==================== mcif_wr_arb
==> mcif_wr_arb/pdn.png <==
The bar under the picture is 100 um long. Pins as bars on the die edge.
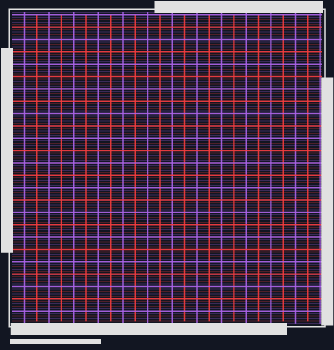

File: config.mk
export PLATFORM = sky130hd
export DESIGN_NAME = mcif_wr_arb
export DESIGN_NICKNAME = d
export VERILOG_FILES = /design/src/rtl/CNN_defines.sv /design/src/rtl/mcif_rsp_id_fifo.sv /design/src/rtl/mcif_wr_arb.sv
export SDC_FILE = /design/constraint.sdc
export NUM_CORES = 1
export LEC_CHECK = 0
export CAP_MARGIN = 20
export CORE_AREA = 2 2 344 346
export DETAILED_ROUTE_END_ITERATION = 10
export DIE_AREA = 0 0 346 348
export PLACE_DENSITY = 0.33
export SETUP_SLACK_MARGIN = 0.3
export SLEW_MARGIN = 20
export SYNTH_ARGS = -nofsm -noshare
export SYNTH_HDL_FRONTEND = slang
export SYNTH_SLANG_ARGS = --single-unit
File: constraint.sdc
create_clock -name clk -period 4.35 [get_ports clk]
set_input_delay 1.305 -clock clk [delete_from_list [all_inputs] [get_ports clk]]
set_output_delay 1.305 -clock clk [all_outputs]
set_load 0.05 [all_outputs]
File: src/rtl/CNN_defines.sv
// Shared definitions for the MCIF write path: payload field layout and
// the arbiter state encoding.
package CNN_defines;

  // Longest write burst in data beats; the length field holds beats-1.
  localparam int AXI_BURST_LEN = 16;

  // Command-beat field layout (low bits of the payload).
  localparam int ADDR_LSB = 0;
  localparam int ADDR_W   = 32;
  localparam int LEN_LSB  = ADDR_LSB + ADDR_W;
  localparam int LEN_W    = $clog2(AXI_BURST_LEN);
  localparam int NP_BIT   = LEN_LSB + LEN_W;

  typedef enum logic [1:0] {
    ST_IDLE = 2'd0,
    ST_CMD  = 2'd1,
    ST_DATA = 2'd2
  } arb_state_e;

  // The command flag is always the payload MSB, whatever the payload width.
  function automatic int cmd_flag(input int pd_w);
    return pd_w - 1;
  endfunction

endpackage

File: src/rtl/mcif_rsp_id_fifo.sv
// Completion-ID FIFO: remembers which requester issued each outstanding
// non-posted burst and routes completions back as one-cycle pulses.
// DEPTH must be a power of two, at least 2, so the pointers wrap naturally.
module mcif_rsp_id_fifo #(
  parameter int DEPTH = 4
) (
  input  logic clk,
  input  logic rst_n,
  input  logic push_vld,
  input  logic push_id,
  input  logic pop_vld,
  output logic full,
  output logic drop_err,
  output logic rsp0_complete,
  output logic rsp1_complete
);

  localparam int AW = $clog2(DEPTH);
  localparam int CW = AW + 1;
  localparam logic [CW-1:0] FULL_CNT = CW'(DEPTH);

  logic          mem_q [DEPTH];
  logic [AW-1:0] wr_ptr_q, wr_ptr_d;
  logic [AW-1:0] rd_ptr_q, rd_ptr_d;
  logic [CW-1:0] count_q, count_d;
  logic          rsp0_q, rsp0_d;
  logic          rsp1_q, rsp1_d;
  logic          empty, push_ok, pop_ok, head_id;

  assign empty    = (count_q == '0);
  assign full     = (count_q == FULL_CNT);
  assign pop_ok   = pop_vld & ~empty;
  // A pop in the same cycle frees the slot, so a push on full still lands.
  assign push_ok  = push_vld & (~full | pop_ok);
  assign drop_err = pop_vld & empty;
  assign head_id  = mem_q[rd_ptr_q];

  assign rsp0_complete = rsp0_q;
  assign rsp1_complete = rsp1_q;

  // Pointer/occupancy update and completion routing from the head entry.
  always_comb begin
    wr_ptr_d = wr_ptr_q;
    rd_ptr_d = rd_ptr_q;
    count_d  = count_q;
    rsp0_d   = pop_ok & ~head_id;
    rsp1_d   = pop_ok & head_id;
    if (push_ok) wr_ptr_d = wr_ptr_q + AW'(1);
    if (pop_ok)  rd_ptr_d = rd_ptr_q + AW'(1);
    case ({push_ok, pop_ok})
      2'b10:   count_d = count_q + CW'(1);
      2'b01:   count_d = count_q - CW'(1);
      default: count_d = count_q;
    endcase
  end

  // Control state; reset discards every outstanding ID.
  always_ff @(posedge clk or negedge rst_n) begin
    if (!rst_n) begin
      wr_ptr_q <= '0;
      rd_ptr_q <= '0;
      count_q  <= '0;
      rsp0_q   <= 1'b0;
      rsp1_q   <= 1'b0;
    end else begin
      wr_ptr_q <= wr_ptr_d;
      rd_ptr_q <= rd_ptr_d;
      count_q  <= count_d;
      rsp0_q   <= rsp0_d;
      rsp1_q   <= rsp1_d;
    end
  end

  // ID storage; contents are only meaningful between the pointers.
  always_ff @(posedge clk) begin
    if (push_ok) mem_q[wr_ptr_q] <= push_id;
  end

endmodule

File: src/rtl/mcif_wr_arb.sv
// Two-requester MCIF write arbiter: round-robin grant per burst (command
// beat plus length+1 data beats), with completion routing for non-posted
// bursts and a sticky protocol-error flag.
module mcif_wr_arb
  import CNN_defines::*;
#(
  parameter int DW        = 8,
  parameter int TOUT      = 32,
  parameter int PD_W      = 2 + 4 + 32 + DW * TOUT,
  parameter int RSP_DEPTH = 4
) (
  input  logic            clk,
  input  logic            rst_n,
  input  logic            req0_vld,
  input  logic [PD_W-1:0] req0_pd,
  output logic            req0_rdy,
  output logic            req0_rsp_complete,
  input  logic            req1_vld,
  input  logic [PD_W-1:0] req1_pd,
  output logic            req1_rdy,
  output logic            req1_rsp_complete,
  output logic            mcif_wr_req_vld,
  output logic [PD_W-1:0] mcif_wr_req_pd,
  input  logic            mcif_wr_req_rdy,
  input  logic            mcif_wr_rsp_complete,
  output logic            arb_err
);

  localparam int CMD_FLAG = cmd_flag(PD_W);

  arb_state_e       state_q, state_d;
  logic             gnt_q, gnt_d;
  logic             rr_q, rr_d;
  logic [LEN_W-1:0] cnt_q, cnt_d;
  logic             arb_err_q, arb_err_d;

  logic            fifo_full, fifo_err, push;
  logic            elig0, elig1, any_elig, sel, cur_gnt, fwd_en, cur_vld, hs;
  logic [PD_W-1:0] cur_pd;

  // A requester may start a burst only with a command beat, and a
  // non-posted one only when a completion slot is free.
  assign elig0 = req0_vld & req0_pd[CMD_FLAG] & (~req0_pd[NP_BIT] | ~fifo_full);
  assign elig1 = req1_vld & req1_pd[CMD_FLAG] & (~req1_pd[NP_BIT] | ~fifo_full);

  // Grant selection: combinational in IDLE so a command can pass the same cycle.
  always_comb begin
    any_elig = elig0 | elig1;
    sel      = (elig0 & elig1) ? rr_q : elig1;
    cur_gnt  = (state_q == ST_IDLE) ? sel : gnt_q;
    fwd_en   = (state_q != ST_IDLE) | any_elig;
  end

  assign cur_vld = fwd_en & (cur_gnt ? req1_vld : req0_vld);
  assign cur_pd  = cur_gnt ? req1_pd : req0_pd;
  assign hs      = cur_vld & mcif_wr_req_rdy;

  assign mcif_wr_req_vld = cur_vld;
  assign mcif_wr_req_pd  = cur_pd;
  assign req0_rdy        = fwd_en & ~cur_gnt & mcif_wr_req_rdy;
  assign req1_rdy        = fwd_en &  cur_gnt & mcif_wr_req_rdy;
  assign arb_err         = arb_err_q;

  // Burst sequencing: command handshake loads the beat counter, the last
  // data beat hands priority to the other requester.
  always_comb begin
    state_d   = state_q;
    gnt_d     = gnt_q;
    rr_d      = rr_q;
    cnt_d     = cnt_q;
    push      = 1'b0;
    arb_err_d = arb_err_q | fifo_err;
    case (state_q)
      ST_IDLE, ST_CMD: begin
        if ((state_q == ST_IDLE) &&
            ((req0_vld & ~req0_pd[CMD_FLAG]) | (req1_vld & ~req1_pd[CMD_FLAG])))
          arb_err_d = 1'b1;
        if (fwd_en) begin
          gnt_d = cur_gnt;
          if (hs) begin
            cnt_d   = cur_pd[LEN_LSB +: LEN_W];
            push    = cur_pd[NP_BIT];
            state_d = ST_DATA;
          end else begin
            state_d = ST_CMD;
          end
        end
      end
      ST_DATA: begin
        if (cur_vld & cur_pd[CMD_FLAG]) arb_err_d = 1'b1;
        if (hs) begin
          if (cnt_q == '0) begin
            state_d = ST_IDLE;
            rr_d    = ~gnt_q;
          end else begin
            cnt_d = cnt_q - LEN_W'(1);
          end
        end
      end
      default: state_d = ST_IDLE;
    endcase
  end

  // Arbiter state registers.
  always_ff @(posedge clk or negedge rst_n) begin
    if (!rst_n) begin
      state_q   <= ST_IDLE;
      gnt_q     <= 1'b0;
      rr_q      <= 1'b0;
      cnt_q     <= '0;
      arb_err_q <= 1'b0;
    end else begin
      state_q   <= state_d;
      gnt_q     <= gnt_d;
      rr_q      <= rr_d;
      cnt_q     <= cnt_d;
      arb_err_q <= arb_err_d;
    end
  end

  mcif_rsp_id_fifo #(
    .DEPTH(RSP_DEPTH)
  ) u_rsp_fifo (
    .clk          (clk),
    .rst_n        (rst_n),
    .push_vld     (push),
    .push_id      (cur_gnt),
    .pop_vld      (mcif_wr_rsp_complete),
    .full         (fifo_full),
    .drop_err     (fifo_err),
    .rsp0_complete(req0_rsp_complete),
    .rsp1_complete(req1_rsp_complete)
  );

endmodule

==================== online_ccm_iter
`src/rtl/online_ccm_iter.sv`:
```
// rtl/online_ccm_iter.sv - iterative online constant-coefficient multiplier, one signed power-of-two term per clock
// Define ONLINE_CCM_SKIP_EN to spend RUN cycles only on enabled terms.
module online_ccm_iter #(
    parameter int STAGE  = 4,
    parameter int NTERMS = 4,
    parameter int SMAX   = 7,
    localparam int TG    = $clog2(NTERMS),
    localparam int SW    = $clog2(SMAX + 1),
    localparam int TW    = SW + 2,
    localparam int ACC_D = STAGE + SMAX + TG,
    localparam int ACC_W = ACC_D + 1
) (
    input  logic                   clk,
    input  logic                   rst,
    input  logic                   start,
    input  logic [2*STAGE-1:0]     x,
    input  logic [NTERMS*TW-1:0]   coef,
    output logic                   busy,
    output logic                   done,
    output logic [2*ACC_D-1:0]     y
);
    localparam int KW = (TG < 1) ? 1 : TG;

    typedef enum logic [1:0] {S_IDLE, S_RUN, S_DONE} state_t;

    state_t                   state_q, state_d;
    logic signed [ACC_W-1:0]  acc_q, acc_d;
    logic signed [ACC_W-1:0]  xb_q, xb_d;
    logic [NTERMS*TW-1:0]     coef_q, coef_d;
    logic [KW-1:0]            k_q, k_d;
    logic                     done_q, done_d;
    logic [2*ACC_D-1:0]       y_q, y_d;

    logic [STAGE-1:0]         xp, xm;
    logic signed [ACC_W-1:0]  xb_in;
    logic [TW-1:0]            term;
    logic [SW-1:0]            shamt;
    logic signed [ACC_W-1:0]  addend;
    logic                     acc_neg;
    logic [ACC_D-1:0]         abs_acc;
    logic [2*ACC_D-1:0]       y_enc;

`ifdef ONLINE_CCM_SKIP_EN
    logic [NTERMS-1:0]        pend_q, pend_d;
    logic [NTERMS-1:0]        en_in;
    logic [NTERMS-1:0]        pend_left;

    function automatic logic [KW-1:0] first_set(input logic [NTERMS-1:0] m);
        first_set = '0;
        for (int i = NTERMS - 1; i >= 0; i--) begin
            if (m[i]) first_set = KW'(i);
        end
    endfunction
`endif

    // Signed-digit operand to two's complement: plus digits minus minus digits.
    always_comb begin
        xp = '0;
        xm = '0;
        for (int i = 0; i < STAGE; i++) begin
            xp[i] = x[2*i+1];
            xm[i] = x[2*i];
        end
        xb_in = ACC_W'(xp) - ACC_W'(xm);
    end

    assign term = coef_q[k_q*TW +: TW];

    always_comb begin
        shamt = term[SW-1:0];
        if (int'(term[SW-1:0]) > SMAX) shamt = SW'(SMAX);
        addend = xb_q <<< shamt;
    end

    // Sign-magnitude SD encoding: all magnitude bits on one polarity.
    always_comb begin
        acc_neg = acc_q[ACC_W-1];
        abs_acc = acc_neg ? ACC_D'(-acc_q) : ACC_D'(acc_q);
        y_enc   = '0;
        for (int i = 0; i < ACC_D; i++) begin
            y_enc[2*i+1] = ~acc_neg & abs_acc[i];
            y_enc[2*i]   =  acc_neg & abs_acc[i];
        end
    end

    always_comb begin
        state_d = state_q;
        acc_d   = acc_q;
        xb_d    = xb_q;
        coef_d  = coef_q;
        k_d     = k_q;
        done_d  = 1'b0;
        y_d     = y_q;
`ifdef ONLINE_CCM_SKIP_EN
        pend_d    = pend_q;
        pend_left = pend_q & ~(NTERMS'(1) << k_q);
        en_in     = '0;
        for (int i = 0; i < NTERMS; i++) en_in[i] = coef[i*TW+TW-1];
`endif
        case (state_q)
            S_IDLE: begin
                if (start) begin
                    xb_d   = xb_in;
                    coef_d = coef;
                    acc_d  = '0;
                    k_d    = '0;
`ifdef ONLINE_CCM_SKIP_EN
                    pend_d  = en_in;
                    k_d     = first_set(en_in);
                    state_d = (en_in == '0) ? S_DONE : S_RUN;
`else
                    state_d = S_RUN;
`endif
                end
            end
            S_RUN: begin
                if (term[TW-1]) begin
                    acc_d = term[TW-2] ? (acc_q - addend) : (acc_q + addend);
                end
`ifdef ONLINE_CCM_SKIP_EN
                pend_d = pend_left;
                k_d    = first_set(pend_left);
                if (pend_left == '0) state_d = S_DONE;
`else
                if (k_q == KW'(NTERMS - 1)) state_d = S_DONE;
                else                        k_d = k_q + KW'(1);
`endif
            end
            S_DONE: begin
                y_d     = y_enc;
                done_d  = 1'b1;
                state_d = S_IDLE;
            end
            default: state_d = S_IDLE;
        endcase
    end

    always_ff @(posedge clk or posedge rst) begin
        if (rst) begin
            state_q <= S_IDLE;
            acc_q   <= '0;
            xb_q    <= '0;
            coef_q  <= '0;
            k_q     <= '0;
            done_q  <= 1'b0;
            y_q     <= '0;
`ifdef ONLINE_CCM_SKIP_EN
            pend_q  <= '0;
`endif
        end else begin
            state_q <= state_d;
            acc_q   <= acc_d;
            xb_q    <= xb_d;
            coef_q  <= coef_d;
            k_q     <= k_d;
            done_q  <= done_d;
            y_q     <= y_d;
`ifdef ONLINE_CCM_SKIP_EN
            pend_q  <= pend_d;
`endif
        end
    end

    assign busy = (state_q != S_IDLE);
    assign done = done_q;
    assign y    = y_q;

endmodule
```
`config.mk`:
```
export PLATFORM = sky130hd
export DESIGN_NAME = online_ccm_iter
export DESIGN_NICKNAME = d
export VERILOG_FILES = /design/src/rtl/online_ccm_iter.sv
export SDC_FILE = /design/constraint.sdc
export NUM_CORES = 1
export LEC_CHECK = 0
export ABC_AREA = 1
export CORE_AREA = 8 8 98 100
export CTS_CLUSTER_DIAMETER = 30
export DETAILED_ROUTE_END_ITERATION = 12
export DIE_AREA = 0 0 106 108
export GPL_TIMING_DRIVEN = 0
export PLACE_DENSITY = 0.82
export SETUP_SLACK_MARGIN = 0.5
export SYNTH_ARGS = -nofsm -noshare
export SYNTH_HDL_FRONTEND = slang
export SYNTH_SLANG_ARGS = --single-unit
export TNS_END_PERCENT = 5
```
`constraint.sdc`:
```
create_clock -name clk -period 3.9 [get_ports clk]
set_clock_uncertainty 0.2 [all_clocks]
set_input_delay 1.17 -clock clk [delete_from_list [all_inputs] [get_ports clk]]
set_output_delay 1.17 -clock clk [all_outputs]
set_load 0.02 [all_outputs]
```
==================== pcie_rq_inv_cpl_arb
[config.mk]
export PLATFORM = sky130hd
export DESIGN_NAME = pcie_rq_inv_cpl_arb
export DESIGN_NICKNAME = d
export VERILOG_FILES = /design/src/rtl/pcie_rq_inv_cpl_arb.sv
export SDC_FILE = /design/constraint.sdc
export NUM_CORES = 1
export LEC_CHECK = 0
export ABC_AREA = 1
export CAP_MARGIN = 20
export CORE_AREA = 3 3 767 769
export CTS_CLUSTER_DIAMETER = 60
export CTS_CLUSTER_SIZE = 28
export DETAILED_ROUTE_END_ITERATION = 10
export DIE_AREA = 0 0 770 772
export PLACE_DENSITY_LB_ADDON = 0.15
export SKIP_LAST_GASP = 1
export SYNTH_ARGS = -nofsm -noshare
export SYNTH_HDL_FRONTEND = slang
export SYNTH_SLANG_ARGS = --single-unit
[constraint.sdc]
create_clock -name clk -period 13.4 [get_ports clk]
set_input_delay 2.68 -clock clk [delete_from_list [all_inputs] [get_ports clk]]
set_output_delay 2.68 -clock clk [all_outputs]
set_load 0.02 [all_outputs]
[src/rtl/pcie_rq_inv_cpl_arb.sv]
// pcie_rq_inv_cpl_arb
// Buffers single-beat Invalidation Completion TLPs from the CQ ATS snooper and
// merges them with the user RQ stream into one RQ AXI-stream for the PCIe core.
// Arbitration changes owner only at packet boundaries. Completions arriving
// while the FIFO is full are discarded.
// Optional build macro RQ_INV_DROP_CNT_EN: keeps the saturating drop counter;
// when undefined, inv_drop_cnt reads as zero and the counter is not built.
module pcie_rq_inv_cpl_arb #(
   parameter int AXIS_DATA_WIDTH = 512,
   parameter int RQ_TUSER_WIDTH  = 137,
   parameter int INV_FIFO_DEPTH  = 8,
   parameter int INV_MAX_BURST   = 4
) (
   input  logic                          clk,
   input  logic                          rst,
   input  logic [AXIS_DATA_WIDTH-1:0]    s_inv_tdata,
   input  logic                          s_inv_tvalid,
   output logic                          s_inv_tready,
   input  logic [AXIS_DATA_WIDTH-1:0]    s_usr_tdata,
   input  logic [AXIS_DATA_WIDTH/8-1:0]  s_usr_tkeep,
   input  logic [RQ_TUSER_WIDTH-1:0]     s_usr_tuser,
   input  logic                          s_usr_tlast,
   input  logic                          s_usr_tvalid,
   output logic                          s_usr_tready,
   output logic [AXIS_DATA_WIDTH-1:0]    m_axis_tdata,
   output logic [AXIS_DATA_WIDTH/8-1:0]  m_axis_tkeep,
   output logic [RQ_TUSER_WIDTH-1:0]     m_axis_tuser,
   output logic                          m_axis_tlast,
   output logic                          m_axis_tvalid,
   input  logic                          m_axis_tready,
   output logic [15:0]                   inv_drop_cnt,
   output logic [$clog2(INV_FIFO_DEPTH):0] inv_fifo_level
);

   localparam int AW = $clog2(INV_FIFO_DEPTH);
   localparam int BW = $clog2(INV_MAX_BURST + 1);
   localparam logic [AW:0]   PTR_ONE   = (AW+1)'(1);
   localparam logic [BW-1:0] BURST_ONE = BW'(1);
   localparam logic [BW-1:0] BURST_MAX = BW'(INV_MAX_BURST);

   typedef enum logic [1:0] {IDLE, USR, INV} state_t;

   logic [127:0]  mem [INV_FIFO_DEPTH];
   logic [AW:0]   wr_ptr, rd_ptr;
   logic          fifo_full, fifo_empty;
   logic          wr_en, pop, avail_next;
   logic [127:0]  head;
   state_t        state, state_next;
   logic [BW-1:0] burst, burst_next;
   logic          decide;

   // Only the low 128 bits of a completion beat carry the TLP.
   logic unused_inv_bits;
   assign unused_inv_bits = ^s_inv_tdata[AXIS_DATA_WIDTH-1:128];

   // Extra pointer MSB distinguishes a full FIFO from an empty one.
   assign fifo_empty     = (wr_ptr == rd_ptr);
   assign fifo_full      = (wr_ptr[AW] != rd_ptr[AW]) && (wr_ptr[AW-1:0] == rd_ptr[AW-1:0]);
   assign inv_fifo_level = wr_ptr - rd_ptr;
   assign s_inv_tready   = !fifo_full;
   assign head           = mem[rd_ptr[AW-1:0]];

   // A beat while full is dropped even if a pop happens in the same cycle.
   assign wr_en = s_inv_tvalid && !fifo_full;
   assign pop   = (state == INV) && m_axis_tready;

   // Looks one cycle ahead so a beat written now can be granted next cycle.
   assign avail_next = wr_en || (!fifo_empty && !(pop && (inv_fifo_level == PTR_ONE)));

   // Completion storage.
   // NOTE: the storage array is not reset; the pointers alone define which entries are valid.
   always_ff @(posedge clk) begin
      if (wr_en) mem[wr_ptr[AW-1:0]] <= s_inv_tdata[127:0];
   end

   // FIFO pointers; reset flushes the FIFO.
   // NOTE: sequential state uses non-blocking assignments so every register samples pre-edge values.
   always_ff @(posedge clk) begin
      if (rst) begin
         wr_ptr <= '0;
         rd_ptr <= '0;
      end else begin
         if (wr_en) wr_ptr <= wr_ptr + PTR_ONE;
         if (pop)   rd_ptr <= rd_ptr + PTR_ONE;
      end
   end

   // Arbiter state and inv burst counter registers.
   always_ff @(posedge clk) begin
      if (rst) begin
         state <= IDLE;
         burst <= '0;
      end else begin
         state <= state_next;
         burst <= burst_next;
      end
   end

   // Next-state decision and state-selected output mux.
   // NOTE: every output of this block gets a default first, so no path can infer a latch.
   always_comb begin
      state_next    = state;
      burst_next    = burst;
      decide        = 1'b0;
      m_axis_tdata  = '0;
      m_axis_tkeep  = '0;
      m_axis_tuser  = '0;
      m_axis_tlast  = 1'b0;
      m_axis_tvalid = 1'b0;
      s_usr_tready  = 1'b0;
      case (state)
         IDLE: decide = 1'b1;
         INV: begin
            m_axis_tdata[127:0] = head;
            m_axis_tkeep        = '1;
            m_axis_tlast        = 1'b1;
            m_axis_tvalid       = 1'b1;
            if (m_axis_tready) begin
               if (s_usr_tvalid && (burst != BURST_MAX)) burst_next = burst + BURST_ONE;
               decide = 1'b1;
            end
         end
         USR: begin
            m_axis_tdata  = s_usr_tdata;
            m_axis_tkeep  = s_usr_tkeep;
            m_axis_tuser  = s_usr_tuser;
            m_axis_tlast  = s_usr_tlast;
            m_axis_tvalid = s_usr_tvalid;
            s_usr_tready  = m_axis_tready;
            if (s_usr_tvalid && m_axis_tready && s_usr_tlast) begin
               burst_next = '0;
               decide     = 1'b1;
            end
         end
         default: state_next = IDLE;
      endcase
      // Packet-boundary arbitration: inv wins unless the user has waited a full burst.
      if (decide) begin
         if (avail_next && (!s_usr_tvalid || (burst_next < BURST_MAX))) begin
            state_next = INV;
         end else if (s_usr_tvalid) begin
            state_next = USR;
            burst_next = '0;
         end else begin
            state_next = IDLE;
         end
      end
   end

`ifdef RQ_INV_DROP_CNT_EN
   logic [15:0] drop_cnt;

   // Count completions discarded on a full FIFO, saturating at all ones.
   always_ff @(posedge clk) begin
      if (rst)                                                drop_cnt <= '0;
      else if (s_inv_tvalid && fifo_full && drop_cnt != 16'hFFFF) drop_cnt <= drop_cnt + 16'd1;
   end

   assign inv_drop_cnt = drop_cnt;
`else
   assign inv_drop_cnt = 16'd0;
`endif

endmodule
==================== letc_core_stage_fetch2_flat
## src/rtl/letc_core_stage_fetch2_if.sv

```systemverilog
// Fetch-2 boundary bundle: fetch 1 PC, IMSS response, decode output
// and adhesive stall/flush/ready, as seen by the stage (slave).
interface letc_core_stage_fetch2_if #(
    parameter int PC_W    = 32,
    parameter int INSTR_W = 32
);
    logic               f2_ready;
    logic               f2_flush;
    logic               f2_stall;
    logic               f1_to_f2_valid;
    logic [PC_W-1:0]    f1_to_f2_pc;
    logic               imss_rsp_valid;
    logic [INSTR_W-1:0] imss_rsp_instr;
    logic               imss_rsp_fault;
    logic               f2_to_d_valid;
    logic [PC_W-1:0]    f2_to_d_pc;
    logic [INSTR_W-1:0] f2_to_d_instr;
    logic               f2_to_d_fault;
    logic               f2_to_d_misalign;

    modport master (
        input  f2_ready,
        output f2_flush,
        output f2_stall,
        output f1_to_f2_valid,
        output f1_to_f2_pc,
        output imss_rsp_valid,
        output imss_rsp_instr,
        output imss_rsp_fault,
        input  f2_to_d_valid,
        input  f2_to_d_pc,
        input  f2_to_d_instr,
        input  f2_to_d_fault,
        input  f2_to_d_misalign
    );

    modport slave (
        output f2_ready,
        input  f2_flush,
        input  f2_stall,
        input  f1_to_f2_valid,
        input  f1_to_f2_pc,
        input  imss_rsp_valid,
        input  imss_rsp_instr,
        input  imss_rsp_fault,
        output f2_to_d_valid,
        output f2_to_d_pc,
        output f2_to_d_instr,
        output f2_to_d_fault,
        output f2_to_d_misalign
    );
endinterface

```

## src/rtl/letc_core_stage_fetch2.sv

```systemverilog
// Fetch 2: pairs each fetch-1 PC with its in-order IMSS response and
// holds the pair for decode; drops responses orphaned by a flush.
module letc_core_stage_fetch2 #(
    parameter int PC_W     = 32,
    parameter int INSTR_W  = 32,
    parameter int MAX_DROP = 2
) (
    input logic clk,
    input logic rst_n,
    letc_core_stage_fetch2_if.slave f2
);
    localparam int DROP_W = $clog2(MAX_DROP + 1);
    localparam logic [DROP_W-1:0] DROP_ONE = DROP_W'(1);
    localparam logic [DROP_W-1:0] DROP_MAX = DROP_W'(MAX_DROP);

    typedef enum logic [1:0] {
        S_EMPTY,
        S_WAIT,
        S_READY
    } state_t;

    state_t             state_q, state_d;
    logic [DROP_W-1:0]  drop_cnt, drop_cnt_d;
    logic [PC_W-1:0]    pc_q, pc_d;
    logic [INSTR_W-1:0] instr_q, instr_d;
    logic               fault_q, fault_d;

    logic rsp_use;
    logic drop_inc;
    logic drop_dec;
    logic misalign;

    assign rsp_use  = f2.imss_rsp_valid && (drop_cnt == '0);
    assign drop_dec = f2.imss_rsp_valid && (drop_cnt != '0);
    // A flush in WAIT orphans the pending response, unless it lands
    // in the flush cycle itself and is simply discarded right away.
    assign drop_inc = f2.f2_flush && (state_q == S_WAIT) && !rsp_use;

    always_ff @(posedge clk or negedge rst_n) begin
        if (!rst_n) begin
            state_q  <= S_EMPTY;
            drop_cnt <= '0;
            pc_q     <= '0;
            instr_q  <= '0;
            fault_q  <= 1'b0;
        end else begin
            state_q  <= state_d;
            drop_cnt <= drop_cnt_d;
            pc_q     <= pc_d;
            instr_q  <= instr_d;
            fault_q  <= fault_d;
        end
    end

    always_comb begin
        drop_cnt_d = drop_cnt;
        unique case ({drop_inc, drop_dec})
            2'b10:   drop_cnt_d = drop_cnt + DROP_ONE;
            2'b01:   drop_cnt_d = drop_cnt - DROP_ONE;
            default: drop_cnt_d = drop_cnt;
        endcase
    end

    always_comb begin
        state_d = state_q;
        pc_d    = pc_q;
        instr_d = instr_q;
        fault_d = fault_q;
        if (f2.f2_flush) begin
            state_d = S_EMPTY;
        end else begin
            unique case (state_q)
                S_EMPTY: begin
                    if (f2.f1_to_f2_valid) begin
                        pc_d    = f2.f1_to_f2_pc;
                        state_d = S_WAIT;
                    end
                end
                S_WAIT: begin
                    // Latch regardless of stall; the hold happens in READY.
                    if (rsp_use) begin
                        instr_d = f2.imss_rsp_instr;
                        fault_d = f2.imss_rsp_fault;
                        state_d = S_READY;
                    end
                end
                S_READY: begin
                    if (!f2.f2_stall) begin
                        if (f2.f1_to_f2_valid) begin
                            pc_d    = f2.f1_to_f2_pc;
                            state_d = S_WAIT;
                        end else begin
                            state_d = S_EMPTY;
                        end
                    end
                end
                default: state_d = S_EMPTY;
            endcase
        end
    end

    assign misalign            = (pc_q[1:0] != 2'b00);
    assign f2.f2_ready         = (state_q != S_WAIT);
    assign f2.f2_to_d_valid    = (state_q == S_READY) && !f2.f2_flush;
    assign f2.f2_to_d_pc       = pc_q;
    assign f2.f2_to_d_fault    = fault_q;
    assign f2.f2_to_d_misalign = misalign;
    assign f2.f2_to_d_instr    = (fault_q || misalign) ? '0 : instr_q;

    a_f1_valid_ok: assert property (
        @(posedge clk) disable iff (!rst_n)
        f2.f1_to_f2_valid |->
            (state_q == S_EMPTY) ||
            ((state_q == S_READY) && !f2.f2_stall)
    );

    a_drop_max: assert property (
        @(posedge clk) disable iff (!rst_n)
        drop_cnt <= DROP_MAX
    );

    a_rsp_only_wait: assert property (
        @(posedge clk) disable iff (!rst_n)
        (f2.imss_rsp_valid && (drop_cnt == '0)) |-> (state_q == S_WAIT)
    );

    a_no_flush_stall: assert property (
        @(posedge clk) disable iff (!rst_n)
        !(f2.f2_flush && f2.f2_stall)
    );

    a_stall_stable: assert property (
        @(posedge clk) disable iff (!rst_n)
        ((state_q == S_READY) && f2.f2_stall) |=>
            ($stable(f2.f2_to_d_pc) && $stable(f2.f2_to_d_instr) &&
             $stable(f2.f2_to_d_fault) && $stable(f2.f2_to_d_misalign))
    );
endmodule

```

## src/flat_wrapper.sv

```systemverilog
// flat-port wrapper written by rule: the top's interface ports become plain ports
module letc_core_stage_fetch2_flat 
#(
    parameter int PC_W     = 32,
    parameter int INSTR_W  = 32,
    parameter int MAX_DROP = 2
)
  (clk, rst_n, f2_f2_ready, f2_f2_flush, f2_f2_stall, f2_f1_to_f2_valid, f2_f1_to_f2_pc, f2_imss_rsp_valid, f2_imss_rsp_instr, f2_imss_rsp_fault, f2_f2_to_d_valid, f2_f2_to_d_pc, f2_f2_to_d_instr, f2_f2_to_d_fault, f2_f2_to_d_misalign);
  letc_core_stage_fetch2_if #(.PC_W(PC_W), .INSTR_W(INSTR_W)) f2_i ();
  input logic clk;
  input logic rst_n;
  output wire logic [$bits(f2_i.f2_ready)-1:0] f2_f2_ready;
  input wire logic [$bits(f2_i.f2_flush)-1:0] f2_f2_flush;
  input wire logic [$bits(f2_i.f2_stall)-1:0] f2_f2_stall;
  input wire logic [$bits(f2_i.f1_to_f2_valid)-1:0] f2_f1_to_f2_valid;
  input wire logic [$bits(f2_i.f1_to_f2_pc)-1:0] f2_f1_to_f2_pc;
  input wire logic [$bits(f2_i.imss_rsp_valid)-1:0] f2_imss_rsp_valid;
  input wire logic [$bits(f2_i.imss_rsp_instr)-1:0] f2_imss_rsp_instr;
  input wire logic [$bits(f2_i.imss_rsp_fault)-1:0] f2_imss_rsp_fault;
  output wire logic [$bits(f2_i.f2_to_d_valid)-1:0] f2_f2_to_d_valid;
  output wire logic [$bits(f2_i.f2_to_d_pc)-1:0] f2_f2_to_d_pc;
  output wire logic [$bits(f2_i.f2_to_d_instr)-1:0] f2_f2_to_d_instr;
  output wire logic [$bits(f2_i.f2_to_d_fault)-1:0] f2_f2_to_d_fault;
  output wire logic [$bits(f2_i.f2_to_d_misalign)-1:0] f2_f2_to_d_misalign;
  assign f2_f2_ready = f2_i.f2_ready;
  assign f2_i.f2_flush = f2_f2_flush;
  assign f2_i.f2_stall = f2_f2_stall;
  assign f2_i.f1_to_f2_valid = f2_f1_to_f2_valid;
  assign f2_i.f1_to_f2_pc = f2_f1_to_f2_pc;
  assign f2_i.imss_rsp_valid = f2_imss_rsp_valid;
  assign f2_i.imss_rsp_instr = f2_imss_rsp_instr;
  assign f2_i.imss_rsp_fault = f2_imss_rsp_fault;
  assign f2_f2_to_d_valid = f2_i.f2_to_d_valid;
  assign f2_f2_to_d_pc = f2_i.f2_to_d_pc;
  assign f2_f2_to_d_instr = f2_i.f2_to_d_instr;
  assign f2_f2_to_d_fault = f2_i.f2_to_d_fault;
  assign f2_f2_to_d_misalign = f2_i.f2_to_d_misalign;
  letc_core_stage_fetch2 #(.PC_W(PC_W), .INSTR_W(INSTR_W), .MAX_DROP(MAX_DROP)) u_core (.clk(clk), .rst_n(rst_n), .f2(f2_i));
endmodule
```

## config.mk

```make
export PLATFORM = sky130hd
export DESIGN_NAME = letc_core_stage_fetch2_flat
export DESIGN_NICKNAME = d
export VERILOG_FILES = /design/src/rtl/letc_core_stage_fetch2_if.sv /design/src/rtl/letc_core_stage_fetch2.sv /design/src/flat_wrapper.sv
export SDC_FILE = /design/constraint.sdc
export NUM_CORES = 1
export LEC_CHECK = 0
export CAP_MARGIN = 20
export CORE_MARGIN = 10
export CORE_UTILIZATION = 35
export CTS_BUF_LIST = sky130_fd_sc_hd__clkbuf_2 sky130_fd_sc_hd__clkbuf_4 sky130_fd_sc_hd__clkbuf_8
export DETAILED_ROUTE_END_ITERATION = 16
export HOLD_SLACK_MARGIN = 0.12
export PLACE_DENSITY = 0.72
export SLEW_MARGIN = 20
export SYNTH_ARGS = -nofsm -noshare
export SYNTH_HDL_FRONTEND = slang
export SYNTH_SLANG_ARGS = --single-unit
```

## constraint.sdc

```tcl
create_clock -name clk -period 1.7 [get_ports clk]
set_input_delay 0.255 -clock clk [delete_from_list [all_inputs] [get_ports clk]]
set_output_delay 0.255 -clock clk [all_outputs]
set_load 0.05 [all_outputs]
```

==> letc_core_stage_fetch2_flat/metal_stack.png <==
The bar under the picture is 20 um long. Two of the layers only.
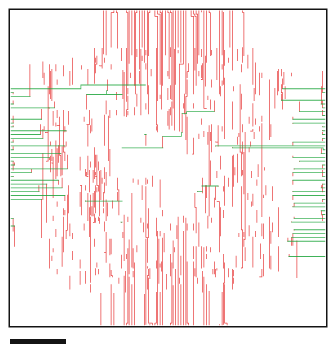
- met3: green (wire length 711 um)
- met2: red (wire length 3870 um)

==> letc_core_stage_fetch2_flat/clock_map.png <==
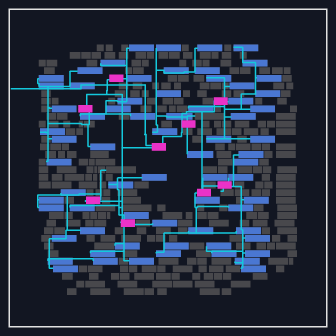
- clock wires: cyan (length 929 um)
- flip-flops: blue (count 69)
- cells driving clock nets: magenta (count 9)
- routed clock nets: 10

==> Implementation_results.wiki, letc_core_stage_fetch2_flat <==
=== Physical design figures ===
{| class="wikitable"
! Metric !! Value
|-
| Result of the run || finished, violations left
|-
| Violations in the final reports || negative setup slack
|-
| # hold bufs at CTS || 1
|-
| Sink of the worst hold path || u_core.state_q[1]
|-
| Total of endpoints with negative setup slack in the final report || 32
|-
| Count of antenna diodes in the layout || 0
|-
| Layout clock area frac || under 10%
|-
| Required @ worst endpoint || between 1000 and 1500 ps
|-
| Sequential portion of the cell area || 33.12%
|-
| Most common library cell in the layout ignoring fill and taps || sky130_fd_sc_hd__clkdlybuf4s50_1
|-
| Post-route setup slack || -188.5 ps
|-
| Top Ports || 139
|-
| Fraction of met2 tracks used by global routing || 20.12%
|-
| Total global-route track usage || 12.42%
|-
| Initial Utilization || 36.30%
|-
| CTS max path bufs || 2
|-
| Count of routing violations after the opening detailed-route iteration || 64
|-
| Xor and xnor area share after synthesis || 0.8721%
|-
| Share of async-settable or async-resettable flops after synthesis || 100.0%
|-
| Worst-Margin Slew || 368.9 ps
|}
## letc_core_stage_fetch2_flat: layer usage
metal	share of wire, %	up-vias
li1	-	970
met4	1.2	0
met1	41	1000
met3	9.0	9
met2	49	80
met5	0	-
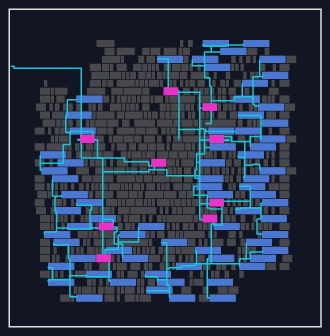
(online_ccm_iter/clock_map.png)
- clock wires: cyan (length 933 um)
- cells driving clock nets: magenta (count 9)
- flip-flops: blue (count 70)
- flops lie: all over the die
- routed clock nets: 10

==> Implementation_results.wiki, online_ccm_iter <==
=== Physical design figures ===
{| class="wikitable"
! Metric !! Value
|-
| Result of the run || complete, no violations
|-
| Number of instances resized during post-cts repair || about 74
|-
| Clock tree from TritonCTS || built
|-
| Worst slew margin relative to its limit || 43.61%
|-
| Final design utilization || 75.48%
|-
| GRT Max-Usage Layer || met2
|-
| CTS max path bufs || 2
|-
| Worst hold path cell count || 2
|-
| Simple logic cell fraction of the synthesized area || around 30%
|-
| Count of routing violations after the opening detailed-route iteration || 243
|-
| Port Buffer Count || 58
|-
| Synthesized instance count || between 500 and 600
|-
| Summed standard-cell area reported by yosys || 4393 um^2
|-
| Number of clock buffers inserted by TritonCTS || 9
|-
| Most common library cell in the layout ignoring fill and taps || sky130_fd_sc_hd__nand2_1
|-
| Placed cell area || between 5000 and 6000 um^2
|-
| Minimum setup slack among reg-to-reg paths || 150 ps
|-
| Worst hold path startpoint || coef_q[14]
|-
| Final weighted congestion in routability-driven placement || just over 0.9
|-
| Buffer and inverter count on the worst path || 4
|-
| Worst endpoint data arrival time || between 3000 and 4000 ps
|-
| Max cap viols || 0
|-
| Critical path start-end classification || register to register
|-
| Worst min-delay path class || register to register
|}
-- online_ccm_iter: cell type report --
cell class / count / area (um^2) / area share (%)
sequential: 70 / 1753 / 28.84
timing repair buffer: 94 / 860.8 / 14.17
multi-input combinational: 432 / 2784 / 45.81
clock inverter: 7 / 102.6 / 1.688
clock buffer: 9 / 123.9 / 2.038
buffer: 16 / 86.33 / 1.421
inverter: 60 / 235.2 / 3.871
tap: 105 / 131.4 / 2.162
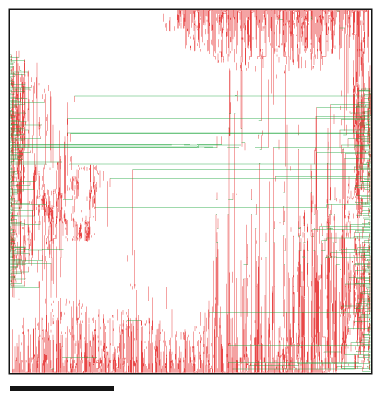
(mcif_wr_arb/metal_stack.png)
The bar under the picture is 100 um long. Two of the layers only.
- met3: green (wire length 7100 um)
- met2: red (wire length 38.8 mm)

==> mcif_wr_arb/final_clocks.png <==
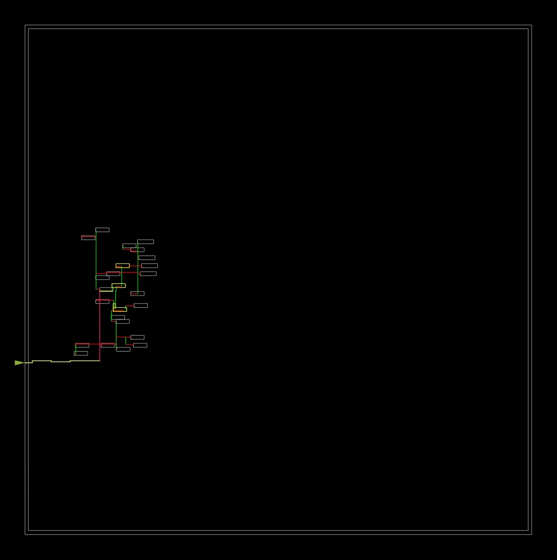
number of clock buffers inserted by TritonCTS: 3
clock network latency to the later pin of the worst-skew pair: 260 ps
clock buffers: 3

## Picture notes: mcif_wr_arb/pdn.png
- VSS: purple
- VDD: red
- rows: 126
- met1 rails: 127
- met5 straps: 25

==> Implementation_results.wiki, mcif_wr_arb <==
=== Physical design figures ===
{| class="wikitable"
! Metric !! Value
|-
| Chip Footprint || 120400 um^2
|-
| Most area-consuming cells after synthesis || sky130_fd_sc_hd__mux2_2, sky130_fd_sc_hd__dfrtp_1, sky130_fd_sc_hd__buf_2, sky130_fd_sc_hd__edfxtp_1, sky130_fd_sc_hd__ha_1
|-
| Met1 demand-to-capacity share in global routing || 13.06%
|-
| Biggest cell delay along the critical path || 340 ps
|-
| Violations in the final reports || negative setup slack
|-
| Number of enable-type register cells in the synthesized netlist || 4
|-
| Total of endpoints with negative setup slack in the final report || 127
|-
| Cell Count Post-Placement || 2883
|-
| CTS max path bufs || 2
|-
| Count of antenna diodes in the layout || 0
|-
| Number of antenna violations at the first check in global routing || 47
|-
| Post-route setup slack || -84.29 ps
|-
| Wire length reported by the detailed router || 74910 um
|-
| Result of the run || finished, violations left
|-
| Wire length of the first global-routing pass || 94320 um
|}
mcif_wr_arb: cell type report:
type | instances | area (um^2) | share of cell area [%]
Clock buffer | 3 | 75.07 | 0.3676
Clock inverter | 1 | 3.754 | 0.01838
Inverter | 16 | 60.06 | 0.2941
Multi-Input combinational cell | 377 | 4751 | 23.26
Sequential cell | 22 | 570.5 | 2.794
Tap cell | 1536 | 1922 | 9.411
Timing Repair Buffer | 992 | 13040 | 63.85
==> pcie_rq_inv_cpl_arb/clock_map.png <==
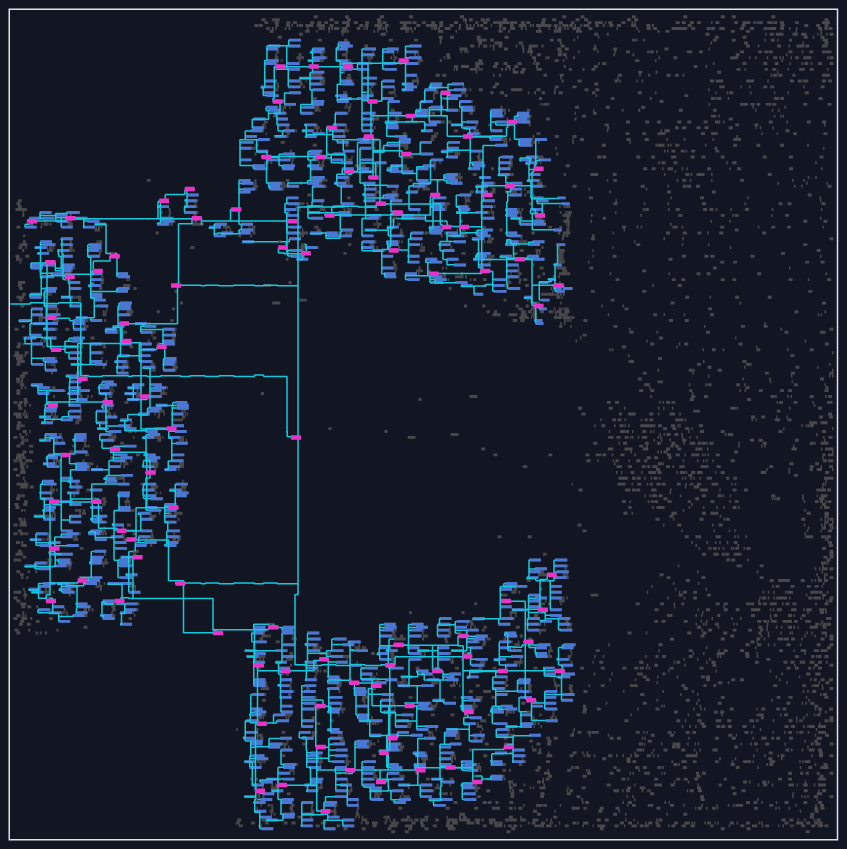
- flip-flops: blue (count 1040)
- clock wires: cyan (length 16300 um)
- cells driving clock nets: magenta (count 107)
- routed clock nets: 108

==> Implementation_results.wiki, pcie_rq_inv_cpl_arb <==
=== Physical design figures ===
{| class="wikitable"
! Metric !! Value
|-
| Share of async-settable or async-resettable flops after synthesis || 0%
|-
| GRT Max-Usage Layer || met2
|-
| Post CTS Setup Buffer Count || 0
|-
| Worst slack at placement || 5618 ps
|-
| Top cell types by occurrence after synthesis || sky130_fd_sc_hd__edfxtp_1, sky130_fd_sc_hd__nand2_1, sky130_fd_sc_hd__inv_1
|-
| Cell Count Post-Placement || 13427
|-
| Cell taking the most area after synthesis || sky130_fd_sc_hd__edfxtp_1
|-
| Comb/total area || 15.73%
|-
| Routed WL per cell || roughly 30 um
|-
| Total of endpoints with negative setup slack in the final report || 0
|-
| Sequential portion of the cell area || between 40% and 50%
|-
| Most common library cell in the layout ignoring fill and taps || sky130_fd_sc_hd__clkdlybuf4s50_1
|-
| Share of layout cells above drive strength 1 || 4.738%
|-
| Final net count || 7025
|-
| Root Buffer || sky130_fd_sc_hd__clkbuf_16
|-
| Maximum net fanout on the critical path || between 60 and 70
|-
| Global-route congestion overflow total || 0
|-
| CTS max path bufs || 4
|-
| Worst hold slack across all endpoints || 486.6 ps
|-
| Capturing point of the worst reg2reg path || mem[4][32]
|-
| Clk slew on worst S/H paths || about 60 ps
|-
| Result of the run || complete, no violations
|-
| Mi-comb count || 2445
|-
| Maximum number of pins on one net before global-route repair || around 140
|}
-- pcie_rq_inv_cpl_arb: critical path: stages, from the launching register on --
cell	delay [ps]
sky130_fd_sc_hd__dfxtp_4	740
sky130_fd_sc_hd__buf_4	730
sky130_fd_sc_hd__buf_4	800
sky130_fd_sc_hd__buf_4	820
sky130_fd_sc_hd__o21ai_0	220
sky130_fd_sc_hd__o221ai_1	250
sky130_fd_sc_hd__nand3_1	280
sky130_fd_sc_hd__nand2_1	150
sky130_fd_sc_hd__clkdlybuf4s50_1	620

==================== atm_txn_arbiter
==> atm_txn_arbiter/pdn.png <==
The bar under the picture is 50 um long. Pins as bars on the die edge.
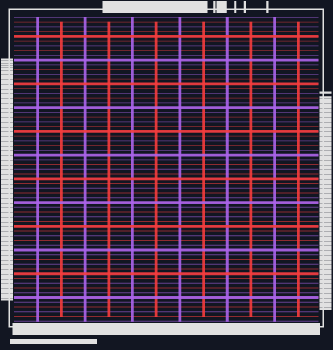

--- src/rtl/atm_txn_arbiter.sv ---
// Round-robin arbiter sharing one ATM transaction engine between N_REQ terminals.
// Each grant clears the engine, runs it for EXEC_CYCLES, then returns balance/success with a done pulse.
module atm_txn_arbiter #(
    parameter int unsigned N_REQ       = 4,
    parameter int unsigned EXEC_CYCLES = 4
) (
    input  logic                 clk,
    input  logic                 rst,
    input  logic [N_REQ-1:0]     req,
    input  logic [3*N_REQ-1:0]   req_operation,
    input  logic [4*N_REQ-1:0]   req_acc_num,
    input  logic [16*N_REQ-1:0]  req_pin,
    input  logic [16*N_REQ-1:0]  req_new_pin,
    input  logic [32*N_REQ-1:0]  req_amount,
    input  logic [N_REQ-1:0]     req_language,
    output logic [N_REQ-1:0]     gnt,
    output logic [N_REQ-1:0]     done,
    output logic [31:0]          rsp_balance,
    output logic                 rsp_success,
    output logic                 rsp_reject,
    output logic                 busy,
    output logic                 eng_rst,
    output logic [2:0]           eng_operation,
    output logic [3:0]           eng_acc_num,
    output logic [15:0]          eng_pin,
    output logic [15:0]          eng_new_pin,
    output logic [31:0]          eng_amount,
    output logic                 eng_language,
    input  logic [31:0]          eng_balance,
    input  logic                 eng_success,
    output logic [15:0]          txn_count
);

    localparam int unsigned PW = (N_REQ > 1) ? $clog2(N_REQ) : 1;

    typedef enum logic [1:0] {IDLE, CLR, EXEC, RESP} state_t;

    state_t        state, state_nxt;
    logic [PW-1:0] ptr;
    logic [PW-1:0] win_q;
    logic [PW-1:0] win_idx;
    logic          win_valid;
    logic [PW:0]   cand;
    logic [3:0]    cnt;
    logic          rej_q;
    logic [2:0]    win_op;
    logic          op_ok;
    logic          exec_last;

    assign win_op    = req_operation[3*win_idx +: 3];
    assign op_ok     = (win_op >= 3'd3) && (win_op <= 3'd6);
    assign exec_last = (cnt == 4'(EXEC_CYCLES - 1));
    assign busy      = (state != IDLE);

    // First asserted requester at or after ptr, wrapping modulo N_REQ.
    always_comb begin
        win_valid = 1'b0;
        win_idx   = '0;
        cand      = '0;
        for (int unsigned k = 0; k < N_REQ; k++) begin
            cand = {1'b0, ptr} + (PW+1)'(k);
            if (cand >= (PW+1)'(N_REQ)) begin
                cand = cand - (PW+1)'(N_REQ);
            end
            if (!win_valid && req[cand[PW-1:0]]) begin
                win_valid = 1'b1;
                win_idx   = cand[PW-1:0];
            end
        end
    end

    always_ff @(posedge clk) begin
        if (!rst) begin
            state <= IDLE;
        end else begin
            state <= state_nxt;
        end
    end

    // Rejects also pass through CLR (engine reset left high) for a fixed two-cycle latency.
    always_comb begin
        state_nxt = state;
        case (state)
            IDLE: if (win_valid) state_nxt = CLR;
            CLR:  state_nxt = rej_q ? RESP : EXEC;
            EXEC: if (exec_last) state_nxt = RESP;
            RESP: state_nxt = IDLE;
            default: state_nxt = IDLE;
        endcase
    end

    always_ff @(posedge clk) begin
        if (!rst) begin
            gnt           <= '0;
            done          <= '0;
            rsp_balance   <= '0;
            rsp_success   <= 1'b0;
            rsp_reject    <= 1'b0;
            eng_rst       <= 1'b0;
            eng_operation <= '0;
            eng_acc_num   <= '0;
            eng_pin       <= '0;
            eng_new_pin   <= '0;
            eng_amount    <= '0;
            eng_language  <= 1'b0;
            txn_count     <= '0;
            ptr           <= '0;
            win_q         <= '0;
            cnt           <= '0;
            rej_q         <= 1'b0;
        end else begin
            done    <= '0;
            eng_rst <= 1'b1;
            case (state)
                IDLE: begin
                    if (win_valid) begin
                        gnt           <= N_REQ'(1) << win_idx;
                        win_q         <= win_idx;
                        eng_operation <= win_op;
                        eng_acc_num   <= req_acc_num[4*win_idx +: 4];
                        eng_pin       <= req_pin[16*win_idx +: 16];
                        eng_new_pin   <= req_new_pin[16*win_idx +: 16];
                        eng_amount    <= req_amount[32*win_idx +: 32];
                        eng_language  <= req_language[win_idx];
                        rej_q         <= !op_ok;
                        if (op_ok) begin
                            eng_rst <= 1'b0;
                        end else begin
                            rsp_reject  <= 1'b1;
                            rsp_success <= 1'b0;
                            rsp_balance <= '0;
                        end
                    end
                end
                CLR: begin
                    cnt <= '0;
                    if (rej_q) done <= gnt;
                end
                EXEC: begin
                    cnt <= cnt + 1'b1;
                    if (exec_last) begin
                        rsp_balance <= eng_balance;
                        rsp_success <= eng_success;
                        rsp_reject  <= 1'b0;
                        done        <= gnt;
                        if (txn_count != '1) txn_count <= txn_count + 1'b1;
                    end
                end
                RESP: begin
                    gnt <= '0;
                    ptr <= (win_q == PW'(N_REQ - 1)) ? '0 : win_q + 1'b1;
                end
                default: ;
            endcase
        end
    end

endmodule
--- config.mk ---
export PLATFORM = sky130hd
export DESIGN_NAME = atm_txn_arbiter
export DESIGN_NICKNAME = d
export VERILOG_FILES = /design/src/rtl/atm_txn_arbiter.sv
export SDC_FILE = /design/constraint.sdc
export NUM_CORES = 1
export LEC_CHECK = 0
export ABC_CLOCK_PERIOD_IN_PS = 7460
export CAP_MARGIN = 20
export CORE_AREA = 2 2 177 179
export CTS_CLUSTER_DIAMETER = 40
export CTS_CLUSTER_SIZE = 25
export DETAILED_ROUTE_END_ITERATION = 6
export DIE_AREA = 0 0 179 181
export PLACE_DENSITY = 0.65
export SKIP_CTS_REPAIR_TIMING = 1
export SYNTH_ARGS = -nofsm -noshare
export SYNTH_HDL_FRONTEND = slang
export SYNTH_SLANG_ARGS = --single-unit
export TNS_END_PERCENT = 1
--- constraint.sdc ---
create_clock -name clk -period 7.46 [get_ports clk]
set_input_delay 1.492 -clock clk [delete_from_list [all_inputs] [get_ports clk]]
set_output_delay 1.492 -clock clk [all_outputs]
set_load 0.01 [all_outputs]
==================== uart_rx_frame
[src/rtl/uart_rx_frame_pkg.sv]
// Shared UART definitions: receiver state encoding and default link parameters
// used by the receiver, transmitter and parity checker.
package uart_rx_frame_pkg;

    localparam int unsigned DefaultClksPerBit = 434;  // 50 MHz / 115200
    localparam int unsigned DefaultWordLength = 10;

    typedef enum logic [2:0] {
        StIdle,
        StStart,
        StShift,
        StStop,
        StBreak
    } rxState_t;

endpackage

[src/rtl/uart_rx_frame_bit_timer.sv]
// Free-running bit-period counter with synchronous clear; wraps to zero on its
// terminal count so consecutive bit periods need no explicit restart.
module uart_rx_frame_bit_timer #(
    parameter int unsigned CLKS_PER_BIT = uart_rx_frame_pkg::DefaultClksPerBit,
    localparam int unsigned CountWidth = $clog2(CLKS_PER_BIT)
) (
    input  logic                  clk,
    input  logic                  reset,
    input  logic                  clear,
    output logic [CountWidth-1:0] count,
    output logic                  terminal
);

    assign terminal = (count == CountWidth'(CLKS_PER_BIT - 1));

    always_ff @(posedge clk or negedge reset) begin
        if (!reset) begin
            count <= '0;
        end else if (clear || terminal) begin
            count <= '0;
        end else begin
            count <= count + CountWidth'(1);
        end
    end

endmodule

[src/rtl/uart_rx_frame.sv]
// UART receive front end: synchronises iRx, qualifies the start bit at mid-bit
// and assembles {stop, data, parity} for the downstream parity checker.
module uart_rx_frame
    import uart_rx_frame_pkg::*;
#(
    parameter int unsigned WORD_LENGTH  = DefaultWordLength,
    parameter int unsigned CLKS_PER_BIT = DefaultClksPerBit
) (
    input  logic                   clk,
    input  logic                   reset,
    input  logic                   iRx,
    output logic [WORD_LENGTH-1:0] oFrame,
    output logic                   oValid,
    output logic                   oFramingError,
    output logic                   oBusy
);

    localparam int unsigned TimerWidth = $clog2(CLKS_PER_BIT);
    localparam int unsigned IndexWidth = $clog2(WORD_LENGTH + 1);
    localparam int unsigned HalfCount  = CLKS_PER_BIT / 2 - 1;

    rxState_t                state;
    logic                    rxMeta;
    logic                    rxSync;
    logic [TimerWidth-1:0]   timerCount;
    logic                    timerTerminal;
    logic                    timerClear;
    logic                    halfTerminal;
    logic [IndexWidth-1:0]   bitIndex;
    logic [WORD_LENGTH-2:0]  shiftReg;

    always_ff @(posedge clk or negedge reset) begin
        if (!reset) begin
            rxMeta <= 1'b1;
            rxSync <= 1'b1;
        end else begin
            rxMeta <= iRx;
            rxSync <= rxMeta;
        end
    end

    assign halfTerminal = (timerCount == TimerWidth'(HalfCount));
    // Held clear while idle so START always begins counting from zero.
    assign timerClear   = (state == StIdle) || ((state == StStart) && halfTerminal);
    assign oBusy        = (state != StIdle);

    uart_rx_frame_bit_timer #(
        .CLKS_PER_BIT (CLKS_PER_BIT)
    ) bitTimer (
        .clk      (clk),
        .reset    (reset),
        .clear    (timerClear),
        .count    (timerCount),
        .terminal (timerTerminal)
    );

    always_ff @(posedge clk or negedge reset) begin
        if (!reset) begin
            state         <= StIdle;
            bitIndex      <= '0;
            shiftReg      <= '0;
            oFrame        <= '0;
            oValid        <= 1'b0;
            oFramingError <= 1'b0;
        end else begin
            oValid <= 1'b0;
            unique case (state)
                StIdle: begin
                    if (!rxSync) state <= StStart;
                end
                StStart: begin
                    if (halfTerminal) begin
                        if (rxSync) begin
                            state <= StIdle;
                        end else begin
                            state    <= StShift;
                            bitIndex <= '0;
                        end
                    end
                end
                StShift: begin
                    if (timerTerminal) begin
                        shiftReg <= {rxSync, shiftReg[WORD_LENGTH-2:1]};
                        bitIndex <= bitIndex + IndexWidth'(1);
                        if (bitIndex == IndexWidth'(WORD_LENGTH - 2)) state <= StStop;
                    end
                end
                StStop: begin
                    if (timerTerminal) begin
                        // Parity arrives last but is presented at bit 0.
                        oFrame        <= {rxSync, shiftReg[WORD_LENGTH-3:0],
                                          shiftReg[WORD_LENGTH-2]};
                        oValid        <= 1'b1;
                        oFramingError <= ~rxSync;
                        state         <= rxSync ? StIdle : StBreak;
                    end
                end
                StBreak: begin
                    if (rxSync) state <= StIdle;
                end
                default: state <= StIdle;
            endcase
        end
    end

endmodule

[config.mk]
export PLATFORM = sky130hd
export DESIGN_NAME = uart_rx_frame
export DESIGN_NICKNAME = d
export VERILOG_FILES = /design/src/rtl/uart_rx_frame_pkg.sv /design/src/rtl/uart_rx_frame_bit_timer.sv /design/src/rtl/uart_rx_frame.sv
export SDC_FILE = /design/constraint.sdc
export NUM_CORES = 1
export LEC_CHECK = 0
export ABC_CLOCK_PERIOD_IN_PS = 2600
export CORE_UTILIZATION = 60
export CTS_CLUSTER_SIZE = 25
export DETAILED_ROUTE_END_ITERATION = 16
export DONT_BUFFER_PORTS = 1
export GPL_TIMING_DRIVEN = 1
export PLACE_DENSITY = 0.76
export SKIP_CTS_REPAIR_TIMING = 1
export SKIP_LAST_GASP = 1
export SLEW_MARGIN = 20
export SYNTH_ARGS = -nofsm -noshare
export SYNTH_HDL_FRONTEND = slang
export SYNTH_SLANG_ARGS = --single-unit
[constraint.sdc]
create_clock -name clk -period 2.6 [get_ports clk]
set_clock_uncertainty 0.15 [all_clocks]
set_input_delay 0.65 -clock clk [delete_from_list [all_inputs] [get_ports clk]]
set_output_delay 0.65 -clock clk [all_outputs]
set_load 0.05 [all_outputs]
==================== fifo_rd_drain
<file path="config.mk">
export PLATFORM = sky130hd
export DESIGN_NAME = fifo_rd_drain
export DESIGN_NICKNAME = d
export VERILOG_FILES = /design/src/rtl/fifo_drain_pkg.sv /design/src/rtl/drain_skid_buf.sv /design/src/rtl/fifo_rd_drain.sv
export SDC_FILE = /design/constraint.sdc
export NUM_CORES = 1
export LEC_CHECK = 0
export CAP_MARGIN = 10
export CORE_ASPECT_RATIO = 2
export CORE_MARGIN = 4
export CORE_UTILIZATION = 26
export DETAILED_ROUTE_END_ITERATION = 16
export GPL_ROUTABILITY_DRIVEN = 0
export GPL_TIMING_DRIVEN = 0
export PLACE_DENSITY = 0.48
export REMOVE_ABC_BUFFERS = 1
export SLEW_MARGIN = 20
export SYNTH_ARGS = -nofsm -noshare
export SYNTH_HDL_FRONTEND = slang
export SYNTH_HIERARCHICAL = 1
export SYNTH_SLANG_ARGS = --single-unit
</file>
<file path="constraint.sdc">
create_clock -name rd_clk -period 1.62 [get_ports rd_clk]
set_input_delay 0.324 -clock rd_clk [delete_from_list [all_inputs] [get_ports rd_clk]]
set_output_delay 0.324 -clock rd_clk [all_outputs]
set_load 0.05 [all_outputs]
</file>
<file path="src/rtl/fifo_drain_pkg.sv">
// rtl/fifo_drain_pkg.sv - shared sizes and types for the async_fifo read-side drain stage
package fifo_drain_pkg;

  localparam int BUF_DEPTH = 3;

  typedef logic [1:0] ptr_t;
  typedef logic [1:0] occ_t;

  function automatic ptr_t ptr_inc(input ptr_t p);
    return (p == ptr_t'(BUF_DEPTH - 1)) ? ptr_t'(0) : p + ptr_t'(1);
  endfunction

endpackage

</file>
<file path="src/rtl/drain_skid_buf.sv">
// rtl/drain_skid_buf.sv - 3-entry circular buffer with push/pop/flush and registered head data
module drain_skid_buf
  import fifo_drain_pkg::*;
#(
  parameter int WIDTH = 8
) (
  input  logic             clk,
  input  logic             rst_n,
  input  logic             push,
  input  logic [WIDTH-1:0] push_data,
  input  logic             pop,
  input  logic             flush,
  output occ_t             occ,
  output logic [WIDTH-1:0] head_data
);

  logic [WIDTH-1:0] mem [BUF_DEPTH];
  ptr_t             wr_ptr;
  ptr_t             rd_ptr;
  logic             do_push;
  logic             do_pop;

  // Flush overrides both ends, so a same-cycle push or pop never lands.
  assign do_push   = push && !flush;
  assign do_pop    = pop && !flush && (occ != occ_t'(0));
  assign head_data = mem[rd_ptr];

  always_ff @(posedge clk or negedge rst_n) begin
    if (!rst_n) begin
      for (int i = 0; i < BUF_DEPTH; i++) mem[i] <= '0;
      wr_ptr <= '0;
      rd_ptr <= '0;
      occ    <= '0;
    end else if (flush) begin
      wr_ptr <= '0;
      rd_ptr <= '0;
      occ    <= '0;
    end else begin
      if (do_push) begin
        mem[wr_ptr] <= push_data;
        wr_ptr      <= ptr_inc(wr_ptr);
      end
      if (do_pop) rd_ptr <= ptr_inc(rd_ptr);
      case ({do_push, do_pop})
        2'b10:   occ <= occ + occ_t'(1);
        2'b01:   occ <= occ - occ_t'(1);
        default: occ <= occ;
      endcase
    end
  end

endmodule

</file>
<file path="src/rtl/fifo_rd_drain.sv">
// rtl/fifo_rd_drain.sv - credit-based async_fifo read drain onto a valid/ready stream
module fifo_rd_drain
  import fifo_drain_pkg::*;
#(
  parameter int WIDTH     = 8,
  parameter int CNT_WIDTH = 16
) (
  input  logic                 rd_clk,
  input  logic                 rst_n,
  input  logic                 fifo_empty,
  input  logic                 fifo_error,
  input  logic [WIDTH-1:0]     fifo_rd_data,
  output logic                 fifo_rd_en,
  output logic                 m_valid,
  input  logic                 m_ready,
  output logic [WIDTH-1:0]     m_data,
  input  logic                 flush,
  input  logic                 clr,
  output logic [CNT_WIDTH-1:0] rd_count,
  output logic                 err_sticky
);

  occ_t       occ;
  logic       inflight;
  logic [2:0] credit_used;
  logic       accept;

  // Entries held plus the beat already requested must leave room for this read.
  assign credit_used = {1'b0, occ} + {2'b00, inflight};
  assign fifo_rd_en  = rst_n && !fifo_empty && !flush && (credit_used <= 3'd2);
  assign m_valid     = (occ != occ_t'(0));
  assign accept      = m_valid && m_ready;

  drain_skid_buf #(
    .WIDTH(WIDTH)
  ) u_buf (
    .clk      (rd_clk),
    .rst_n    (rst_n),
    .push     (inflight),
    .push_data(fifo_rd_data),
    .pop      (accept),
    .flush    (flush),
    .occ      (occ),
    .head_data(m_data)
  );

  always_ff @(posedge rd_clk or negedge rst_n) begin
    if (!rst_n) inflight <= 1'b0;
    else        inflight <= fifo_rd_en;
  end

  always_ff @(posedge rd_clk or negedge rst_n) begin
    if (!rst_n)      rd_count <= '0;
    else if (clr)    rd_count <= '0;
    else if (accept) rd_count <= rd_count + CNT_WIDTH'(1);
  end

  always_ff @(posedge rd_clk or negedge rst_n) begin
    if (!rst_n)          err_sticky <= 1'b0;
    else if (fifo_error) err_sticky <= 1'b1;
    else if (clr)        err_sticky <= 1'b0;
  end

endmodule
</file>
==================== ce_prescaler_multi
--- config.mk ---
export PLATFORM = sky130hd
export DESIGN_NAME = ce_prescaler_multi
export DESIGN_NICKNAME = d
export VERILOG_FILES = /design/src/rtl/presc_pkg.sv /design/src/rtl/ce_presc_chan.sv /design/src/rtl/ce_prescaler_multi.sv
export SDC_FILE = /design/constraint.sdc
export NUM_CORES = 1
export LEC_CHECK = 0
export ABC_CLOCK_PERIOD_IN_PS = 7500
export CAP_MARGIN = 20
export CORE_MARGIN = 2
export CORE_UTILIZATION = 40
export CTS_CLUSTER_DIAMETER = 150
export CTS_CLUSTER_SIZE = 12
export DETAILED_ROUTE_END_ITERATION = 7
export PLACE_DENSITY = 0.56
export SYNTH_ARGS = -nofsm -noshare
export SYNTH_HDL_FRONTEND = slang
export SYNTH_HIERARCHICAL = 1
export SYNTH_SLANG_ARGS = --single-unit
--- constraint.sdc ---
create_clock -name CLK -period 7.5 [get_ports CLK]
set_input_delay 0.75 -clock CLK [delete_from_list [all_inputs] [get_ports CLK]]
set_output_delay 0.75 -clock CLK [all_outputs]
set_load 0.005 [all_outputs]
--- src/rtl/presc_pkg.sv ---
// presc_pkg: shared constants and the channel mode encoding for the
// multi-channel clock-enable prescaler.
package presc_pkg;

    // Default channel count, counter width and reset divisor
    // (200000 gives a 500 Hz CE from a 100 MHz CLK).
    localparam int DFLT_NUM_CH = 4;
    localparam int DFLT_CNT_W  = 18;
    localparam int DFLT_DIV    = 200000;

    // Per-channel run mode.
    typedef enum logic {
        MODE_CONT    = 1'b0,
        MODE_ONESHOT = 1'b1
    } mode_e;

endpackage

--- src/rtl/ce_presc_chan.sv ---
// ce_presc_chan: one prescaler channel. Holds the counter, the programmable
// divisor and the one-shot done flag, and emits a registered one-cycle CE
// pulse every max(div,1) qualified edges. 'adv' qualifies which edges count;
// it is tied high for free-running channels and driven by the previous
// channel's CE when cascading.
module ce_presc_chan
    import presc_pkg::*;
#(
    parameter int CNT_W   = DFLT_CNT_W,
    parameter int DEF_DIV = DFLT_DIV
) (
    input  logic             CLK,
    input  logic             CLR_N,
    input  logic             en,
    input  logic             mode,
    input  logic             sync,
    input  logic             load,
    input  logic [CNT_W-1:0] load_div,
    input  logic             adv,
    output logic             ce_o,
    output logic             active
);

    logic [CNT_W-1:0] cnt_q;
    logic [CNT_W-1:0] cnt_d;
    logic [CNT_W-1:0] div_q;
    logic [CNT_W-1:0] div_d;
    logic [CNT_W-1:0] last_cnt;
    logic             done_q;
    logic             done_d;
    logic             ce_d;
    mode_e            chan_mode;

    assign chan_mode = mode_e'(mode);

    // Terminal count is effective_div-1; divisors 0 and 1 both terminate at 0,
    // so the channel fires on every qualified edge.
    assign last_cnt = (div_q > CNT_W'(1)) ? div_q - CNT_W'(1) : '0;

    // Next-state logic, priority: SYNC > LOAD > EN low > done > count.
    always_comb begin
        // NOTE: every variable gets a default first so no path leaves it unassigned (no latch).
        cnt_d  = cnt_q;
        div_d  = div_q;
        done_d = done_q;
        ce_d   = 1'b0;

        // A LOAD always updates the divisor, even when SYNC wins the restart.
        if (load) begin
            div_d = load_div;
        end

        if (sync || load || !en) begin
            cnt_d  = '0;
            done_d = 1'b0;
        end else if (done_q) begin
            cnt_d = '0;
        end else if (adv) begin
            if (cnt_q == last_cnt) begin
                cnt_d  = '0;
                ce_d   = 1'b1;
                done_d = (chan_mode == MODE_ONESHOT);
            end else begin
                cnt_d = cnt_q + CNT_W'(1);
            end
        end
    end

    // Channel state and registered outputs.
    always_ff @(posedge CLK or negedge CLR_N) begin
        if (!CLR_N) begin
            cnt_q  <= '0;
            div_q  <= CNT_W'(DEF_DIV);
            done_q <= 1'b0;
            ce_o   <= 1'b0;
            active <= 1'b0;
        end else begin
            // NOTE: non-blocking assignments so every register samples pre-edge values.
            cnt_q  <= cnt_d;
            div_q  <= div_d;
            done_q <= done_d;
            ce_o   <= ce_d;
            active <= en & ~done_d;
        end
    end

endmodule

--- src/rtl/ce_prescaler_multi.sv ---
// ce_prescaler_multi: NUM_CH independent clock-enable generators with
// runtime-loadable divisors, per-channel enable and one-shot mode, and a
// global SYNC restart. Decodes LOAD/LOAD_CH and flags out-of-range loads.
// Build option: define PRESC_CASCADE_EN to chain channel k>0 onto the CE of
// channel k-1 (period = product of divisors); otherwise channels run freely.
module ce_prescaler_multi
    import presc_pkg::*;
#(
    parameter int NUM_CH  = DFLT_NUM_CH,
    parameter int CNT_W   = DFLT_CNT_W,
    parameter int DEF_DIV = DFLT_DIV,
    parameter int CH_W    = 2
) (
    input  logic              CLK,
    input  logic              CLR_N,
    input  logic [NUM_CH-1:0] EN,
    input  logic [NUM_CH-1:0] MODE,
    input  logic              SYNC,
    input  logic              LOAD,
    input  logic [CH_W-1:0]   LOAD_CH,
    input  logic [CNT_W-1:0]  LOAD_DIV,
    output logic [NUM_CH-1:0] CE_O,
    output logic [NUM_CH-1:0] ACTIVE,
    output logic              LOAD_ERR
);

    logic [NUM_CH-1:0] load_sel;
    logic [NUM_CH-1:0] adv;
    logic              ch_invalid;

    // LOAD_CH may address more slots than exist when NUM_CH is not a power of two.
    assign ch_invalid = (32'(LOAD_CH) >= 32'(NUM_CH));

    // Out-of-range loads are dropped and reported with a one-cycle pulse.
    always_ff @(posedge CLK or negedge CLR_N) begin
        if (!CLR_N) begin
            LOAD_ERR <= 1'b0;
        end else begin
            LOAD_ERR <= LOAD & ch_invalid;
        end
    end

    for (genvar i = 0; i < NUM_CH; i++) begin : g_ch
        assign load_sel[i] = LOAD && (32'(LOAD_CH) == 32'(i));

`ifdef PRESC_CASCADE_EN
        if (i == 0) begin : g_root
            assign adv[i] = 1'b1;
        end else begin : g_link
            assign adv[i] = CE_O[i-1];
        end
`else
        assign adv[i] = 1'b1;
`endif

        ce_presc_chan #(
            .CNT_W   (CNT_W),
            .DEF_DIV (DEF_DIV)
        ) u_chan (
            .CLK      (CLK),
            .CLR_N    (CLR_N),
            .en       (EN[i]),
            .mode     (MODE[i]),
            .sync     (SYNC),
            .load     (load_sel[i]),
            .load_div (LOAD_DIV),
            .adv      (adv[i]),
            .ce_o     (CE_O[i]),
            .active   (ACTIVE[i])
        );
    end

endmodule

==> uart_rx_frame/pdn.png <==
The bar under the picture is 20 um long. Pins as bars on the die edge.
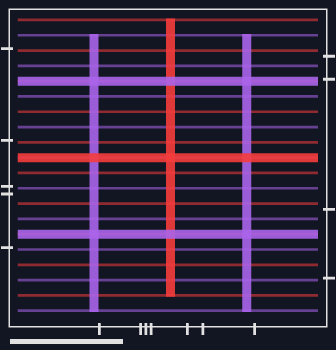
- VSS: purple
- VDD: red
- met1 rails: 20
- rows: 19
- met5 straps: 3
- signal pins: 16

==> Implementation_results.wiki, uart_rx_frame <==
=== Physical design figures ===
{| class="wikitable"
! Metric !! Value
|-
| Non-Filler Cell Area, Final || 1893 um^2
|-
| Most area-consuming cells after synthesis || sky130_fd_sc_hd__dfrtp_1, sky130_fd_sc_hd__mux2_1, sky130_fd_sc_hd__ha_1, sky130_fd_sc_hd__mux2_2, sky130_fd_sc_hd__dfstp_2
|-
| Post-route non-filler standard cell count || about 180
|-
| Worst hold path cell count || 0
|-
| FF-to-FF Start || bitTimer.count[1]
|-
| Worst endpoint data arrival time || 1480 ps
|-
| Flip-flops || 39
|-
| Share of async-settable or async-resettable flops after synthesis || 100.0%
|-
| Static leakage power || 0.9086 nW
|-
| Sequential cell fraction of total power || 59.4%
|-
| Kind of end point of the critical path || output pin
|-
| Clock group share of total power || 38.9%
|-
| Wire length reported by the detailed router || around 2700 um
|-
| Cell type of the slowest stage on the worst timing path || sky130_fd_sc_hd__or3_1
|-
| Result of the run || complete, no violations
|-
| Top Ports || 16
|-
| Top cell types by occurrence after synthesis || sky130_fd_sc_hd__dfrtp_1, sky130_fd_sc_hd__mux2_1, sky130_fd_sc_hd__nor2_1
|-
| Mux share of post-synthesis cell area || around an eighth
|-
| Worst slack at placement || 454.1 ps
|-
| Xor and xnor area share after synthesis || 3.483%
|-
| Synthesized instance count || 140
|-
| Setup crit end || oBusy
|-
| Height of the die || 56.17 um
|-
| Minimum setup slack among reg-to-reg paths || 460 ps
|-
| Number of standard cells reported by yosys || between 100 and 150
|}
-- uart_rx_frame: power groups by stage --
stage / combinational (mW) / sequential (mW) / clock, mW
after floorplan: 0.000952 / 0.622 / 0
after global placement: 0.000975 / 0.623 / 0
after detailed placement: 0.00109 / 0.623 / 0
after CTS: 0.00109 / 0.611 / 0.414
after global routing: 0.0196 / 0.611 / 0.434
final: 0.0169 / 0.611 / 0.400
-- uart_rx_frame: per-layer routing --
metal	vias up	share of wire [%]	global-route usage (%)
met1	503	45	25.55
li1	497	-	-
met2	20	47	31.80
met3	7	5.3	8.140
met5	-	0	0
met4	0	2.2	9.408
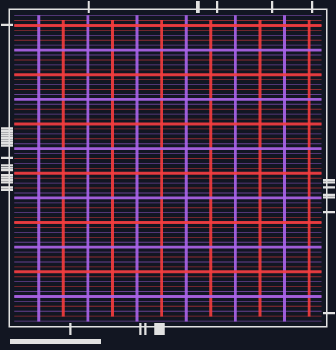
(ce_prescaler_multi/pdn.png)
The bar under the picture is 50 um long. Pins as bars on the die edge.
- VSS: purple
- VDD: red
- met1 rails: 63
- met4 straps: 12
- signal pins: 41

==> Implementation_results.wiki, ce_prescaler_multi <==
=== Physical design figures ===
{| class="wikitable"
! Metric !! Value
|-
| Sw Pwr || 0.8608 mW
|-
| Simple logic cell fraction of the synthesized area || between 20% and 30%
|-
| Clock buffers || 19
|-
| Pwr Total || 2.533 mW
|-
| Combined area of the multi-input logic cells || between 7000 and 8000 um^2
|-
| Met3 global-route usage || 3.215%
|-
| Cell taking the most area after synthesis || sky130_fd_sc_hd__dfrtp_1
|-
| Required @ worst endpoint || 7810 ps
|-
| Final weighted congestion in routability-driven placement || 0.8815
|-
| Minimum setup slack among reg-to-reg paths || 3460 ps
|-
| Sequential area share after synthesis || between 30% and 40%
|-
| Core Rows || between 60 and 70
|-
| Stage-log warning count || 30
|-
| Result of the run || complete, no violations
|-
| Biggest cell delay along the critical path || 600 ps
|-
| Setup crit end || g_ch[1].u_chan/cnt_q[16]
|-
| Top Ports || 41
|-
| Mean instance size in the synthesized netlist || 9.152 um^2
|-
| Part of the cycle the worst path needs || ~54%
|-
| Power drawn by the clock network || 0.845 mW
|-
| Mi-comb count || about 1000
|-
| H-tree level count || 4
|-
| Most area-consuming cells after synthesis || sky130_fd_sc_hd__dfrtp_1, sky130_fd_sc_hd__xor2_1, sky130_fd_sc_hd__mux2_2, sky130_fd_sc_hd__dfstp_2, sky130_fd_sc_hd__xnor2_1
|-
| Mux share of post-synthesis cell area || 5.910%
|-
| Summed standard-cell area reported by yosys || around 12000 um^2
|-
| Routed met2 length || 14740 um
|}
-- ce_prescaler_multi: cells by family (layout without fill, tap and decap cells) --
logic type      Yosys count  count (layout)
simple gates            562             562
compound gates          205             205
flops                   156             156
buf+inv                 140             111
xor+xnor                132             132
mux                      61              61
fa+ha+maj                12              12
other cells               2              20
-- ce_prescaler_multi: critical path: cells and delay by family (launching register included) --
kind / cells / cell delay [ps]
buffers and inverters: 2 / 360
AND-OR/OR-AND: 1 / 490
AND/OR/NAND/NOR: 6 / 1880
adder cells (fa/ha/maj): 1 / 420
multiplexers: 1 / 340
flip-flops: 1 / 410
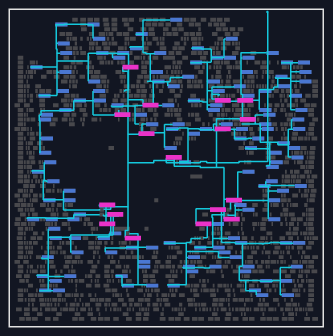
(atm_txn_arbiter/clock_map.png)
- cells driving clock nets: magenta (count 17)
- clock wires: cyan (length 2210 um)
- flip-flops: blue (count 142)
- routed clock nets: 18
- flops lie: all over the die

About atm_txn_arbiter/pdn.png:
- VDD: red
- VSS: purple
- rows: 64
- signal pins: 459

==> Implementation_results.wiki, atm_txn_arbiter <==
=== Physical design figures ===
{| class="wikitable"
! Metric !! Value
|-
| Global-route congestion overflow total || 0
|-
| H-tree level count || 4
|-
| Combined area of the multi-input logic cells || around 5400 um^2
|-
| Count of inserted tapcells || 396
|-
| Maximum number of pins on one net before global-route repair || 102
|-
| Violations in the final reports || design-rule violations
|-
| DRC errors left || 4
|-
| Result of the run || finished, violations left
|-
| Clock tree from TritonCTS || built
|-
| Start point of the critical path || req[0]
|-
| Biggest cell delay along the critical path || 640 ps
|-
| Stage-log warning count || 31
|-
| Total of endpoints with negative setup slack in the final report || 0
|-
| Core Region || 30350 um^2
|-
| Length in cells of the worst reg-to-reg path || 9
|-
| Seq cells post-synth || ~140
|}
## atm_txn_arbiter: how the worst max path moves through the flow
stage,slack [ps],end,cells after the start
floorplan,3870,rsp_balance[23],12
global placement,2230,rsp_balance[4],10
detailed placement,2140,rsp_success,10
CTS,2570,rsp_success,10
global route,2240,rsp_balance[16],10
finish,2520,rsp_balance[16],10
## atm_txn_arbiter: per-stage QoR
stage,cell area (um^2),utilization (%),cells
3_3_place_gp,13500,44.50,1974
2_1_floorplan,8711,-,1218
3_5_place_dp,13500,44.50,1974
4_1_cts,14070,46.38,2006
6_report,14120,46.52,2014
5_1_grt,14120,46.52,2013
==> fifo_rd_drain/final_clocks.png <==
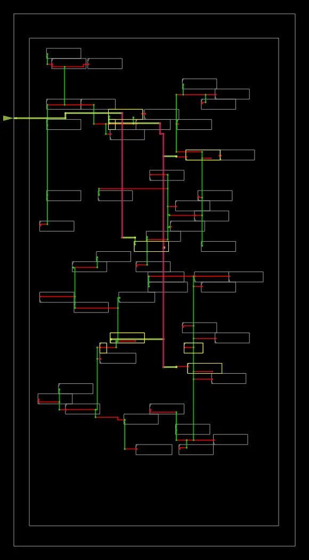
Setup Skew: 6.230 ps
clock buffers: 6
CTS Sinks: 48
clock network latency to the later pin of the worst-skew pair: 290 ps

==> Implementation_results.wiki, fifo_rd_drain <==
=== Physical design figures ===
{| class="wikitable"
! Metric !! Value
|-
| Worst slack at placement || -1124 ps
|-
| Seq cells post-synth || around 48
|-
| Pint || 2.174 mW
|-
| Met3 global-route usage || 2.617%
|-
| Cell taking the most area after synthesis || sky130_fd_sc_hd__dfrtp_1
|-
| Wire length of the first global-routing pass || 9515 um
|-
| Violations in the final reports || negative setup slack
|-
| Core Region || 8708 um^2
|-
| Result of the run || finished, violations left
|-
| Root Buffer || sky130_fd_sc_hd__clkbuf_16
|-
| Worst endpoint data arrival time || 1690 ps
|-
| Part of the cycle the worst path needs || 124.5%
|-
| Length in cells of the worst reg-to-reg path || 6
|-
| Wire length reported by the detailed router || 5727 um
|-
| Via count normalized by instance count || 4.731
|-
| Number of clock buffers inserted by TritonCTS || 5
|-
| Post-route setup slack || -397.7 ps
|-
| Kind of end point of the critical path || output pin
|-
| Register Area || 1210 um^2
|-
| FF-to-FF Start || u_buf/occ[1]
|-
| Shortest period the worst path allows || 2018 ps
|-
| Summed standard-cell area reported by yosys || 2352 um^2
|-
| Setup total negative slack || -1800 ps
|-
| Most frequently placed logic cells in the final layout || sky130_fd_sc_hd__dfrtp_1, sky130_fd_sc_hd__mux2_2, sky130_fd_sc_hd__buf_4, sky130_fd_sc_hd__nor2_1, sky130_fd_sc_hd__nand2_1
|-
| Count of inserted tapcells || 100
|-
| Final Slew Violations || 0
|-
| Initial Utilization || ~27%
|-
| Critical path start-end classification || register to output pin
|-
| Port Buffer Count || about 41
|-
| CP startpoint kind || register
|-
| Most frequently used cell type in the post-synthesis netlist || sky130_fd_sc_hd__dfrtp_1
|-
| Total of endpoints with negative setup slack in the final report || 15
|-
| Detailed-route wire length on metal 1 || 2191 um
|-
| Top Ports || 42
|-
| Netlist area before placement || 2352 um^2
|}
## fifo_rd_drain: flip-flops by register name, indices dropped and copies added, names as in the netlist
register	cells
u_buf/mem	24
err_sticky	1
u_buf/occ	2
u_buf/wr_ptr	2
rd_count	16
inflight	1
u_buf/rd_ptr	2
## fifo_rd_drain: worst max-delay path: stages (launching register included)
cell	delay, ps
sky130_fd_sc_hd__dfrtp_2	380
sky130_fd_sc_hd__ha_4	150
sky130_fd_sc_hd__inv_2	50
sky130_fd_sc_hd__ha_4	260
sky130_fd_sc_hd__a21oi_2	50
sky130_fd_sc_hd__nor4b_2	260
sky130_fd_sc_hd__buf_4	250

==================== key_search_ctrl
==> key_search_ctrl/cell_classes.png <==
Fill, decap, tap and diode cells in gray.
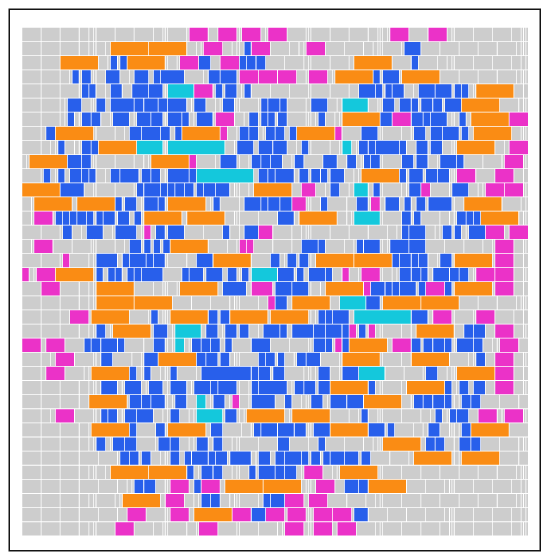

===== config.mk =====
export PLATFORM = sky130hd
export DESIGN_NAME = key_search_ctrl
export DESIGN_NICKNAME = d
export VERILOG_FILES = /design/src/rtl/key_search_ctrl.sv
export SDC_FILE = /design/constraint.sdc
export NUM_CORES = 1
export LEC_CHECK = 0
export ABC_AREA = 0
export CORE_AREA = 2 2 100 102
export DETAILED_ROUTE_END_ITERATION = 10
export DIE_AREA = 0 0 102 104
export GPL_TIMING_DRIVEN = 0
export PLACE_DENSITY = 0.69
export RECOVER_POWER = 50
export SLEW_MARGIN = 30
export SYNTH_ARGS = -nofsm -noshare
export SYNTH_HDL_FRONTEND = slang
export SYNTH_SLANG_ARGS = --single-unit
export TNS_END_PERCENT = 1

===== constraint.sdc =====
create_clock -name clk -period 7.4 [get_ports clk]
set_input_delay 0.74 -clock clk [delete_from_list [all_inputs] [get_ports clk]]
set_output_delay 0.74 -clock clk [all_outputs]
set_load 0.1 [all_outputs]

===== src/rtl/key_search_ctrl.sv =====
// key_search_ctrl: walks a key range, launching the RC4 core per key and
// screening its decrypted bytes for a plausible lowercase/space message.
module key_search_ctrl #(
    parameter int                  KEY_BITS  = 24,
    parameter logic [KEY_BITS-1:0] KEY_START = '0,
    parameter logic [KEY_BITS-1:0] KEY_END   = 24'h3FFFFF,
    parameter int                  MSG_LEN   = 32,
    parameter int                  TIMEOUT   = 4096
) (
    input  logic                clk,
    input  logic                rst,
    input  logic                start,
    output logic                core_start,
    output logic                core_abort,
    input  logic                core_done,
    input  logic                dec_valid,
    input  logic [7:0]          dec_data,
    output logic [KEY_BITS-1:0] key,
    output logic [31:0]         attempts,
    output logic                busy,
    output logic                found,
    output logic                exhausted,
    output logic                timeout_err
);
    localparam int CW = $clog2(MSG_LEN + 1);
    localparam int WW = (TIMEOUT > 2) ? $clog2(TIMEOUT) : 1;

    typedef enum logic [2:0] {IDLE, LAUNCH, RUN, ABORT, NEXT, FOUND, FAIL} state_t;

    state_t              state_q, state_d;
    logic [KEY_BITS-1:0] key_q, key_d;
    logic [31:0]         att_q, att_d;
    logic [CW-1:0]       cnt_q, cnt_d, cnt_acc;
    logic [WW-1:0]       wd_q, wd_d;
    logic                terr_q, terr_d;
    logic                legal, reject;

    assign legal   = (dec_data >= 8'h61 && dec_data <= 8'h7A) || dec_data == 8'h20;
    assign reject  = dec_valid && (!legal || cnt_q == CW'(MSG_LEN));
    // a legal byte arriving with core_done still counts toward the full message
    assign cnt_acc = cnt_q + CW'(dec_valid && !reject);

    always_ff @(posedge clk) begin
        if (rst) begin
            state_q <= IDLE;
            key_q   <= KEY_START;
            att_q   <= '0;
            cnt_q   <= '0;
            wd_q    <= '0;
            terr_q  <= 1'b0;
        end else begin
            state_q <= state_d;
            key_q   <= key_d;
            att_q   <= att_d;
            cnt_q   <= cnt_d;
            wd_q    <= wd_d;
            terr_q  <= terr_d;
        end
    end

    always_comb begin
        state_d = state_q;
        key_d   = key_q;
        att_d   = att_q;
        cnt_d   = cnt_q;
        wd_d    = wd_q;
        terr_d  = terr_q;
        case (state_q)
            IDLE, FOUND, FAIL: begin
                if (start) begin
                    key_d   = KEY_START;
                    att_d   = '0;
                    terr_d  = 1'b0;
                    state_d = LAUNCH;
                end
            end
            LAUNCH: begin
                cnt_d   = '0;
                wd_d    = '0;
                att_d   = &att_q ? att_q : att_q + 32'd1;
                state_d = RUN;
            end
            RUN: begin
                cnt_d = cnt_acc;
                wd_d  = wd_q + WW'(1);
                if (reject) begin
                    state_d = ABORT;
                end else if (core_done) begin
                    state_d = (cnt_acc == CW'(MSG_LEN)) ? FOUND : NEXT;
                end else if (wd_q == WW'(TIMEOUT - 1)) begin
                    state_d = ABORT;
                    terr_d  = 1'b1;
                end
            end
            ABORT: state_d = NEXT;
            NEXT: begin
                state_d = (key_q == KEY_END) ? FAIL : LAUNCH;
                key_d   = (key_q == KEY_END) ? key_q : key_q + KEY_BITS'(1);
            end
            default: state_d = IDLE;
        endcase
    end

    assign core_start  = state_q == LAUNCH;
    assign core_abort  = state_q == ABORT;
    assign busy        = state_q inside {LAUNCH, RUN, ABORT, NEXT};
    assign found       = state_q == FOUND;
    assign exhausted   = state_q == FAIL;
    assign key         = key_q;
    assign attempts    = att_q;
    assign timeout_err = terr_q;
endmodule


==================== serial_bus_master
## config.mk

```make
export PLATFORM = sky130hd
export DESIGN_NAME = serial_bus_master
export DESIGN_NICKNAME = d
export VERILOG_FILES = /design/src/rtl/serial_bus_master.sv
export SDC_FILE = /design/constraint.sdc
export NUM_CORES = 1
export LEC_CHECK = 0
export CELL_PAD_IN_SITES_DETAIL_PLACEMENT = 1
export CELL_PAD_IN_SITES_GLOBAL_PLACEMENT = 2
export CORE_ASPECT_RATIO = 0.8
export CORE_MARGIN = 1
export CORE_UTILIZATION = 35
export CTS_BUF_LIST = sky130_fd_sc_hd__clkbuf_8
export DETAILED_ROUTE_END_ITERATION = 8
export PLACE_DENSITY = 0.95
export SLEW_MARGIN = 10
export SYNTH_ARGS = -nofsm -noshare
export SYNTH_HDL_FRONTEND = slang
export SYNTH_SLANG_ARGS = --single-unit
export TNS_END_PERCENT = 100
```

## constraint.sdc

```tcl
create_clock -name clk -period 6.3 [get_ports clk]
set_input_delay 1.26 -clock clk [delete_from_list [all_inputs] [get_ports clk]]
set_output_delay 1.26 -clock clk [all_outputs]
set_load 0.005 [all_outputs]
```

## src/rtl/serial_bus_master.sv

```systemverilog
// UART-driven single-word bus initiator: 8N1 command frames in on rx,
// Vermibus read/write out, ack / NAK / read data back on tx.
module serial_bus_master #(
  parameter int unsigned DIVISION = 867
) (
  input  logic        clk,
  input  logic        reset,
  output logic        bus_valid,
  output logic [31:0] bus_address,
  output logic [3:0]  bus_wstrobe,
  output logic [31:0] bus_wdata,
  input  logic        bus_ready,
  input  logic [31:0] bus_rdata,
  input  logic        rx,
  output logic        tx,
  output logic        busy
);
  localparam int unsigned CW = (DIVISION < 1) ? 1 : $clog2(DIVISION + 1);
  localparam logic [CW-1:0] DIV_C  = CW'(DIVISION);
  localparam logic [CW-1:0] HALF_C = CW'(DIVISION / 2);
  localparam logic [7:0] OP_W = 8'h57;
  localparam logic [7:0] OP_R = 8'h52;
  localparam logic [7:0] ACK  = 8'h06;
  localparam logic [7:0] NAK  = 8'h15;

  typedef enum logic [2:0] {ST_CMD, ST_ADDR, ST_DATA, ST_BUS, ST_REPLY} state_t;

  logic          rx_meta_q, rx_sync_q, rx_prev_q;
  logic          rx_active_q, rx_active_d;
  logic [CW-1:0] rx_cnt_q, rx_cnt_d;
  logic [3:0]    rx_bit_q, rx_bit_d;
  logic [7:0]    rx_shift_q, rx_shift_d;
  logic          rx_byte_vld, rx_frame_err;

  state_t        state_q, state_d;
  logic [7:0]    op_q, op_d;
  logic [1:0]    cnt_q, cnt_d;
  logic [31:0]   addr_q, addr_d;
  logic [31:0]   wdata_q, wdata_d;
  logic [3:0]    wstrobe_q, wstrobe_d;
  logic [31:0]   reply_q, reply_d;
  logic [1:0]    left_q, left_d;
  logic [9:0]    tx_shift_q, tx_shift_d;
  logic [CW-1:0] tx_cnt_q, tx_cnt_d;
  logic [3:0]    tx_bit_q, tx_bit_d;
  logic          load_en;
  logic [7:0]    load_byte;

  // Receiver: bit 0 is the start bit, 1..8 data LSB first, 9 the stop bit.
  always_comb begin
    rx_active_d  = rx_active_q;
    rx_cnt_d     = rx_cnt_q;
    rx_bit_d     = rx_bit_q;
    rx_shift_d   = rx_shift_q;
    rx_byte_vld  = 1'b0;
    rx_frame_err = 1'b0;
    if (!rx_active_q) begin
      if (rx_prev_q && !rx_sync_q) begin
        rx_active_d = 1'b1;
        rx_cnt_d    = DIV_C;
        rx_bit_d    = 4'd0;
      end
    end else begin
      if (rx_cnt_q == HALF_C) begin
        if (rx_bit_q == 4'd9) begin
          rx_active_d  = 1'b0;
          rx_byte_vld  = rx_sync_q;
          rx_frame_err = !rx_sync_q;
        end else if (rx_bit_q != 4'd0) begin
          rx_shift_d = {rx_sync_q, rx_shift_q[7:1]};
        end
      end
      if (rx_cnt_q == '0) begin
        rx_cnt_d = DIV_C;
        rx_bit_d = rx_bit_q + 4'd1;
      end else begin
        rx_cnt_d = rx_cnt_q - 1'b1;
      end
    end
  end

  always_comb begin
    state_d    = state_q;
    op_d       = op_q;
    cnt_d      = cnt_q;
    addr_d     = addr_q;
    wdata_d    = wdata_q;
    wstrobe_d  = wstrobe_q;
    reply_d    = reply_q;
    left_d     = left_q;
    tx_shift_d = tx_shift_q;
    tx_cnt_d   = tx_cnt_q;
    tx_bit_d   = tx_bit_q;
    load_en    = 1'b0;
    load_byte  = 8'h00;
    case (state_q)
      ST_CMD: begin
        if (rx_byte_vld) begin
          op_d  = rx_shift_q;
          cnt_d = 2'd0;
          if (rx_shift_q == OP_W || rx_shift_q == OP_R) begin
            state_d = ST_ADDR;
          end else begin
            state_d   = ST_REPLY;
            left_d    = 2'd0;
            load_en   = 1'b1;
            load_byte = NAK;
          end
        end
      end
      ST_ADDR: begin
        if (rx_byte_vld) begin
          addr_d = {rx_shift_q, addr_q[31:8]};
          cnt_d  = cnt_q + 2'd1;
          if (cnt_q == 2'd3) begin
            if (op_q == OP_W) begin
              state_d = ST_DATA;
            end else begin
              state_d   = ST_BUS;
              wstrobe_d = 4'h0;
            end
          end
        end
      end
      ST_DATA: begin
        if (rx_byte_vld) begin
          wdata_d = {rx_shift_q, wdata_q[31:8]};
          cnt_d   = cnt_q + 2'd1;
          if (cnt_q == 2'd3) begin
            state_d   = ST_BUS;
            wstrobe_d = 4'hF;
          end
        end
      end
      ST_BUS: begin
        if (bus_ready) begin
          state_d = ST_REPLY;
          load_en = 1'b1;
          if (op_q == OP_W) begin
            left_d    = 2'd0;
            load_byte = ACK;
          end else begin
            left_d    = 2'd3;
            reply_d   = bus_rdata;
            load_byte = bus_rdata[7:0];
          end
        end
      end
      ST_REPLY: begin
        if (tx_cnt_q == '0) begin
          tx_cnt_d = DIV_C;
          if (tx_bit_q == 4'd9) begin
            tx_bit_d = 4'd0;
            if (left_q == 2'd0) begin
              state_d = ST_CMD;
            end else begin
              // Next byte starts straight after this stop bit, no idle gap.
              left_d    = left_q - 2'd1;
              reply_d   = {8'h00, reply_q[31:8]};
              load_en   = 1'b1;
              load_byte = reply_q[15:8];
            end
          end else begin
            tx_bit_d   = tx_bit_q + 4'd1;
            tx_shift_d = {1'b1, tx_shift_q[9:1]};
          end
        end else begin
          tx_cnt_d = tx_cnt_q - 1'b1;
        end
      end
      default: state_d = ST_CMD;
    endcase
    if (rx_frame_err && (state_q == ST_CMD || state_q == ST_ADDR || state_q == ST_DATA)) begin
      state_d = ST_CMD;
    end
    if (load_en) begin
      tx_shift_d = {1'b1, load_byte, 1'b0};
      tx_cnt_d   = DIV_C;
      tx_bit_d   = 4'd0;
    end
  end

  always_ff @(posedge clk) begin
    if (reset) begin
      rx_meta_q   <= 1'b1;
      rx_sync_q   <= 1'b1;
      rx_prev_q   <= 1'b1;
      rx_active_q <= 1'b0;
      rx_cnt_q    <= '0;
      rx_bit_q    <= 4'd0;
      rx_shift_q  <= 8'h00;
      state_q     <= ST_CMD;
      op_q        <= 8'h00;
      cnt_q       <= 2'd0;
      addr_q      <= 32'h0;
      wdata_q     <= 32'h0;
      wstrobe_q   <= 4'h0;
      reply_q     <= 32'h0;
      left_q      <= 2'd0;
      tx_shift_q  <= '1;
      tx_cnt_q    <= '0;
      tx_bit_q    <= 4'd0;
    end else begin
      rx_meta_q   <= rx;
      rx_sync_q   <= rx_meta_q;
      rx_prev_q   <= rx_sync_q;
      rx_active_q <= rx_active_d;
      rx_cnt_q    <= rx_cnt_d;
      rx_bit_q    <= rx_bit_d;
      rx_shift_q  <= rx_shift_d;
      state_q     <= state_d;
      op_q        <= op_d;
      cnt_q       <= cnt_d;
      addr_q      <= addr_d;
      wdata_q     <= wdata_d;
      wstrobe_q   <= wstrobe_d;
      reply_q     <= reply_d;
      left_q      <= left_d;
      tx_shift_q  <= tx_shift_d;
      tx_cnt_q    <= tx_cnt_d;
      tx_bit_q    <= tx_bit_d;
    end
  end

  assign bus_valid   = (state_q == ST_BUS);
  assign bus_address = addr_q;
  assign bus_wdata   = wdata_q;
  assign bus_wstrobe = wstrobe_q;
  assign tx          = tx_shift_q[0];
  assign busy        = (state_q != ST_CMD);
endmodule

```

==> key_search_ctrl/metal_stack.png <==
The bar under the picture is 20 um long. Two of the layers only.
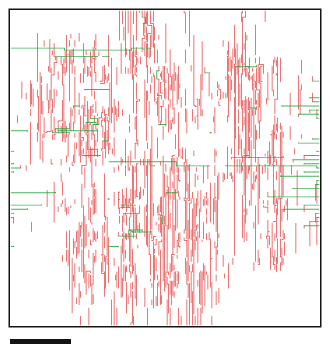
- met2: red (wire length 4810 um)
- met3: green (wire length 431 um)

Notes on key_search_ctrl/cell_classes.png above:
- all other logic: blue (cells 414)
- clock drivers and dummy loads: cyan (cells 16)
- other buffers and delay cells: magenta (cells 94)
- flops: orange (cells 78)

==> Implementation_results.wiki, key_search_ctrl <==
=== Physical design figures ===
{| class="wikitable"
! Metric !! Value
|-
| Result of the run || complete, no violations
|-
| CTS max path bufs || 2
|-
| Worst slew margin relative to its limit || 17.43%
|-
| Share of layout cells above drive strength 1 || 5.814%
|-
| Routed WL per cell || between 10 and 15 um
|-
| Setup Skew || 9.240 ps
|-
| Minimum setup slack among reg-to-reg paths || ~4200 ps
|-
| Number of clock buffers inserted by TritonCTS || 9
|-
| Final Slew Violations || 0
|-
| Summed standard-cell area reported by yosys || just over 4000 um^2
|-
| X dimension of the die || 102 um
|-
| Core Rows || 36
|-
| Root Buffer || sky130_fd_sc_hd__clkbuf_8
|-
| Proportion of power drawn by combinational gates || 35.1%
|-
| Capturing point of the worst reg2reg path || state_q[0]
|-
| AND-OR/OR-AND share of the synthesized area || 13.27%
|-
| Kind of end point of the critical path || output pin
|-
| Count of antenna diodes in the layout || 0
|-
| Clk slew on worst S/H paths || 80 ps
|-
| Wire length of the first global-routing pass || roughly 18000 um
|-
| Detailed-route wire length on metal 1 || 5207 um
|-
| Count of inserted tapcells || 133
|-
| Number of antenna violations at the first check in global routing || 0
|-
| Buffer and inverter count on the worst path || 4
|-
| Biggest cell delay along the critical path || 1160 ps
|-
| Total of endpoints with negative setup slack in the final report || 0
|-
| Sequential area share after synthesis || 37.56%
|-
| Total global-route track usage || 20.22%
|-
| Core Region || 9549 um^2
|-
| Power per cell area || ~240 nW/um^2
|-
| Most area-consuming cells after synthesis || sky130_fd_sc_hd__dfxtp_1, sky130_fd_sc_hd__nor2_1, sky130_fd_sc_hd__a21oi_1, sky130_fd_sc_hd__nand2_1, sky130_fd_sc_hd__xnor2_1
|-
| Worst hold path startpoint || wd_q[9]
|-
| Mux share of post-synthesis cell area || ~1.6%
|-
| Sw Pwr || 0.5074 mW
|-
| Sequential cell fraction of total power || 35.0%
|-
| Most frequently used flop master after synthesis || sky130_fd_sc_hd__dfxtp_1
|-
| Met1 demand-to-capacity share in global routing || 28.75%
|-
| Final-layout non-clock buffer area share || 15.82%
|}
-- key_search_ctrl: per-stage QoR --
stage	instance area (um^2)	worst slack (ps)
after floorplan	4158	4053
after global placement	5055	3786
after detailed placement	5055	3738
after CTS	5291	3906
after global routing	5253	3506
final	5253	3652
-- key_search_ctrl: power by group through the flow --
stage	clock network (mW)	logic [mW]	registers [mW]
after detailed placement	0	0.459	0.458
final	0.383	0.450	0.448
after global routing	0.405	0.489	0.450
after floorplan	0	0.306	0.494
after CTS	0.388	0.460	0.448
after global placement	0	0.453	0.457
==> serial_bus_master/cell_classes.png <==
Fill, decap, tap and diode cells in gray.
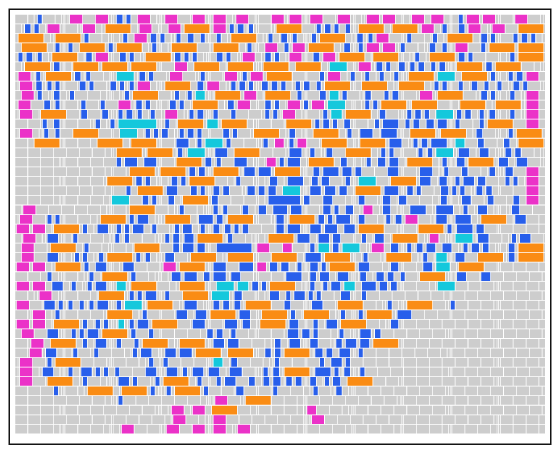
- all other logic: blue (cells 583)
- clock drivers and dummy loads: cyan (cells 32)
- other buffers and delay cells: magenta (cells 113)
- flops: orange (cells 153)

==> Implementation_results.wiki, serial_bus_master <==
=== Physical design figures ===
{| class="wikitable"
! Metric !! Value
|-
| Pint || approximately 1.3 mW
|-
| Most frequently placed logic cells in the final layout || sky130_fd_sc_hd__nand2_1, sky130_fd_sc_hd__dfxtp_1, sky130_fd_sc_hd__clkdlybuf4s50_1, sky130_fd_sc_hd__a21oi_1, sky130_fd_sc_hd__nor2_1
|-
| Worst hold slack across all endpoints || roughly 430 ps
|-
| Most frequently used flop master after synthesis || sky130_fd_sc_hd__dfxtp_1
|-
| Most area-consuming cells after synthesis || sky130_fd_sc_hd__dfxtp_1, sky130_fd_sc_hd__nand2_1, sky130_fd_sc_hd__a21oi_1, sky130_fd_sc_hd__nor2_1, sky130_fd_sc_hd__a311oi_1
|-
| Power dissipated in combinational cells || just over 0.09 mW
|-
| Start point of the critical path || state_q[2]
|-
| AND-OR/OR-AND share of the synthesized area || 18.48%
|-
| Area share of the largest cell type after synthesis || 47.33%
|-
| Routed WL per cell || 15.82 um
|-
| Sink of the worst hold path || rx_sync_q
|-
| Max cap viols || 0
|-
| Mean instance size in the synthesized netlist || 8.171 um^2
|-
| Met3 global-route usage || 3.653%
|-
| Setup Skew || between 10 and 15 ps
|-
| Combinational family with the most area after synthesis || simple AND/OR/NAND/NOR gates
|-
| Final Slew Violations || 0
|-
| Peak VDD IR || 99.46 uV
|-
| Result of the run || complete, no violations
|-
| Clock tree from TritonCTS || built
|-
| Power drawn by the clock network || 0.734 mW
|-
| Cell taking the most area after synthesis || sky130_fd_sc_hd__dfxtp_1
|-
| Most common library cell in the layout ignoring fill and taps || sky130_fd_sc_hd__nand2_1
|-
| Part of the cycle the worst path needs || 61.02%
|-
| Non-Filler Cell Area, Final || 8058 um^2
|-
| Power per cell area || 224.4 nW/um^2
|-
| Root Buffer || sky130_fd_sc_hd__clkbuf_8
|-
| Synthesized instance count || slightly below 800
|-
| Required @ worst endpoint || 5040 ps
|-
| Critical path start-end classification || register to output pin
|-
| Count of antenna diodes in the layout || 0
|-
| Number of instances resized during post-cts repair || 0
|-
| Detailed Place HPWL || 11830 um
|-
| Filler cell count in the final layout || around 2100
|-
| Buffer and inverter count on the worst path || 2
|-
| Setup total negative slack || 0 ps
|-
| Sw Pwr || about 0.46 mW
|-
| Setup crit end || busy
|-
| Sequence of cells on the critical path || nor3_1, inv_1, clkdlybuf4s50_1
|}
## serial_bus_master: area by class of cell
cell class / instances / area (um^2) / share of cell area (%)
clock buffer: 18 / 247.7 / 3.075
clock inverter: 14 / 136.4 / 1.693
inverter: 15 / 56.30 / 0.6988
sequential: 153 / 3063 / 38.01
timing repair buffer: 113 / 1111 / 13.79
multi-input combinational: 568 / 3156 / 39.16
tap: 230 / 287.8 / 3.571
## serial_bus_master: routing by layer
| metal | share of wire (%) | wire, um |
|---|---|---|
| met5 | 0 | 0 |
| met4 | 0.91 | 160 |
| met3 | 2.9 | 508 |
| met2 | 45 | 7895 |
| met1 | 51 | 9007 |

==================== char_uart_tx
==> char_uart_tx/pdn.png <==
The bar under the picture is 20 um long. Pins as bars on the die edge.
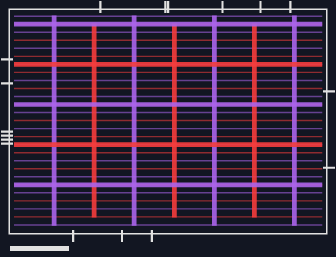

--- config.mk ---
export PLATFORM = sky130hd
export DESIGN_NAME = char_uart_tx
export DESIGN_NICKNAME = d
export VERILOG_FILES = /design/src/rtl/uart_pkg.sv /design/src/rtl/char_fifo.sv /design/src/rtl/char_uart_tx.sv
export SDC_FILE = /design/constraint.sdc
export NUM_CORES = 1
export LEC_CHECK = 0
export ABC_AREA = 1
export CAP_MARGIN = 10
export CORE_ASPECT_RATIO = 0.7
export CORE_MARGIN = 1
export CORE_UTILIZATION = 40
export DETAILED_ROUTE_END_ITERATION = 6
export PLACE_DENSITY = 0.6
export SLEW_MARGIN = 20
export SYNTH_ARGS = -nofsm -noshare
export SYNTH_HDL_FRONTEND = slang
export SYNTH_SLANG_ARGS = --single-unit
export TNS_END_PERCENT = 100
--- constraint.sdc ---
create_clock -name clk -period 3.2 [get_ports clk]
set_clock_uncertainty 0.2 [all_clocks]
set_input_delay 0.64 -clock clk [delete_from_list [all_inputs] [get_ports clk]]
set_output_delay 0.64 -clock clk [all_outputs]
set_load 0.005 [all_outputs]
--- src/rtl/uart_pkg.sv ---
// Shared definitions for the character UART transmitter: FSM states and frame constants.
// The PARITY state exists only when CHAR_UART_TX_PARITY_EN is defined.
package uart_pkg;

  localparam logic IDLE_LEVEL = 1'b1;
  localparam int   DATA_BITS  = 8;

  typedef enum logic [2:0] {
    IDLE,
    START,
    DATA,
`ifdef CHAR_UART_TX_PARITY_EN
    PARITY,
`endif
    STOP
  } state_t;

endpackage

--- src/rtl/char_fifo.sv ---
// Power-of-two character FIFO; pointers wrap naturally at FIFO_DEPTH.
// Push is ignored when full and pop is ignored when empty.
module char_fifo #(
  parameter int FIFO_DEPTH = 4
) (
  input  logic                          clk,
  input  logic                          rst_n,
  input  logic                          push,
  input  logic                          pop,
  input  logic [7:0]                    din,
  output logic [7:0]                    dout,
  output logic [$clog2(FIFO_DEPTH):0]   count,
  output logic                          full,
  output logic                          empty
);

  localparam int PW = $clog2(FIFO_DEPTH);
  localparam logic [PW:0] DEPTH_C = FIFO_DEPTH[PW:0];

  logic [7:0]    mem_q [FIFO_DEPTH];
  logic [PW-1:0] wr_ptr_q;
  logic [PW-1:0] rd_ptr_q;
  logic [PW:0]   count_q;
  logic          do_push;
  logic          do_pop;

  assign full    = (count_q == DEPTH_C);
  assign empty   = (count_q == '0);
  assign do_push = push && !full;
  assign do_pop  = pop && !empty;
  assign dout    = mem_q[rd_ptr_q];
  assign count   = count_q;

  always_ff @(posedge clk) begin
    if (do_push) begin
      mem_q[wr_ptr_q] <= din;
    end
  end

  always_ff @(posedge clk or posedge rst_n) begin
    if (rst_n) begin
      wr_ptr_q <= '0;
      rd_ptr_q <= '0;
      count_q  <= '0;
    end else begin
      if (do_push) wr_ptr_q <= wr_ptr_q + 1'b1;
      if (do_pop)  rd_ptr_q <= rd_ptr_q + 1'b1;
      // A simultaneous push and pop leaves the occupancy unchanged.
      case ({do_push, do_pop})
        2'b10:   count_q <= count_q + 1'b1;
        2'b01:   count_q <= count_q - 1'b1;
        default: count_q <= count_q;
      endcase
    end
  end

endmodule

--- src/rtl/char_uart_tx.sv ---
// Buffered 8N1 UART transmitter fed by a character valid/ready stream.
// Define CHAR_UART_TX_PARITY_EN to add an even-parity bit between data and stop.
module char_uart_tx
  import uart_pkg::*;
#(
  parameter int CLKS_PER_BIT = 10,
  parameter int FIFO_DEPTH   = 4
) (
  input  logic                        clk,
  input  logic                        rst_n,
  input  logic [7:0]                  ch_in,
  input  logic                        ch_valid,
  output logic                        ch_ready,
  output logic                        tx,
  output logic                        busy,
  output logic [$clog2(FIFO_DEPTH):0] fifo_count
);

  localparam logic [11:0] BIT_RELOAD = 12'(CLKS_PER_BIT - 1);
  localparam logic [2:0]  LAST_BIT   = 3'(DATA_BITS - 1);

  state_t      state_q;
  logic [11:0] baud_cnt_q;
  logic [2:0]  bit_idx_q;
  logic [7:0]  shift_q;
  logic        tx_q;
`ifdef CHAR_UART_TX_PARITY_EN
  logic        parity_q;
`endif

  logic       fifo_full;
  logic       fifo_empty;
  logic [7:0] fifo_dout;
  logic       push;
  logic       pop;
  logic       bit_done;

  assign bit_done = (baud_cnt_q == '0);
  assign push     = ch_valid && ch_ready;
  // The head is taken either from idle or at the last cycle of a stop bit.
  assign pop      = !fifo_empty &&
                    ((state_q == IDLE) || ((state_q == STOP) && bit_done));
  assign ch_ready = !fifo_full;
  assign busy     = (state_q != IDLE) || !fifo_empty;
  assign tx       = tx_q;

  char_fifo #(
    .FIFO_DEPTH(FIFO_DEPTH)
  ) u_fifo (
    .clk   (clk),
    .rst_n (rst_n),
    .push  (push),
    .pop   (pop),
    .din   (ch_in),
    .dout  (fifo_dout),
    .count (fifo_count),
    .full  (fifo_full),
    .empty (fifo_empty)
  );

  always_ff @(posedge clk or posedge rst_n) begin
    if (rst_n) begin
      state_q    <= IDLE;
      baud_cnt_q <= '0;
      bit_idx_q  <= '0;
      shift_q    <= '0;
      tx_q       <= IDLE_LEVEL;
`ifdef CHAR_UART_TX_PARITY_EN
      parity_q   <= 1'b0;
`endif
    end else begin
      if (state_q != IDLE) begin
        baud_cnt_q <= bit_done ? BIT_RELOAD : baud_cnt_q - 1'b1;
      end
      // Loading a character drives the start bit on the same edge as the pop.
      if (pop) begin
        state_q    <= START;
        shift_q    <= fifo_dout;
        bit_idx_q  <= '0;
        baud_cnt_q <= BIT_RELOAD;
        tx_q       <= 1'b0;
`ifdef CHAR_UART_TX_PARITY_EN
        parity_q   <= ^fifo_dout;
`endif
      end else begin
        case (state_q)
          IDLE: begin
            tx_q <= IDLE_LEVEL;
          end
          START: begin
            if (bit_done) begin
              state_q   <= DATA;
              bit_idx_q <= '0;
              tx_q      <= shift_q[0];
            end
          end
          DATA: begin
            if (bit_done) begin
              if (bit_idx_q == LAST_BIT) begin
`ifdef CHAR_UART_TX_PARITY_EN
                state_q <= PARITY;
                tx_q    <= parity_q;
`else
                state_q <= STOP;
                tx_q    <= IDLE_LEVEL;
`endif
              end else begin
                bit_idx_q <= bit_idx_q + 1'b1;
                shift_q   <= {1'b0, shift_q[7:1]};
                tx_q      <= shift_q[1];
              end
            end
          end
`ifdef CHAR_UART_TX_PARITY_EN
          PARITY: begin
            if (bit_done) begin
              state_q <= STOP;
              tx_q    <= IDLE_LEVEL;
            end
          end
`endif
          STOP: begin
            if (bit_done) begin
              state_q <= IDLE;
              tx_q    <= IDLE_LEVEL;
            end
          end
          default: begin
            state_q <= IDLE;
            tx_q    <= IDLE_LEVEL;
          end
        endcase
      end
    end
  end

endmodule
==================== lockstep_delay_line
### src/rtl/lockstep_delay_line.sv
// Valid+data shift register of DEPTH stages; DEPTH=0 is a plain wire.
// Synchronous flush empties every stage; async active-low reset.
module lockstep_delay_line #(
   parameter int DEPTH = 2,
   parameter int W     = 8
) (
   input  logic         clk,
   input  logic         rst_n,
   input  logic         flush_i,
   input  logic         in_vld_i,
   input  logic [W-1:0] in_dat_i,
   output logic         out_vld_o,
   output logic [W-1:0] out_dat_o
);

   generate
      if (DEPTH == 0) begin : g_bypass
         assign out_vld_o = in_vld_i;
         assign out_dat_o = in_dat_i;
      end else begin : g_pipe
         logic [DEPTH-1:0] vld_q;
         logic [W-1:0]     dat_q [DEPTH];

         always_ff @(posedge clk or negedge rst_n) begin
            if (!rst_n) begin
               vld_q <= '0;
               for (int i = 0; i < DEPTH; i++) dat_q[i] <= '0;
            end else if (flush_i) begin
               vld_q <= '0;
               for (int i = 0; i < DEPTH; i++) dat_q[i] <= '0;
            end else begin
               vld_q[0] <= in_vld_i;
               dat_q[0] <= in_dat_i;
               for (int i = 1; i < DEPTH; i++) begin
                  vld_q[i] <= vld_q[i-1];
                  dat_q[i] <= dat_q[i-1];
               end
            end
         end

         assign out_vld_o = vld_q[DEPTH-1];
         assign out_dat_o = dat_q[DEPTH-1];
      end
   endgenerate

endmodule

### config.mk
export PLATFORM = sky130hd
export DESIGN_NAME = lockstep_delay_line
export DESIGN_NICKNAME = d
export VERILOG_FILES = /design/src/rtl/lockstep_delay_line.sv
export SDC_FILE = /design/constraint.sdc
export NUM_CORES = 1
export LEC_CHECK = 0
export CELL_PAD_IN_SITES_DETAIL_PLACEMENT = 0
export CELL_PAD_IN_SITES_GLOBAL_PLACEMENT = 1
export CORE_MARGIN = 1
export CORE_UTILIZATION = 34
export DETAILED_ROUTE_END_ITERATION = 7
export PLACE_DENSITY_LB_ADDON = 0.1
export SLEW_MARGIN = 15
export SYNTH_ARGS = -nofsm -noshare
export SYNTH_HDL_FRONTEND = slang
export SYNTH_SLANG_ARGS = --single-unit
### constraint.sdc
create_clock -name clk -period 0.8 [get_ports clk]
set_input_delay 0.16 -clock clk [delete_from_list [all_inputs] [get_ports clk]]
set_output_delay 0.16 -clock clk [all_outputs]
set_load 0.05 [all_outputs]
==> lockstep_delay_line/final_clocks.png <==
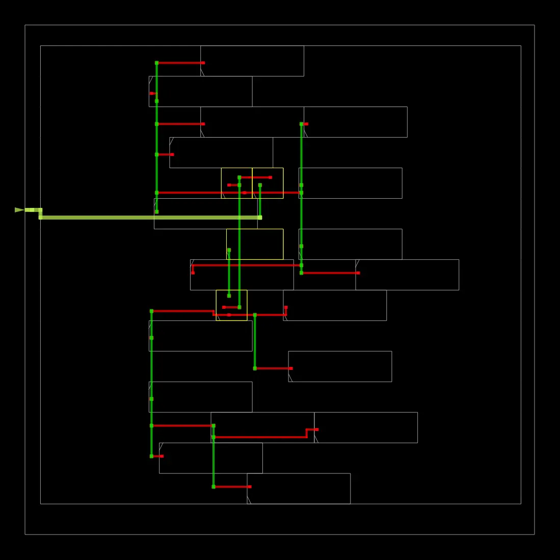
power drawn by the clock network: 0.534 mW
Setup Skew: 0.6390 ps
CTS Sinks: 18
number of clock buffers inserted by TritonCTS: 3
clock buffers: 4

==> lockstep_delay_line/pdn.png <==
The bar under the picture is 10 um long. Pins as bars on the die edge.
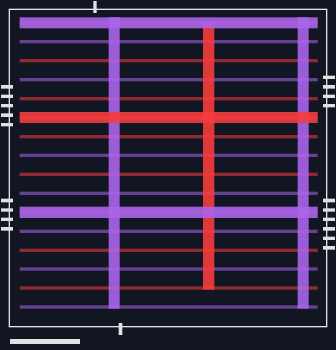
- VSS: purple
- VDD: red
- met1 rails: 16
- signal pins: 21
- rows: 15
- met4 straps: 3
- met5 straps: 3

==> Implementation_results.wiki, lockstep_delay_line <==
=== Physical design figures ===
{| class="wikitable"
! Metric !! Value
|-
| Result of the run || finished, violations left
|-
| Part of the cycle the worst path needs || 126.0%
|-
| Final Slew Violations || 0
|-
| Wire length of the first global-routing pass || 1497 um
|-
| Post-route setup slack || -207.6 ps
|-
| Top cell types by occurrence after synthesis || sky130_fd_sc_hd__dfrtp_1, sky130_fd_sc_hd__nor2b_1, sky130_fd_sc_hd__buf_4
|-
| Mi-comb count || 18
|-
| Mean instance size in the synthesized netlist || about 14 um^2
|-
| Routed WL per cell || roughly 9.5 um
|-
| Fraction of met2 tracks used by global routing || between 20% and 30%
|-
| Proportion of power drawn by combinational gates || 16.0%
|-
| Port Buffer Count || 20
|-
| Number of standard cells reported by yosys || 45
|-
| Violations in the final reports || negative setup slack
|-
| Total of endpoints with negative setup slack in the final report || 9
|-
| CTS max path bufs || 2
|-
| Chip Footprint || 2058 um^2
|-
| Flip-flops || 18
|-
| Count of routing violations after the opening detailed-route iteration || 0
|-
| Post-Synth Adder-Cell Area || 0%
|-
| Height of the die || 45.37 um
|-
| Sequential area share after synthesis || 70.45%
|-
| Wire length reported by the detailed router || ~850 um
|-
| Most area-consuming cells after synthesis || sky130_fd_sc_hd__dfrtp_1, sky130_fd_sc_hd__nor2b_1, sky130_fd_sc_hd__buf_4, sky130_fd_sc_hd__and2b_1
|-
| Clock tree from TritonCTS || built
|-
| Share of layout cells above drive strength 1 || 28.13%
|-
| Kind of end point of the critical path || output pin
|-
| Shortest period the worst path allows || 1008 ps
|-
| Worst min-delay path class || primary input to async pin
|-
| Largest power group || registers
|-
| Combinational family with the most area after synthesis || simple AND/OR/NAND/NOR gates
|-
| Maximum net fanout on the critical path || 1
|-
| Total global-route track usage || 10.88%
|-
| Pint || 1.394 mW
|}
[lockstep_delay_line: repair_timing]
item | 4_1_cts | 5_1_grt
setup buffers | 2 | 0
endpoints found under the setup margin | 16 | 18
hold endpoints to repair | 0 | 0
resized | 0 | 2
pin swaps | 0 | 0
[lockstep_delay_line: cell families (layout without fill, tap and decap cells)]
family | count (synthesis) | count (layout)
DFF | 18 | 18
and+or+nand+nor | 18 | 18
buffers and inverters | 9 | 28
[lockstep_delay_line: metal layers]
metal / vias up / part of all wire [%]
li1: 164 / -
met4: 0 / 0
met1: 169 / 34
met3: 0 / 9.0
met2: 19 / 57
met5: - / 0
==> char_uart_tx/final_clocks.png <==
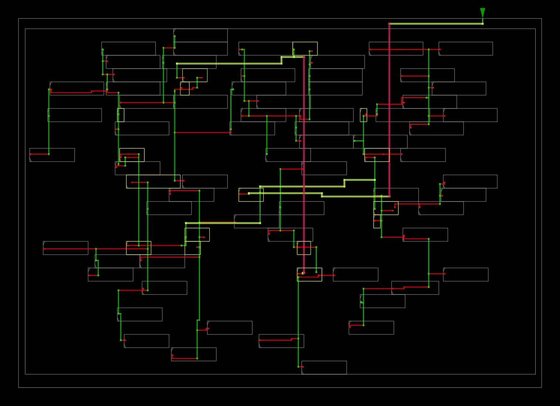
number of clock buffers inserted by TritonCTS: 9
CTS Sinks: 65

==> char_uart_tx/metal_stack.png <==
The bar under the picture is 20 um long. Two of the layers only.
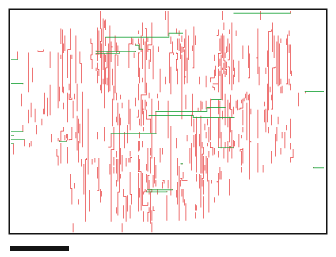
- met3: green (wire length 192 um)
- met2: red (wire length 2450 um)

## Picture notes: char_uart_tx/pdn.png
- VSS: purple
- VDD: red
- met5 straps: 5
- met4 straps: 7
- rows: 26
- met1 rails: 27

==> Implementation_results.wiki, char_uart_tx <==
=== Physical design figures ===
{| class="wikitable"
! Metric !! Value
|-
| Stage-log warning count || 32
|-
| Cell taking the most area after synthesis || sky130_fd_sc_hd__edfxtp_1
|-
| Part of the cycle the worst path needs || 93.61%
|-
| Final design utilization || 48.15%
|-
| Clk slew on worst S/H paths || 70 ps
|-
| Length in cells of the worst reg-to-reg path || 12
|-
| Most frequently placed logic cells in the final layout || sky130_fd_sc_hd__nand2_1, sky130_fd_sc_hd__nor2_1, sky130_fd_sc_hd__inv_1, sky130_fd_sc_hd__dfrtp_1, sky130_fd_sc_hd__edfxtp_1
|-
| CTS max path bufs || 2
|-
| FF-to-FF Start || baud_cnt_q[0]
|-
| Chip Footprint || 8087 um^2
|-
| Root Buffer || sky130_fd_sc_hd__clkbuf_8
|-
| Most common library cell in the layout ignoring fill and taps || sky130_fd_sc_hd__nand2_1
|-
| Cell Count Post-Placement || 419
|-
| Clock network latency to the later pin of the worst-skew pair || roughly 340 ps
|-
| Worst hold path cell count || 2
|-
| Non-Filler Cell Area, Final || ~3600 um^2
|-
| Flip-flop count of the largest register, all copies and words added || 32
|-
| Met1 demand-to-capacity share in global routing || a little under a quarter
|-
| Biggest cell delay along the critical path || 570 ps
|-
| Sequence of cells on the critical path || inv_1, ha_1, inv_1, nor2_1, inv_2, clkdlybuf4s50_1
|-
| Result of the run || complete, no violations
|-
| Top Ports || 17
|}
char_uart_tx: area by class of cell:
cell class                      instances  area [um^2]  share of cell area [%]
Clock buffer                           10        127.6                   3.589
Clock inverter                          6        58.81                   1.654
Inverter                               34        128.9                   3.624
Multi-Input combinational cell        199         1117                   31.42
Sequential cell                        65         1788                   50.28
Tap cell                               98        122.6                   3.448
Timing Repair Buffer                   23        212.7                   5.982
char_uart_tx: report_power, final:
| part | switching (mW) | total, mW | internal, mW |
|---|---|---|---|
| sequential | 0.0519 | 1.05 | 1.00 |
| clock | 0.308 | 0.662 | 0.354 |
| combinational | 0.183 | 0.322 | 0.139 |

==> gallery <==
Cell classes on the final placement.
Fill, decap, tap and diode cells in gray.
shot_01.png
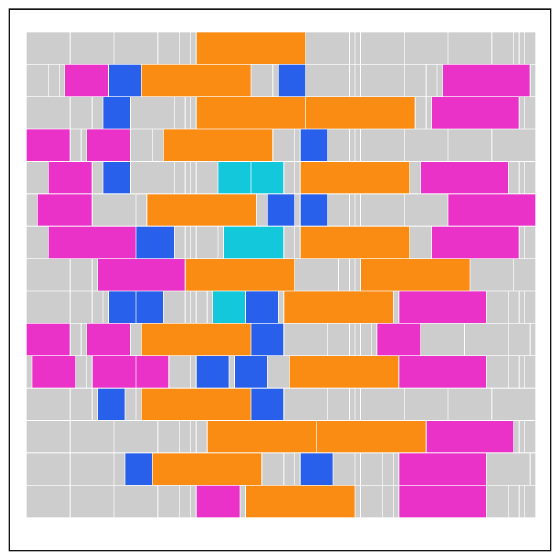
shot_02.png
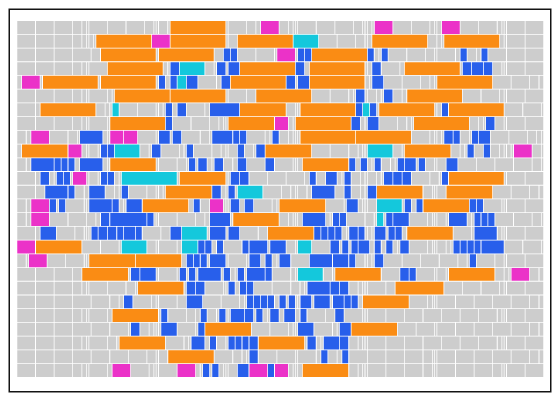
- shot_01.png = lockstep_delay_line
- shot_02.png = char_uart_tx
- most cells: shot_02.png

Key to shot_01.png:
- clock drivers and dummy loads: cyan (cells 4)
- all other logic: blue (cells 18)
- flops: orange (cells 18)
- other buffers and delay cells: magenta (cells 24)



==> layout pictures side by side <==
Clock network drawn from the DEF.
panel A
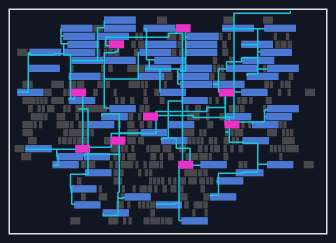
panel B
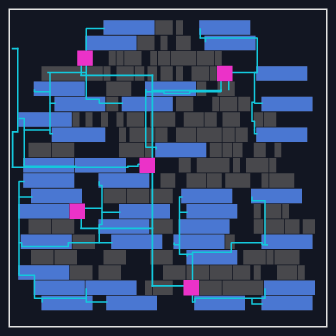
panel C
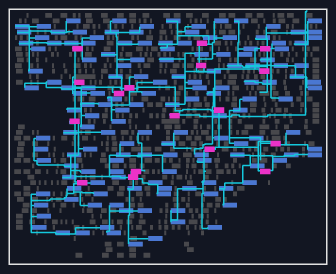
panel D
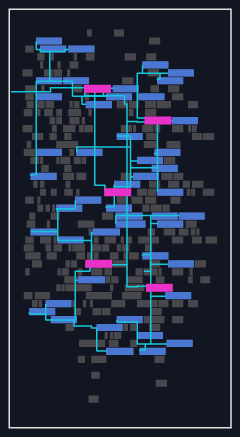
panel E
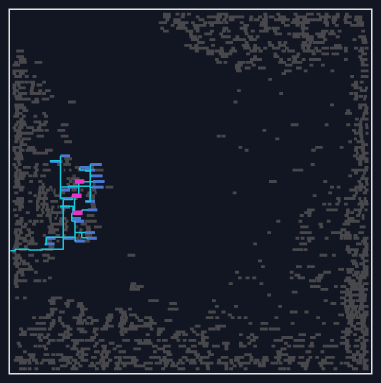
panel F
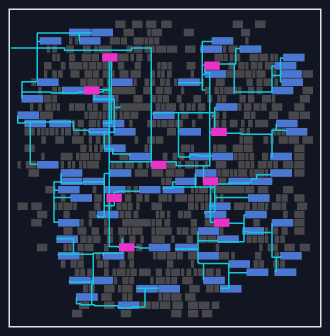
Of these, fewest sequential cells: panel E
Of these, most sequential cells: panel C
panel D: fifo_rd_drain
panel C: serial_bus_master
panel A: char_uart_tx
panel E: mcif_wr_arb
panel F: key_search_ctrl
panel B: uart_rx_frame


==> layout pictures side by side <==
Cell classes on the final placement.
Fill, decap, tap and diode cells in gray.
Plate I
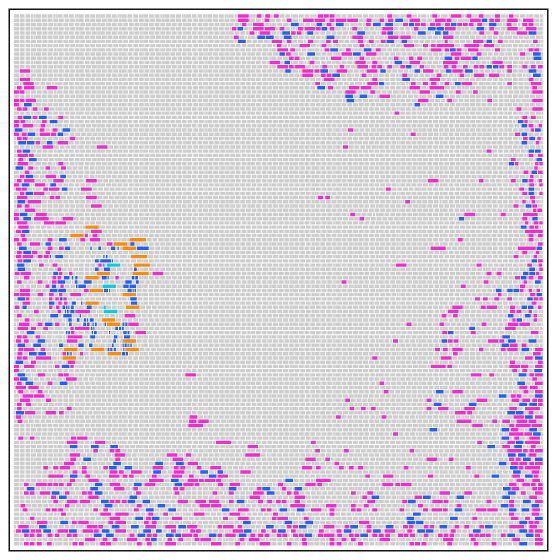
Plate II
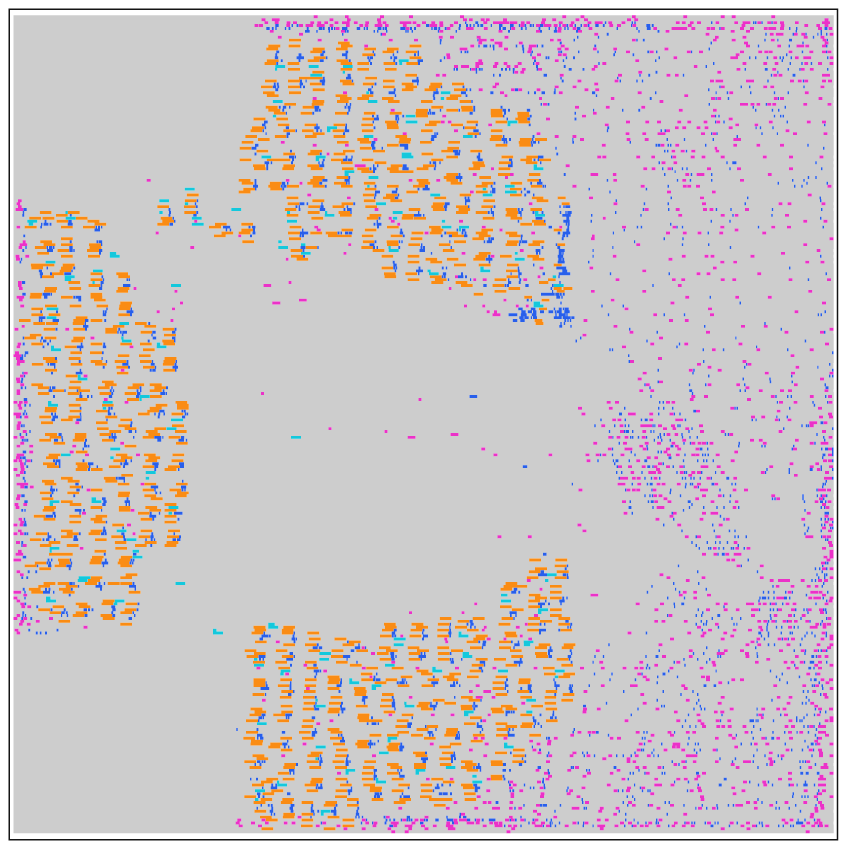
Plate III
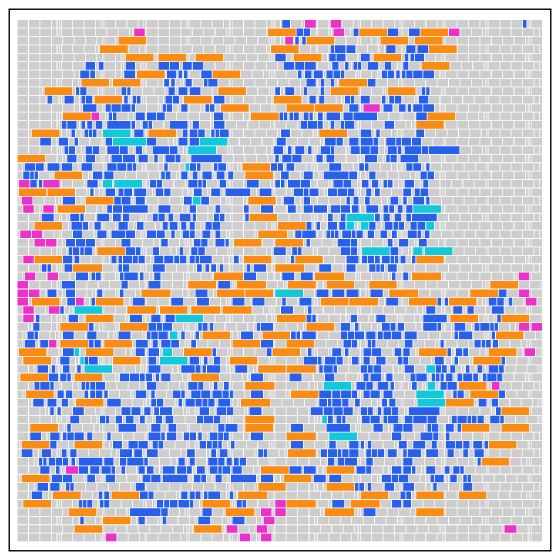
Plate IV
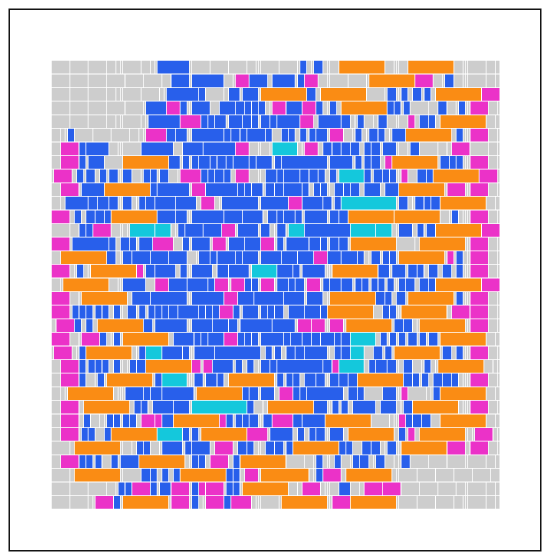
Plate V
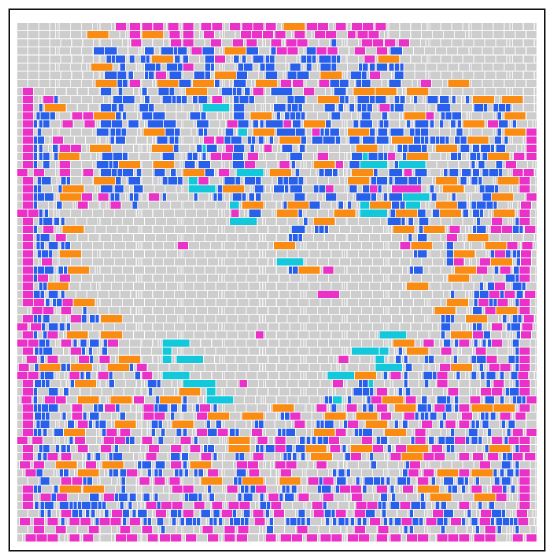
Plate VI
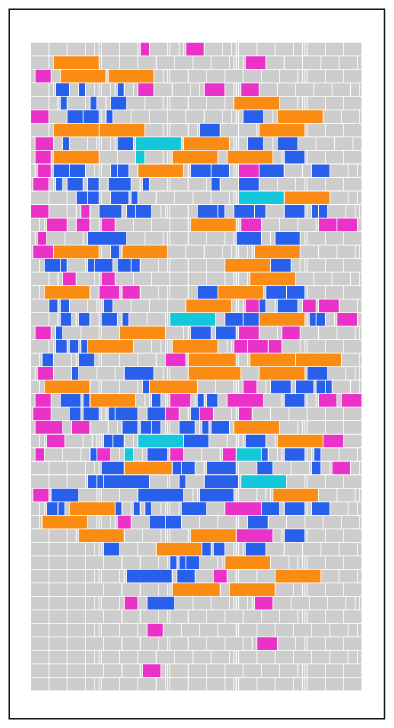
Plate IV is online_ccm_iter.
Plate II is pcie_rq_inv_cpl_arb.
Plate I is mcif_wr_arb.
Plate III is ce_prescaler_multi.
Plate V is atm_txn_arbiter.
Plate VI is fifo_rd_drain.

Key to Plate I:
- flops: orange (cells 22)
- all other logic: blue (cells 393)
- other buffers and delay cells: magenta (cells 992)
- clock drivers and dummy loads: cyan (cells 4)

No activity file was given, so power comes from the tool's default toggle rates.
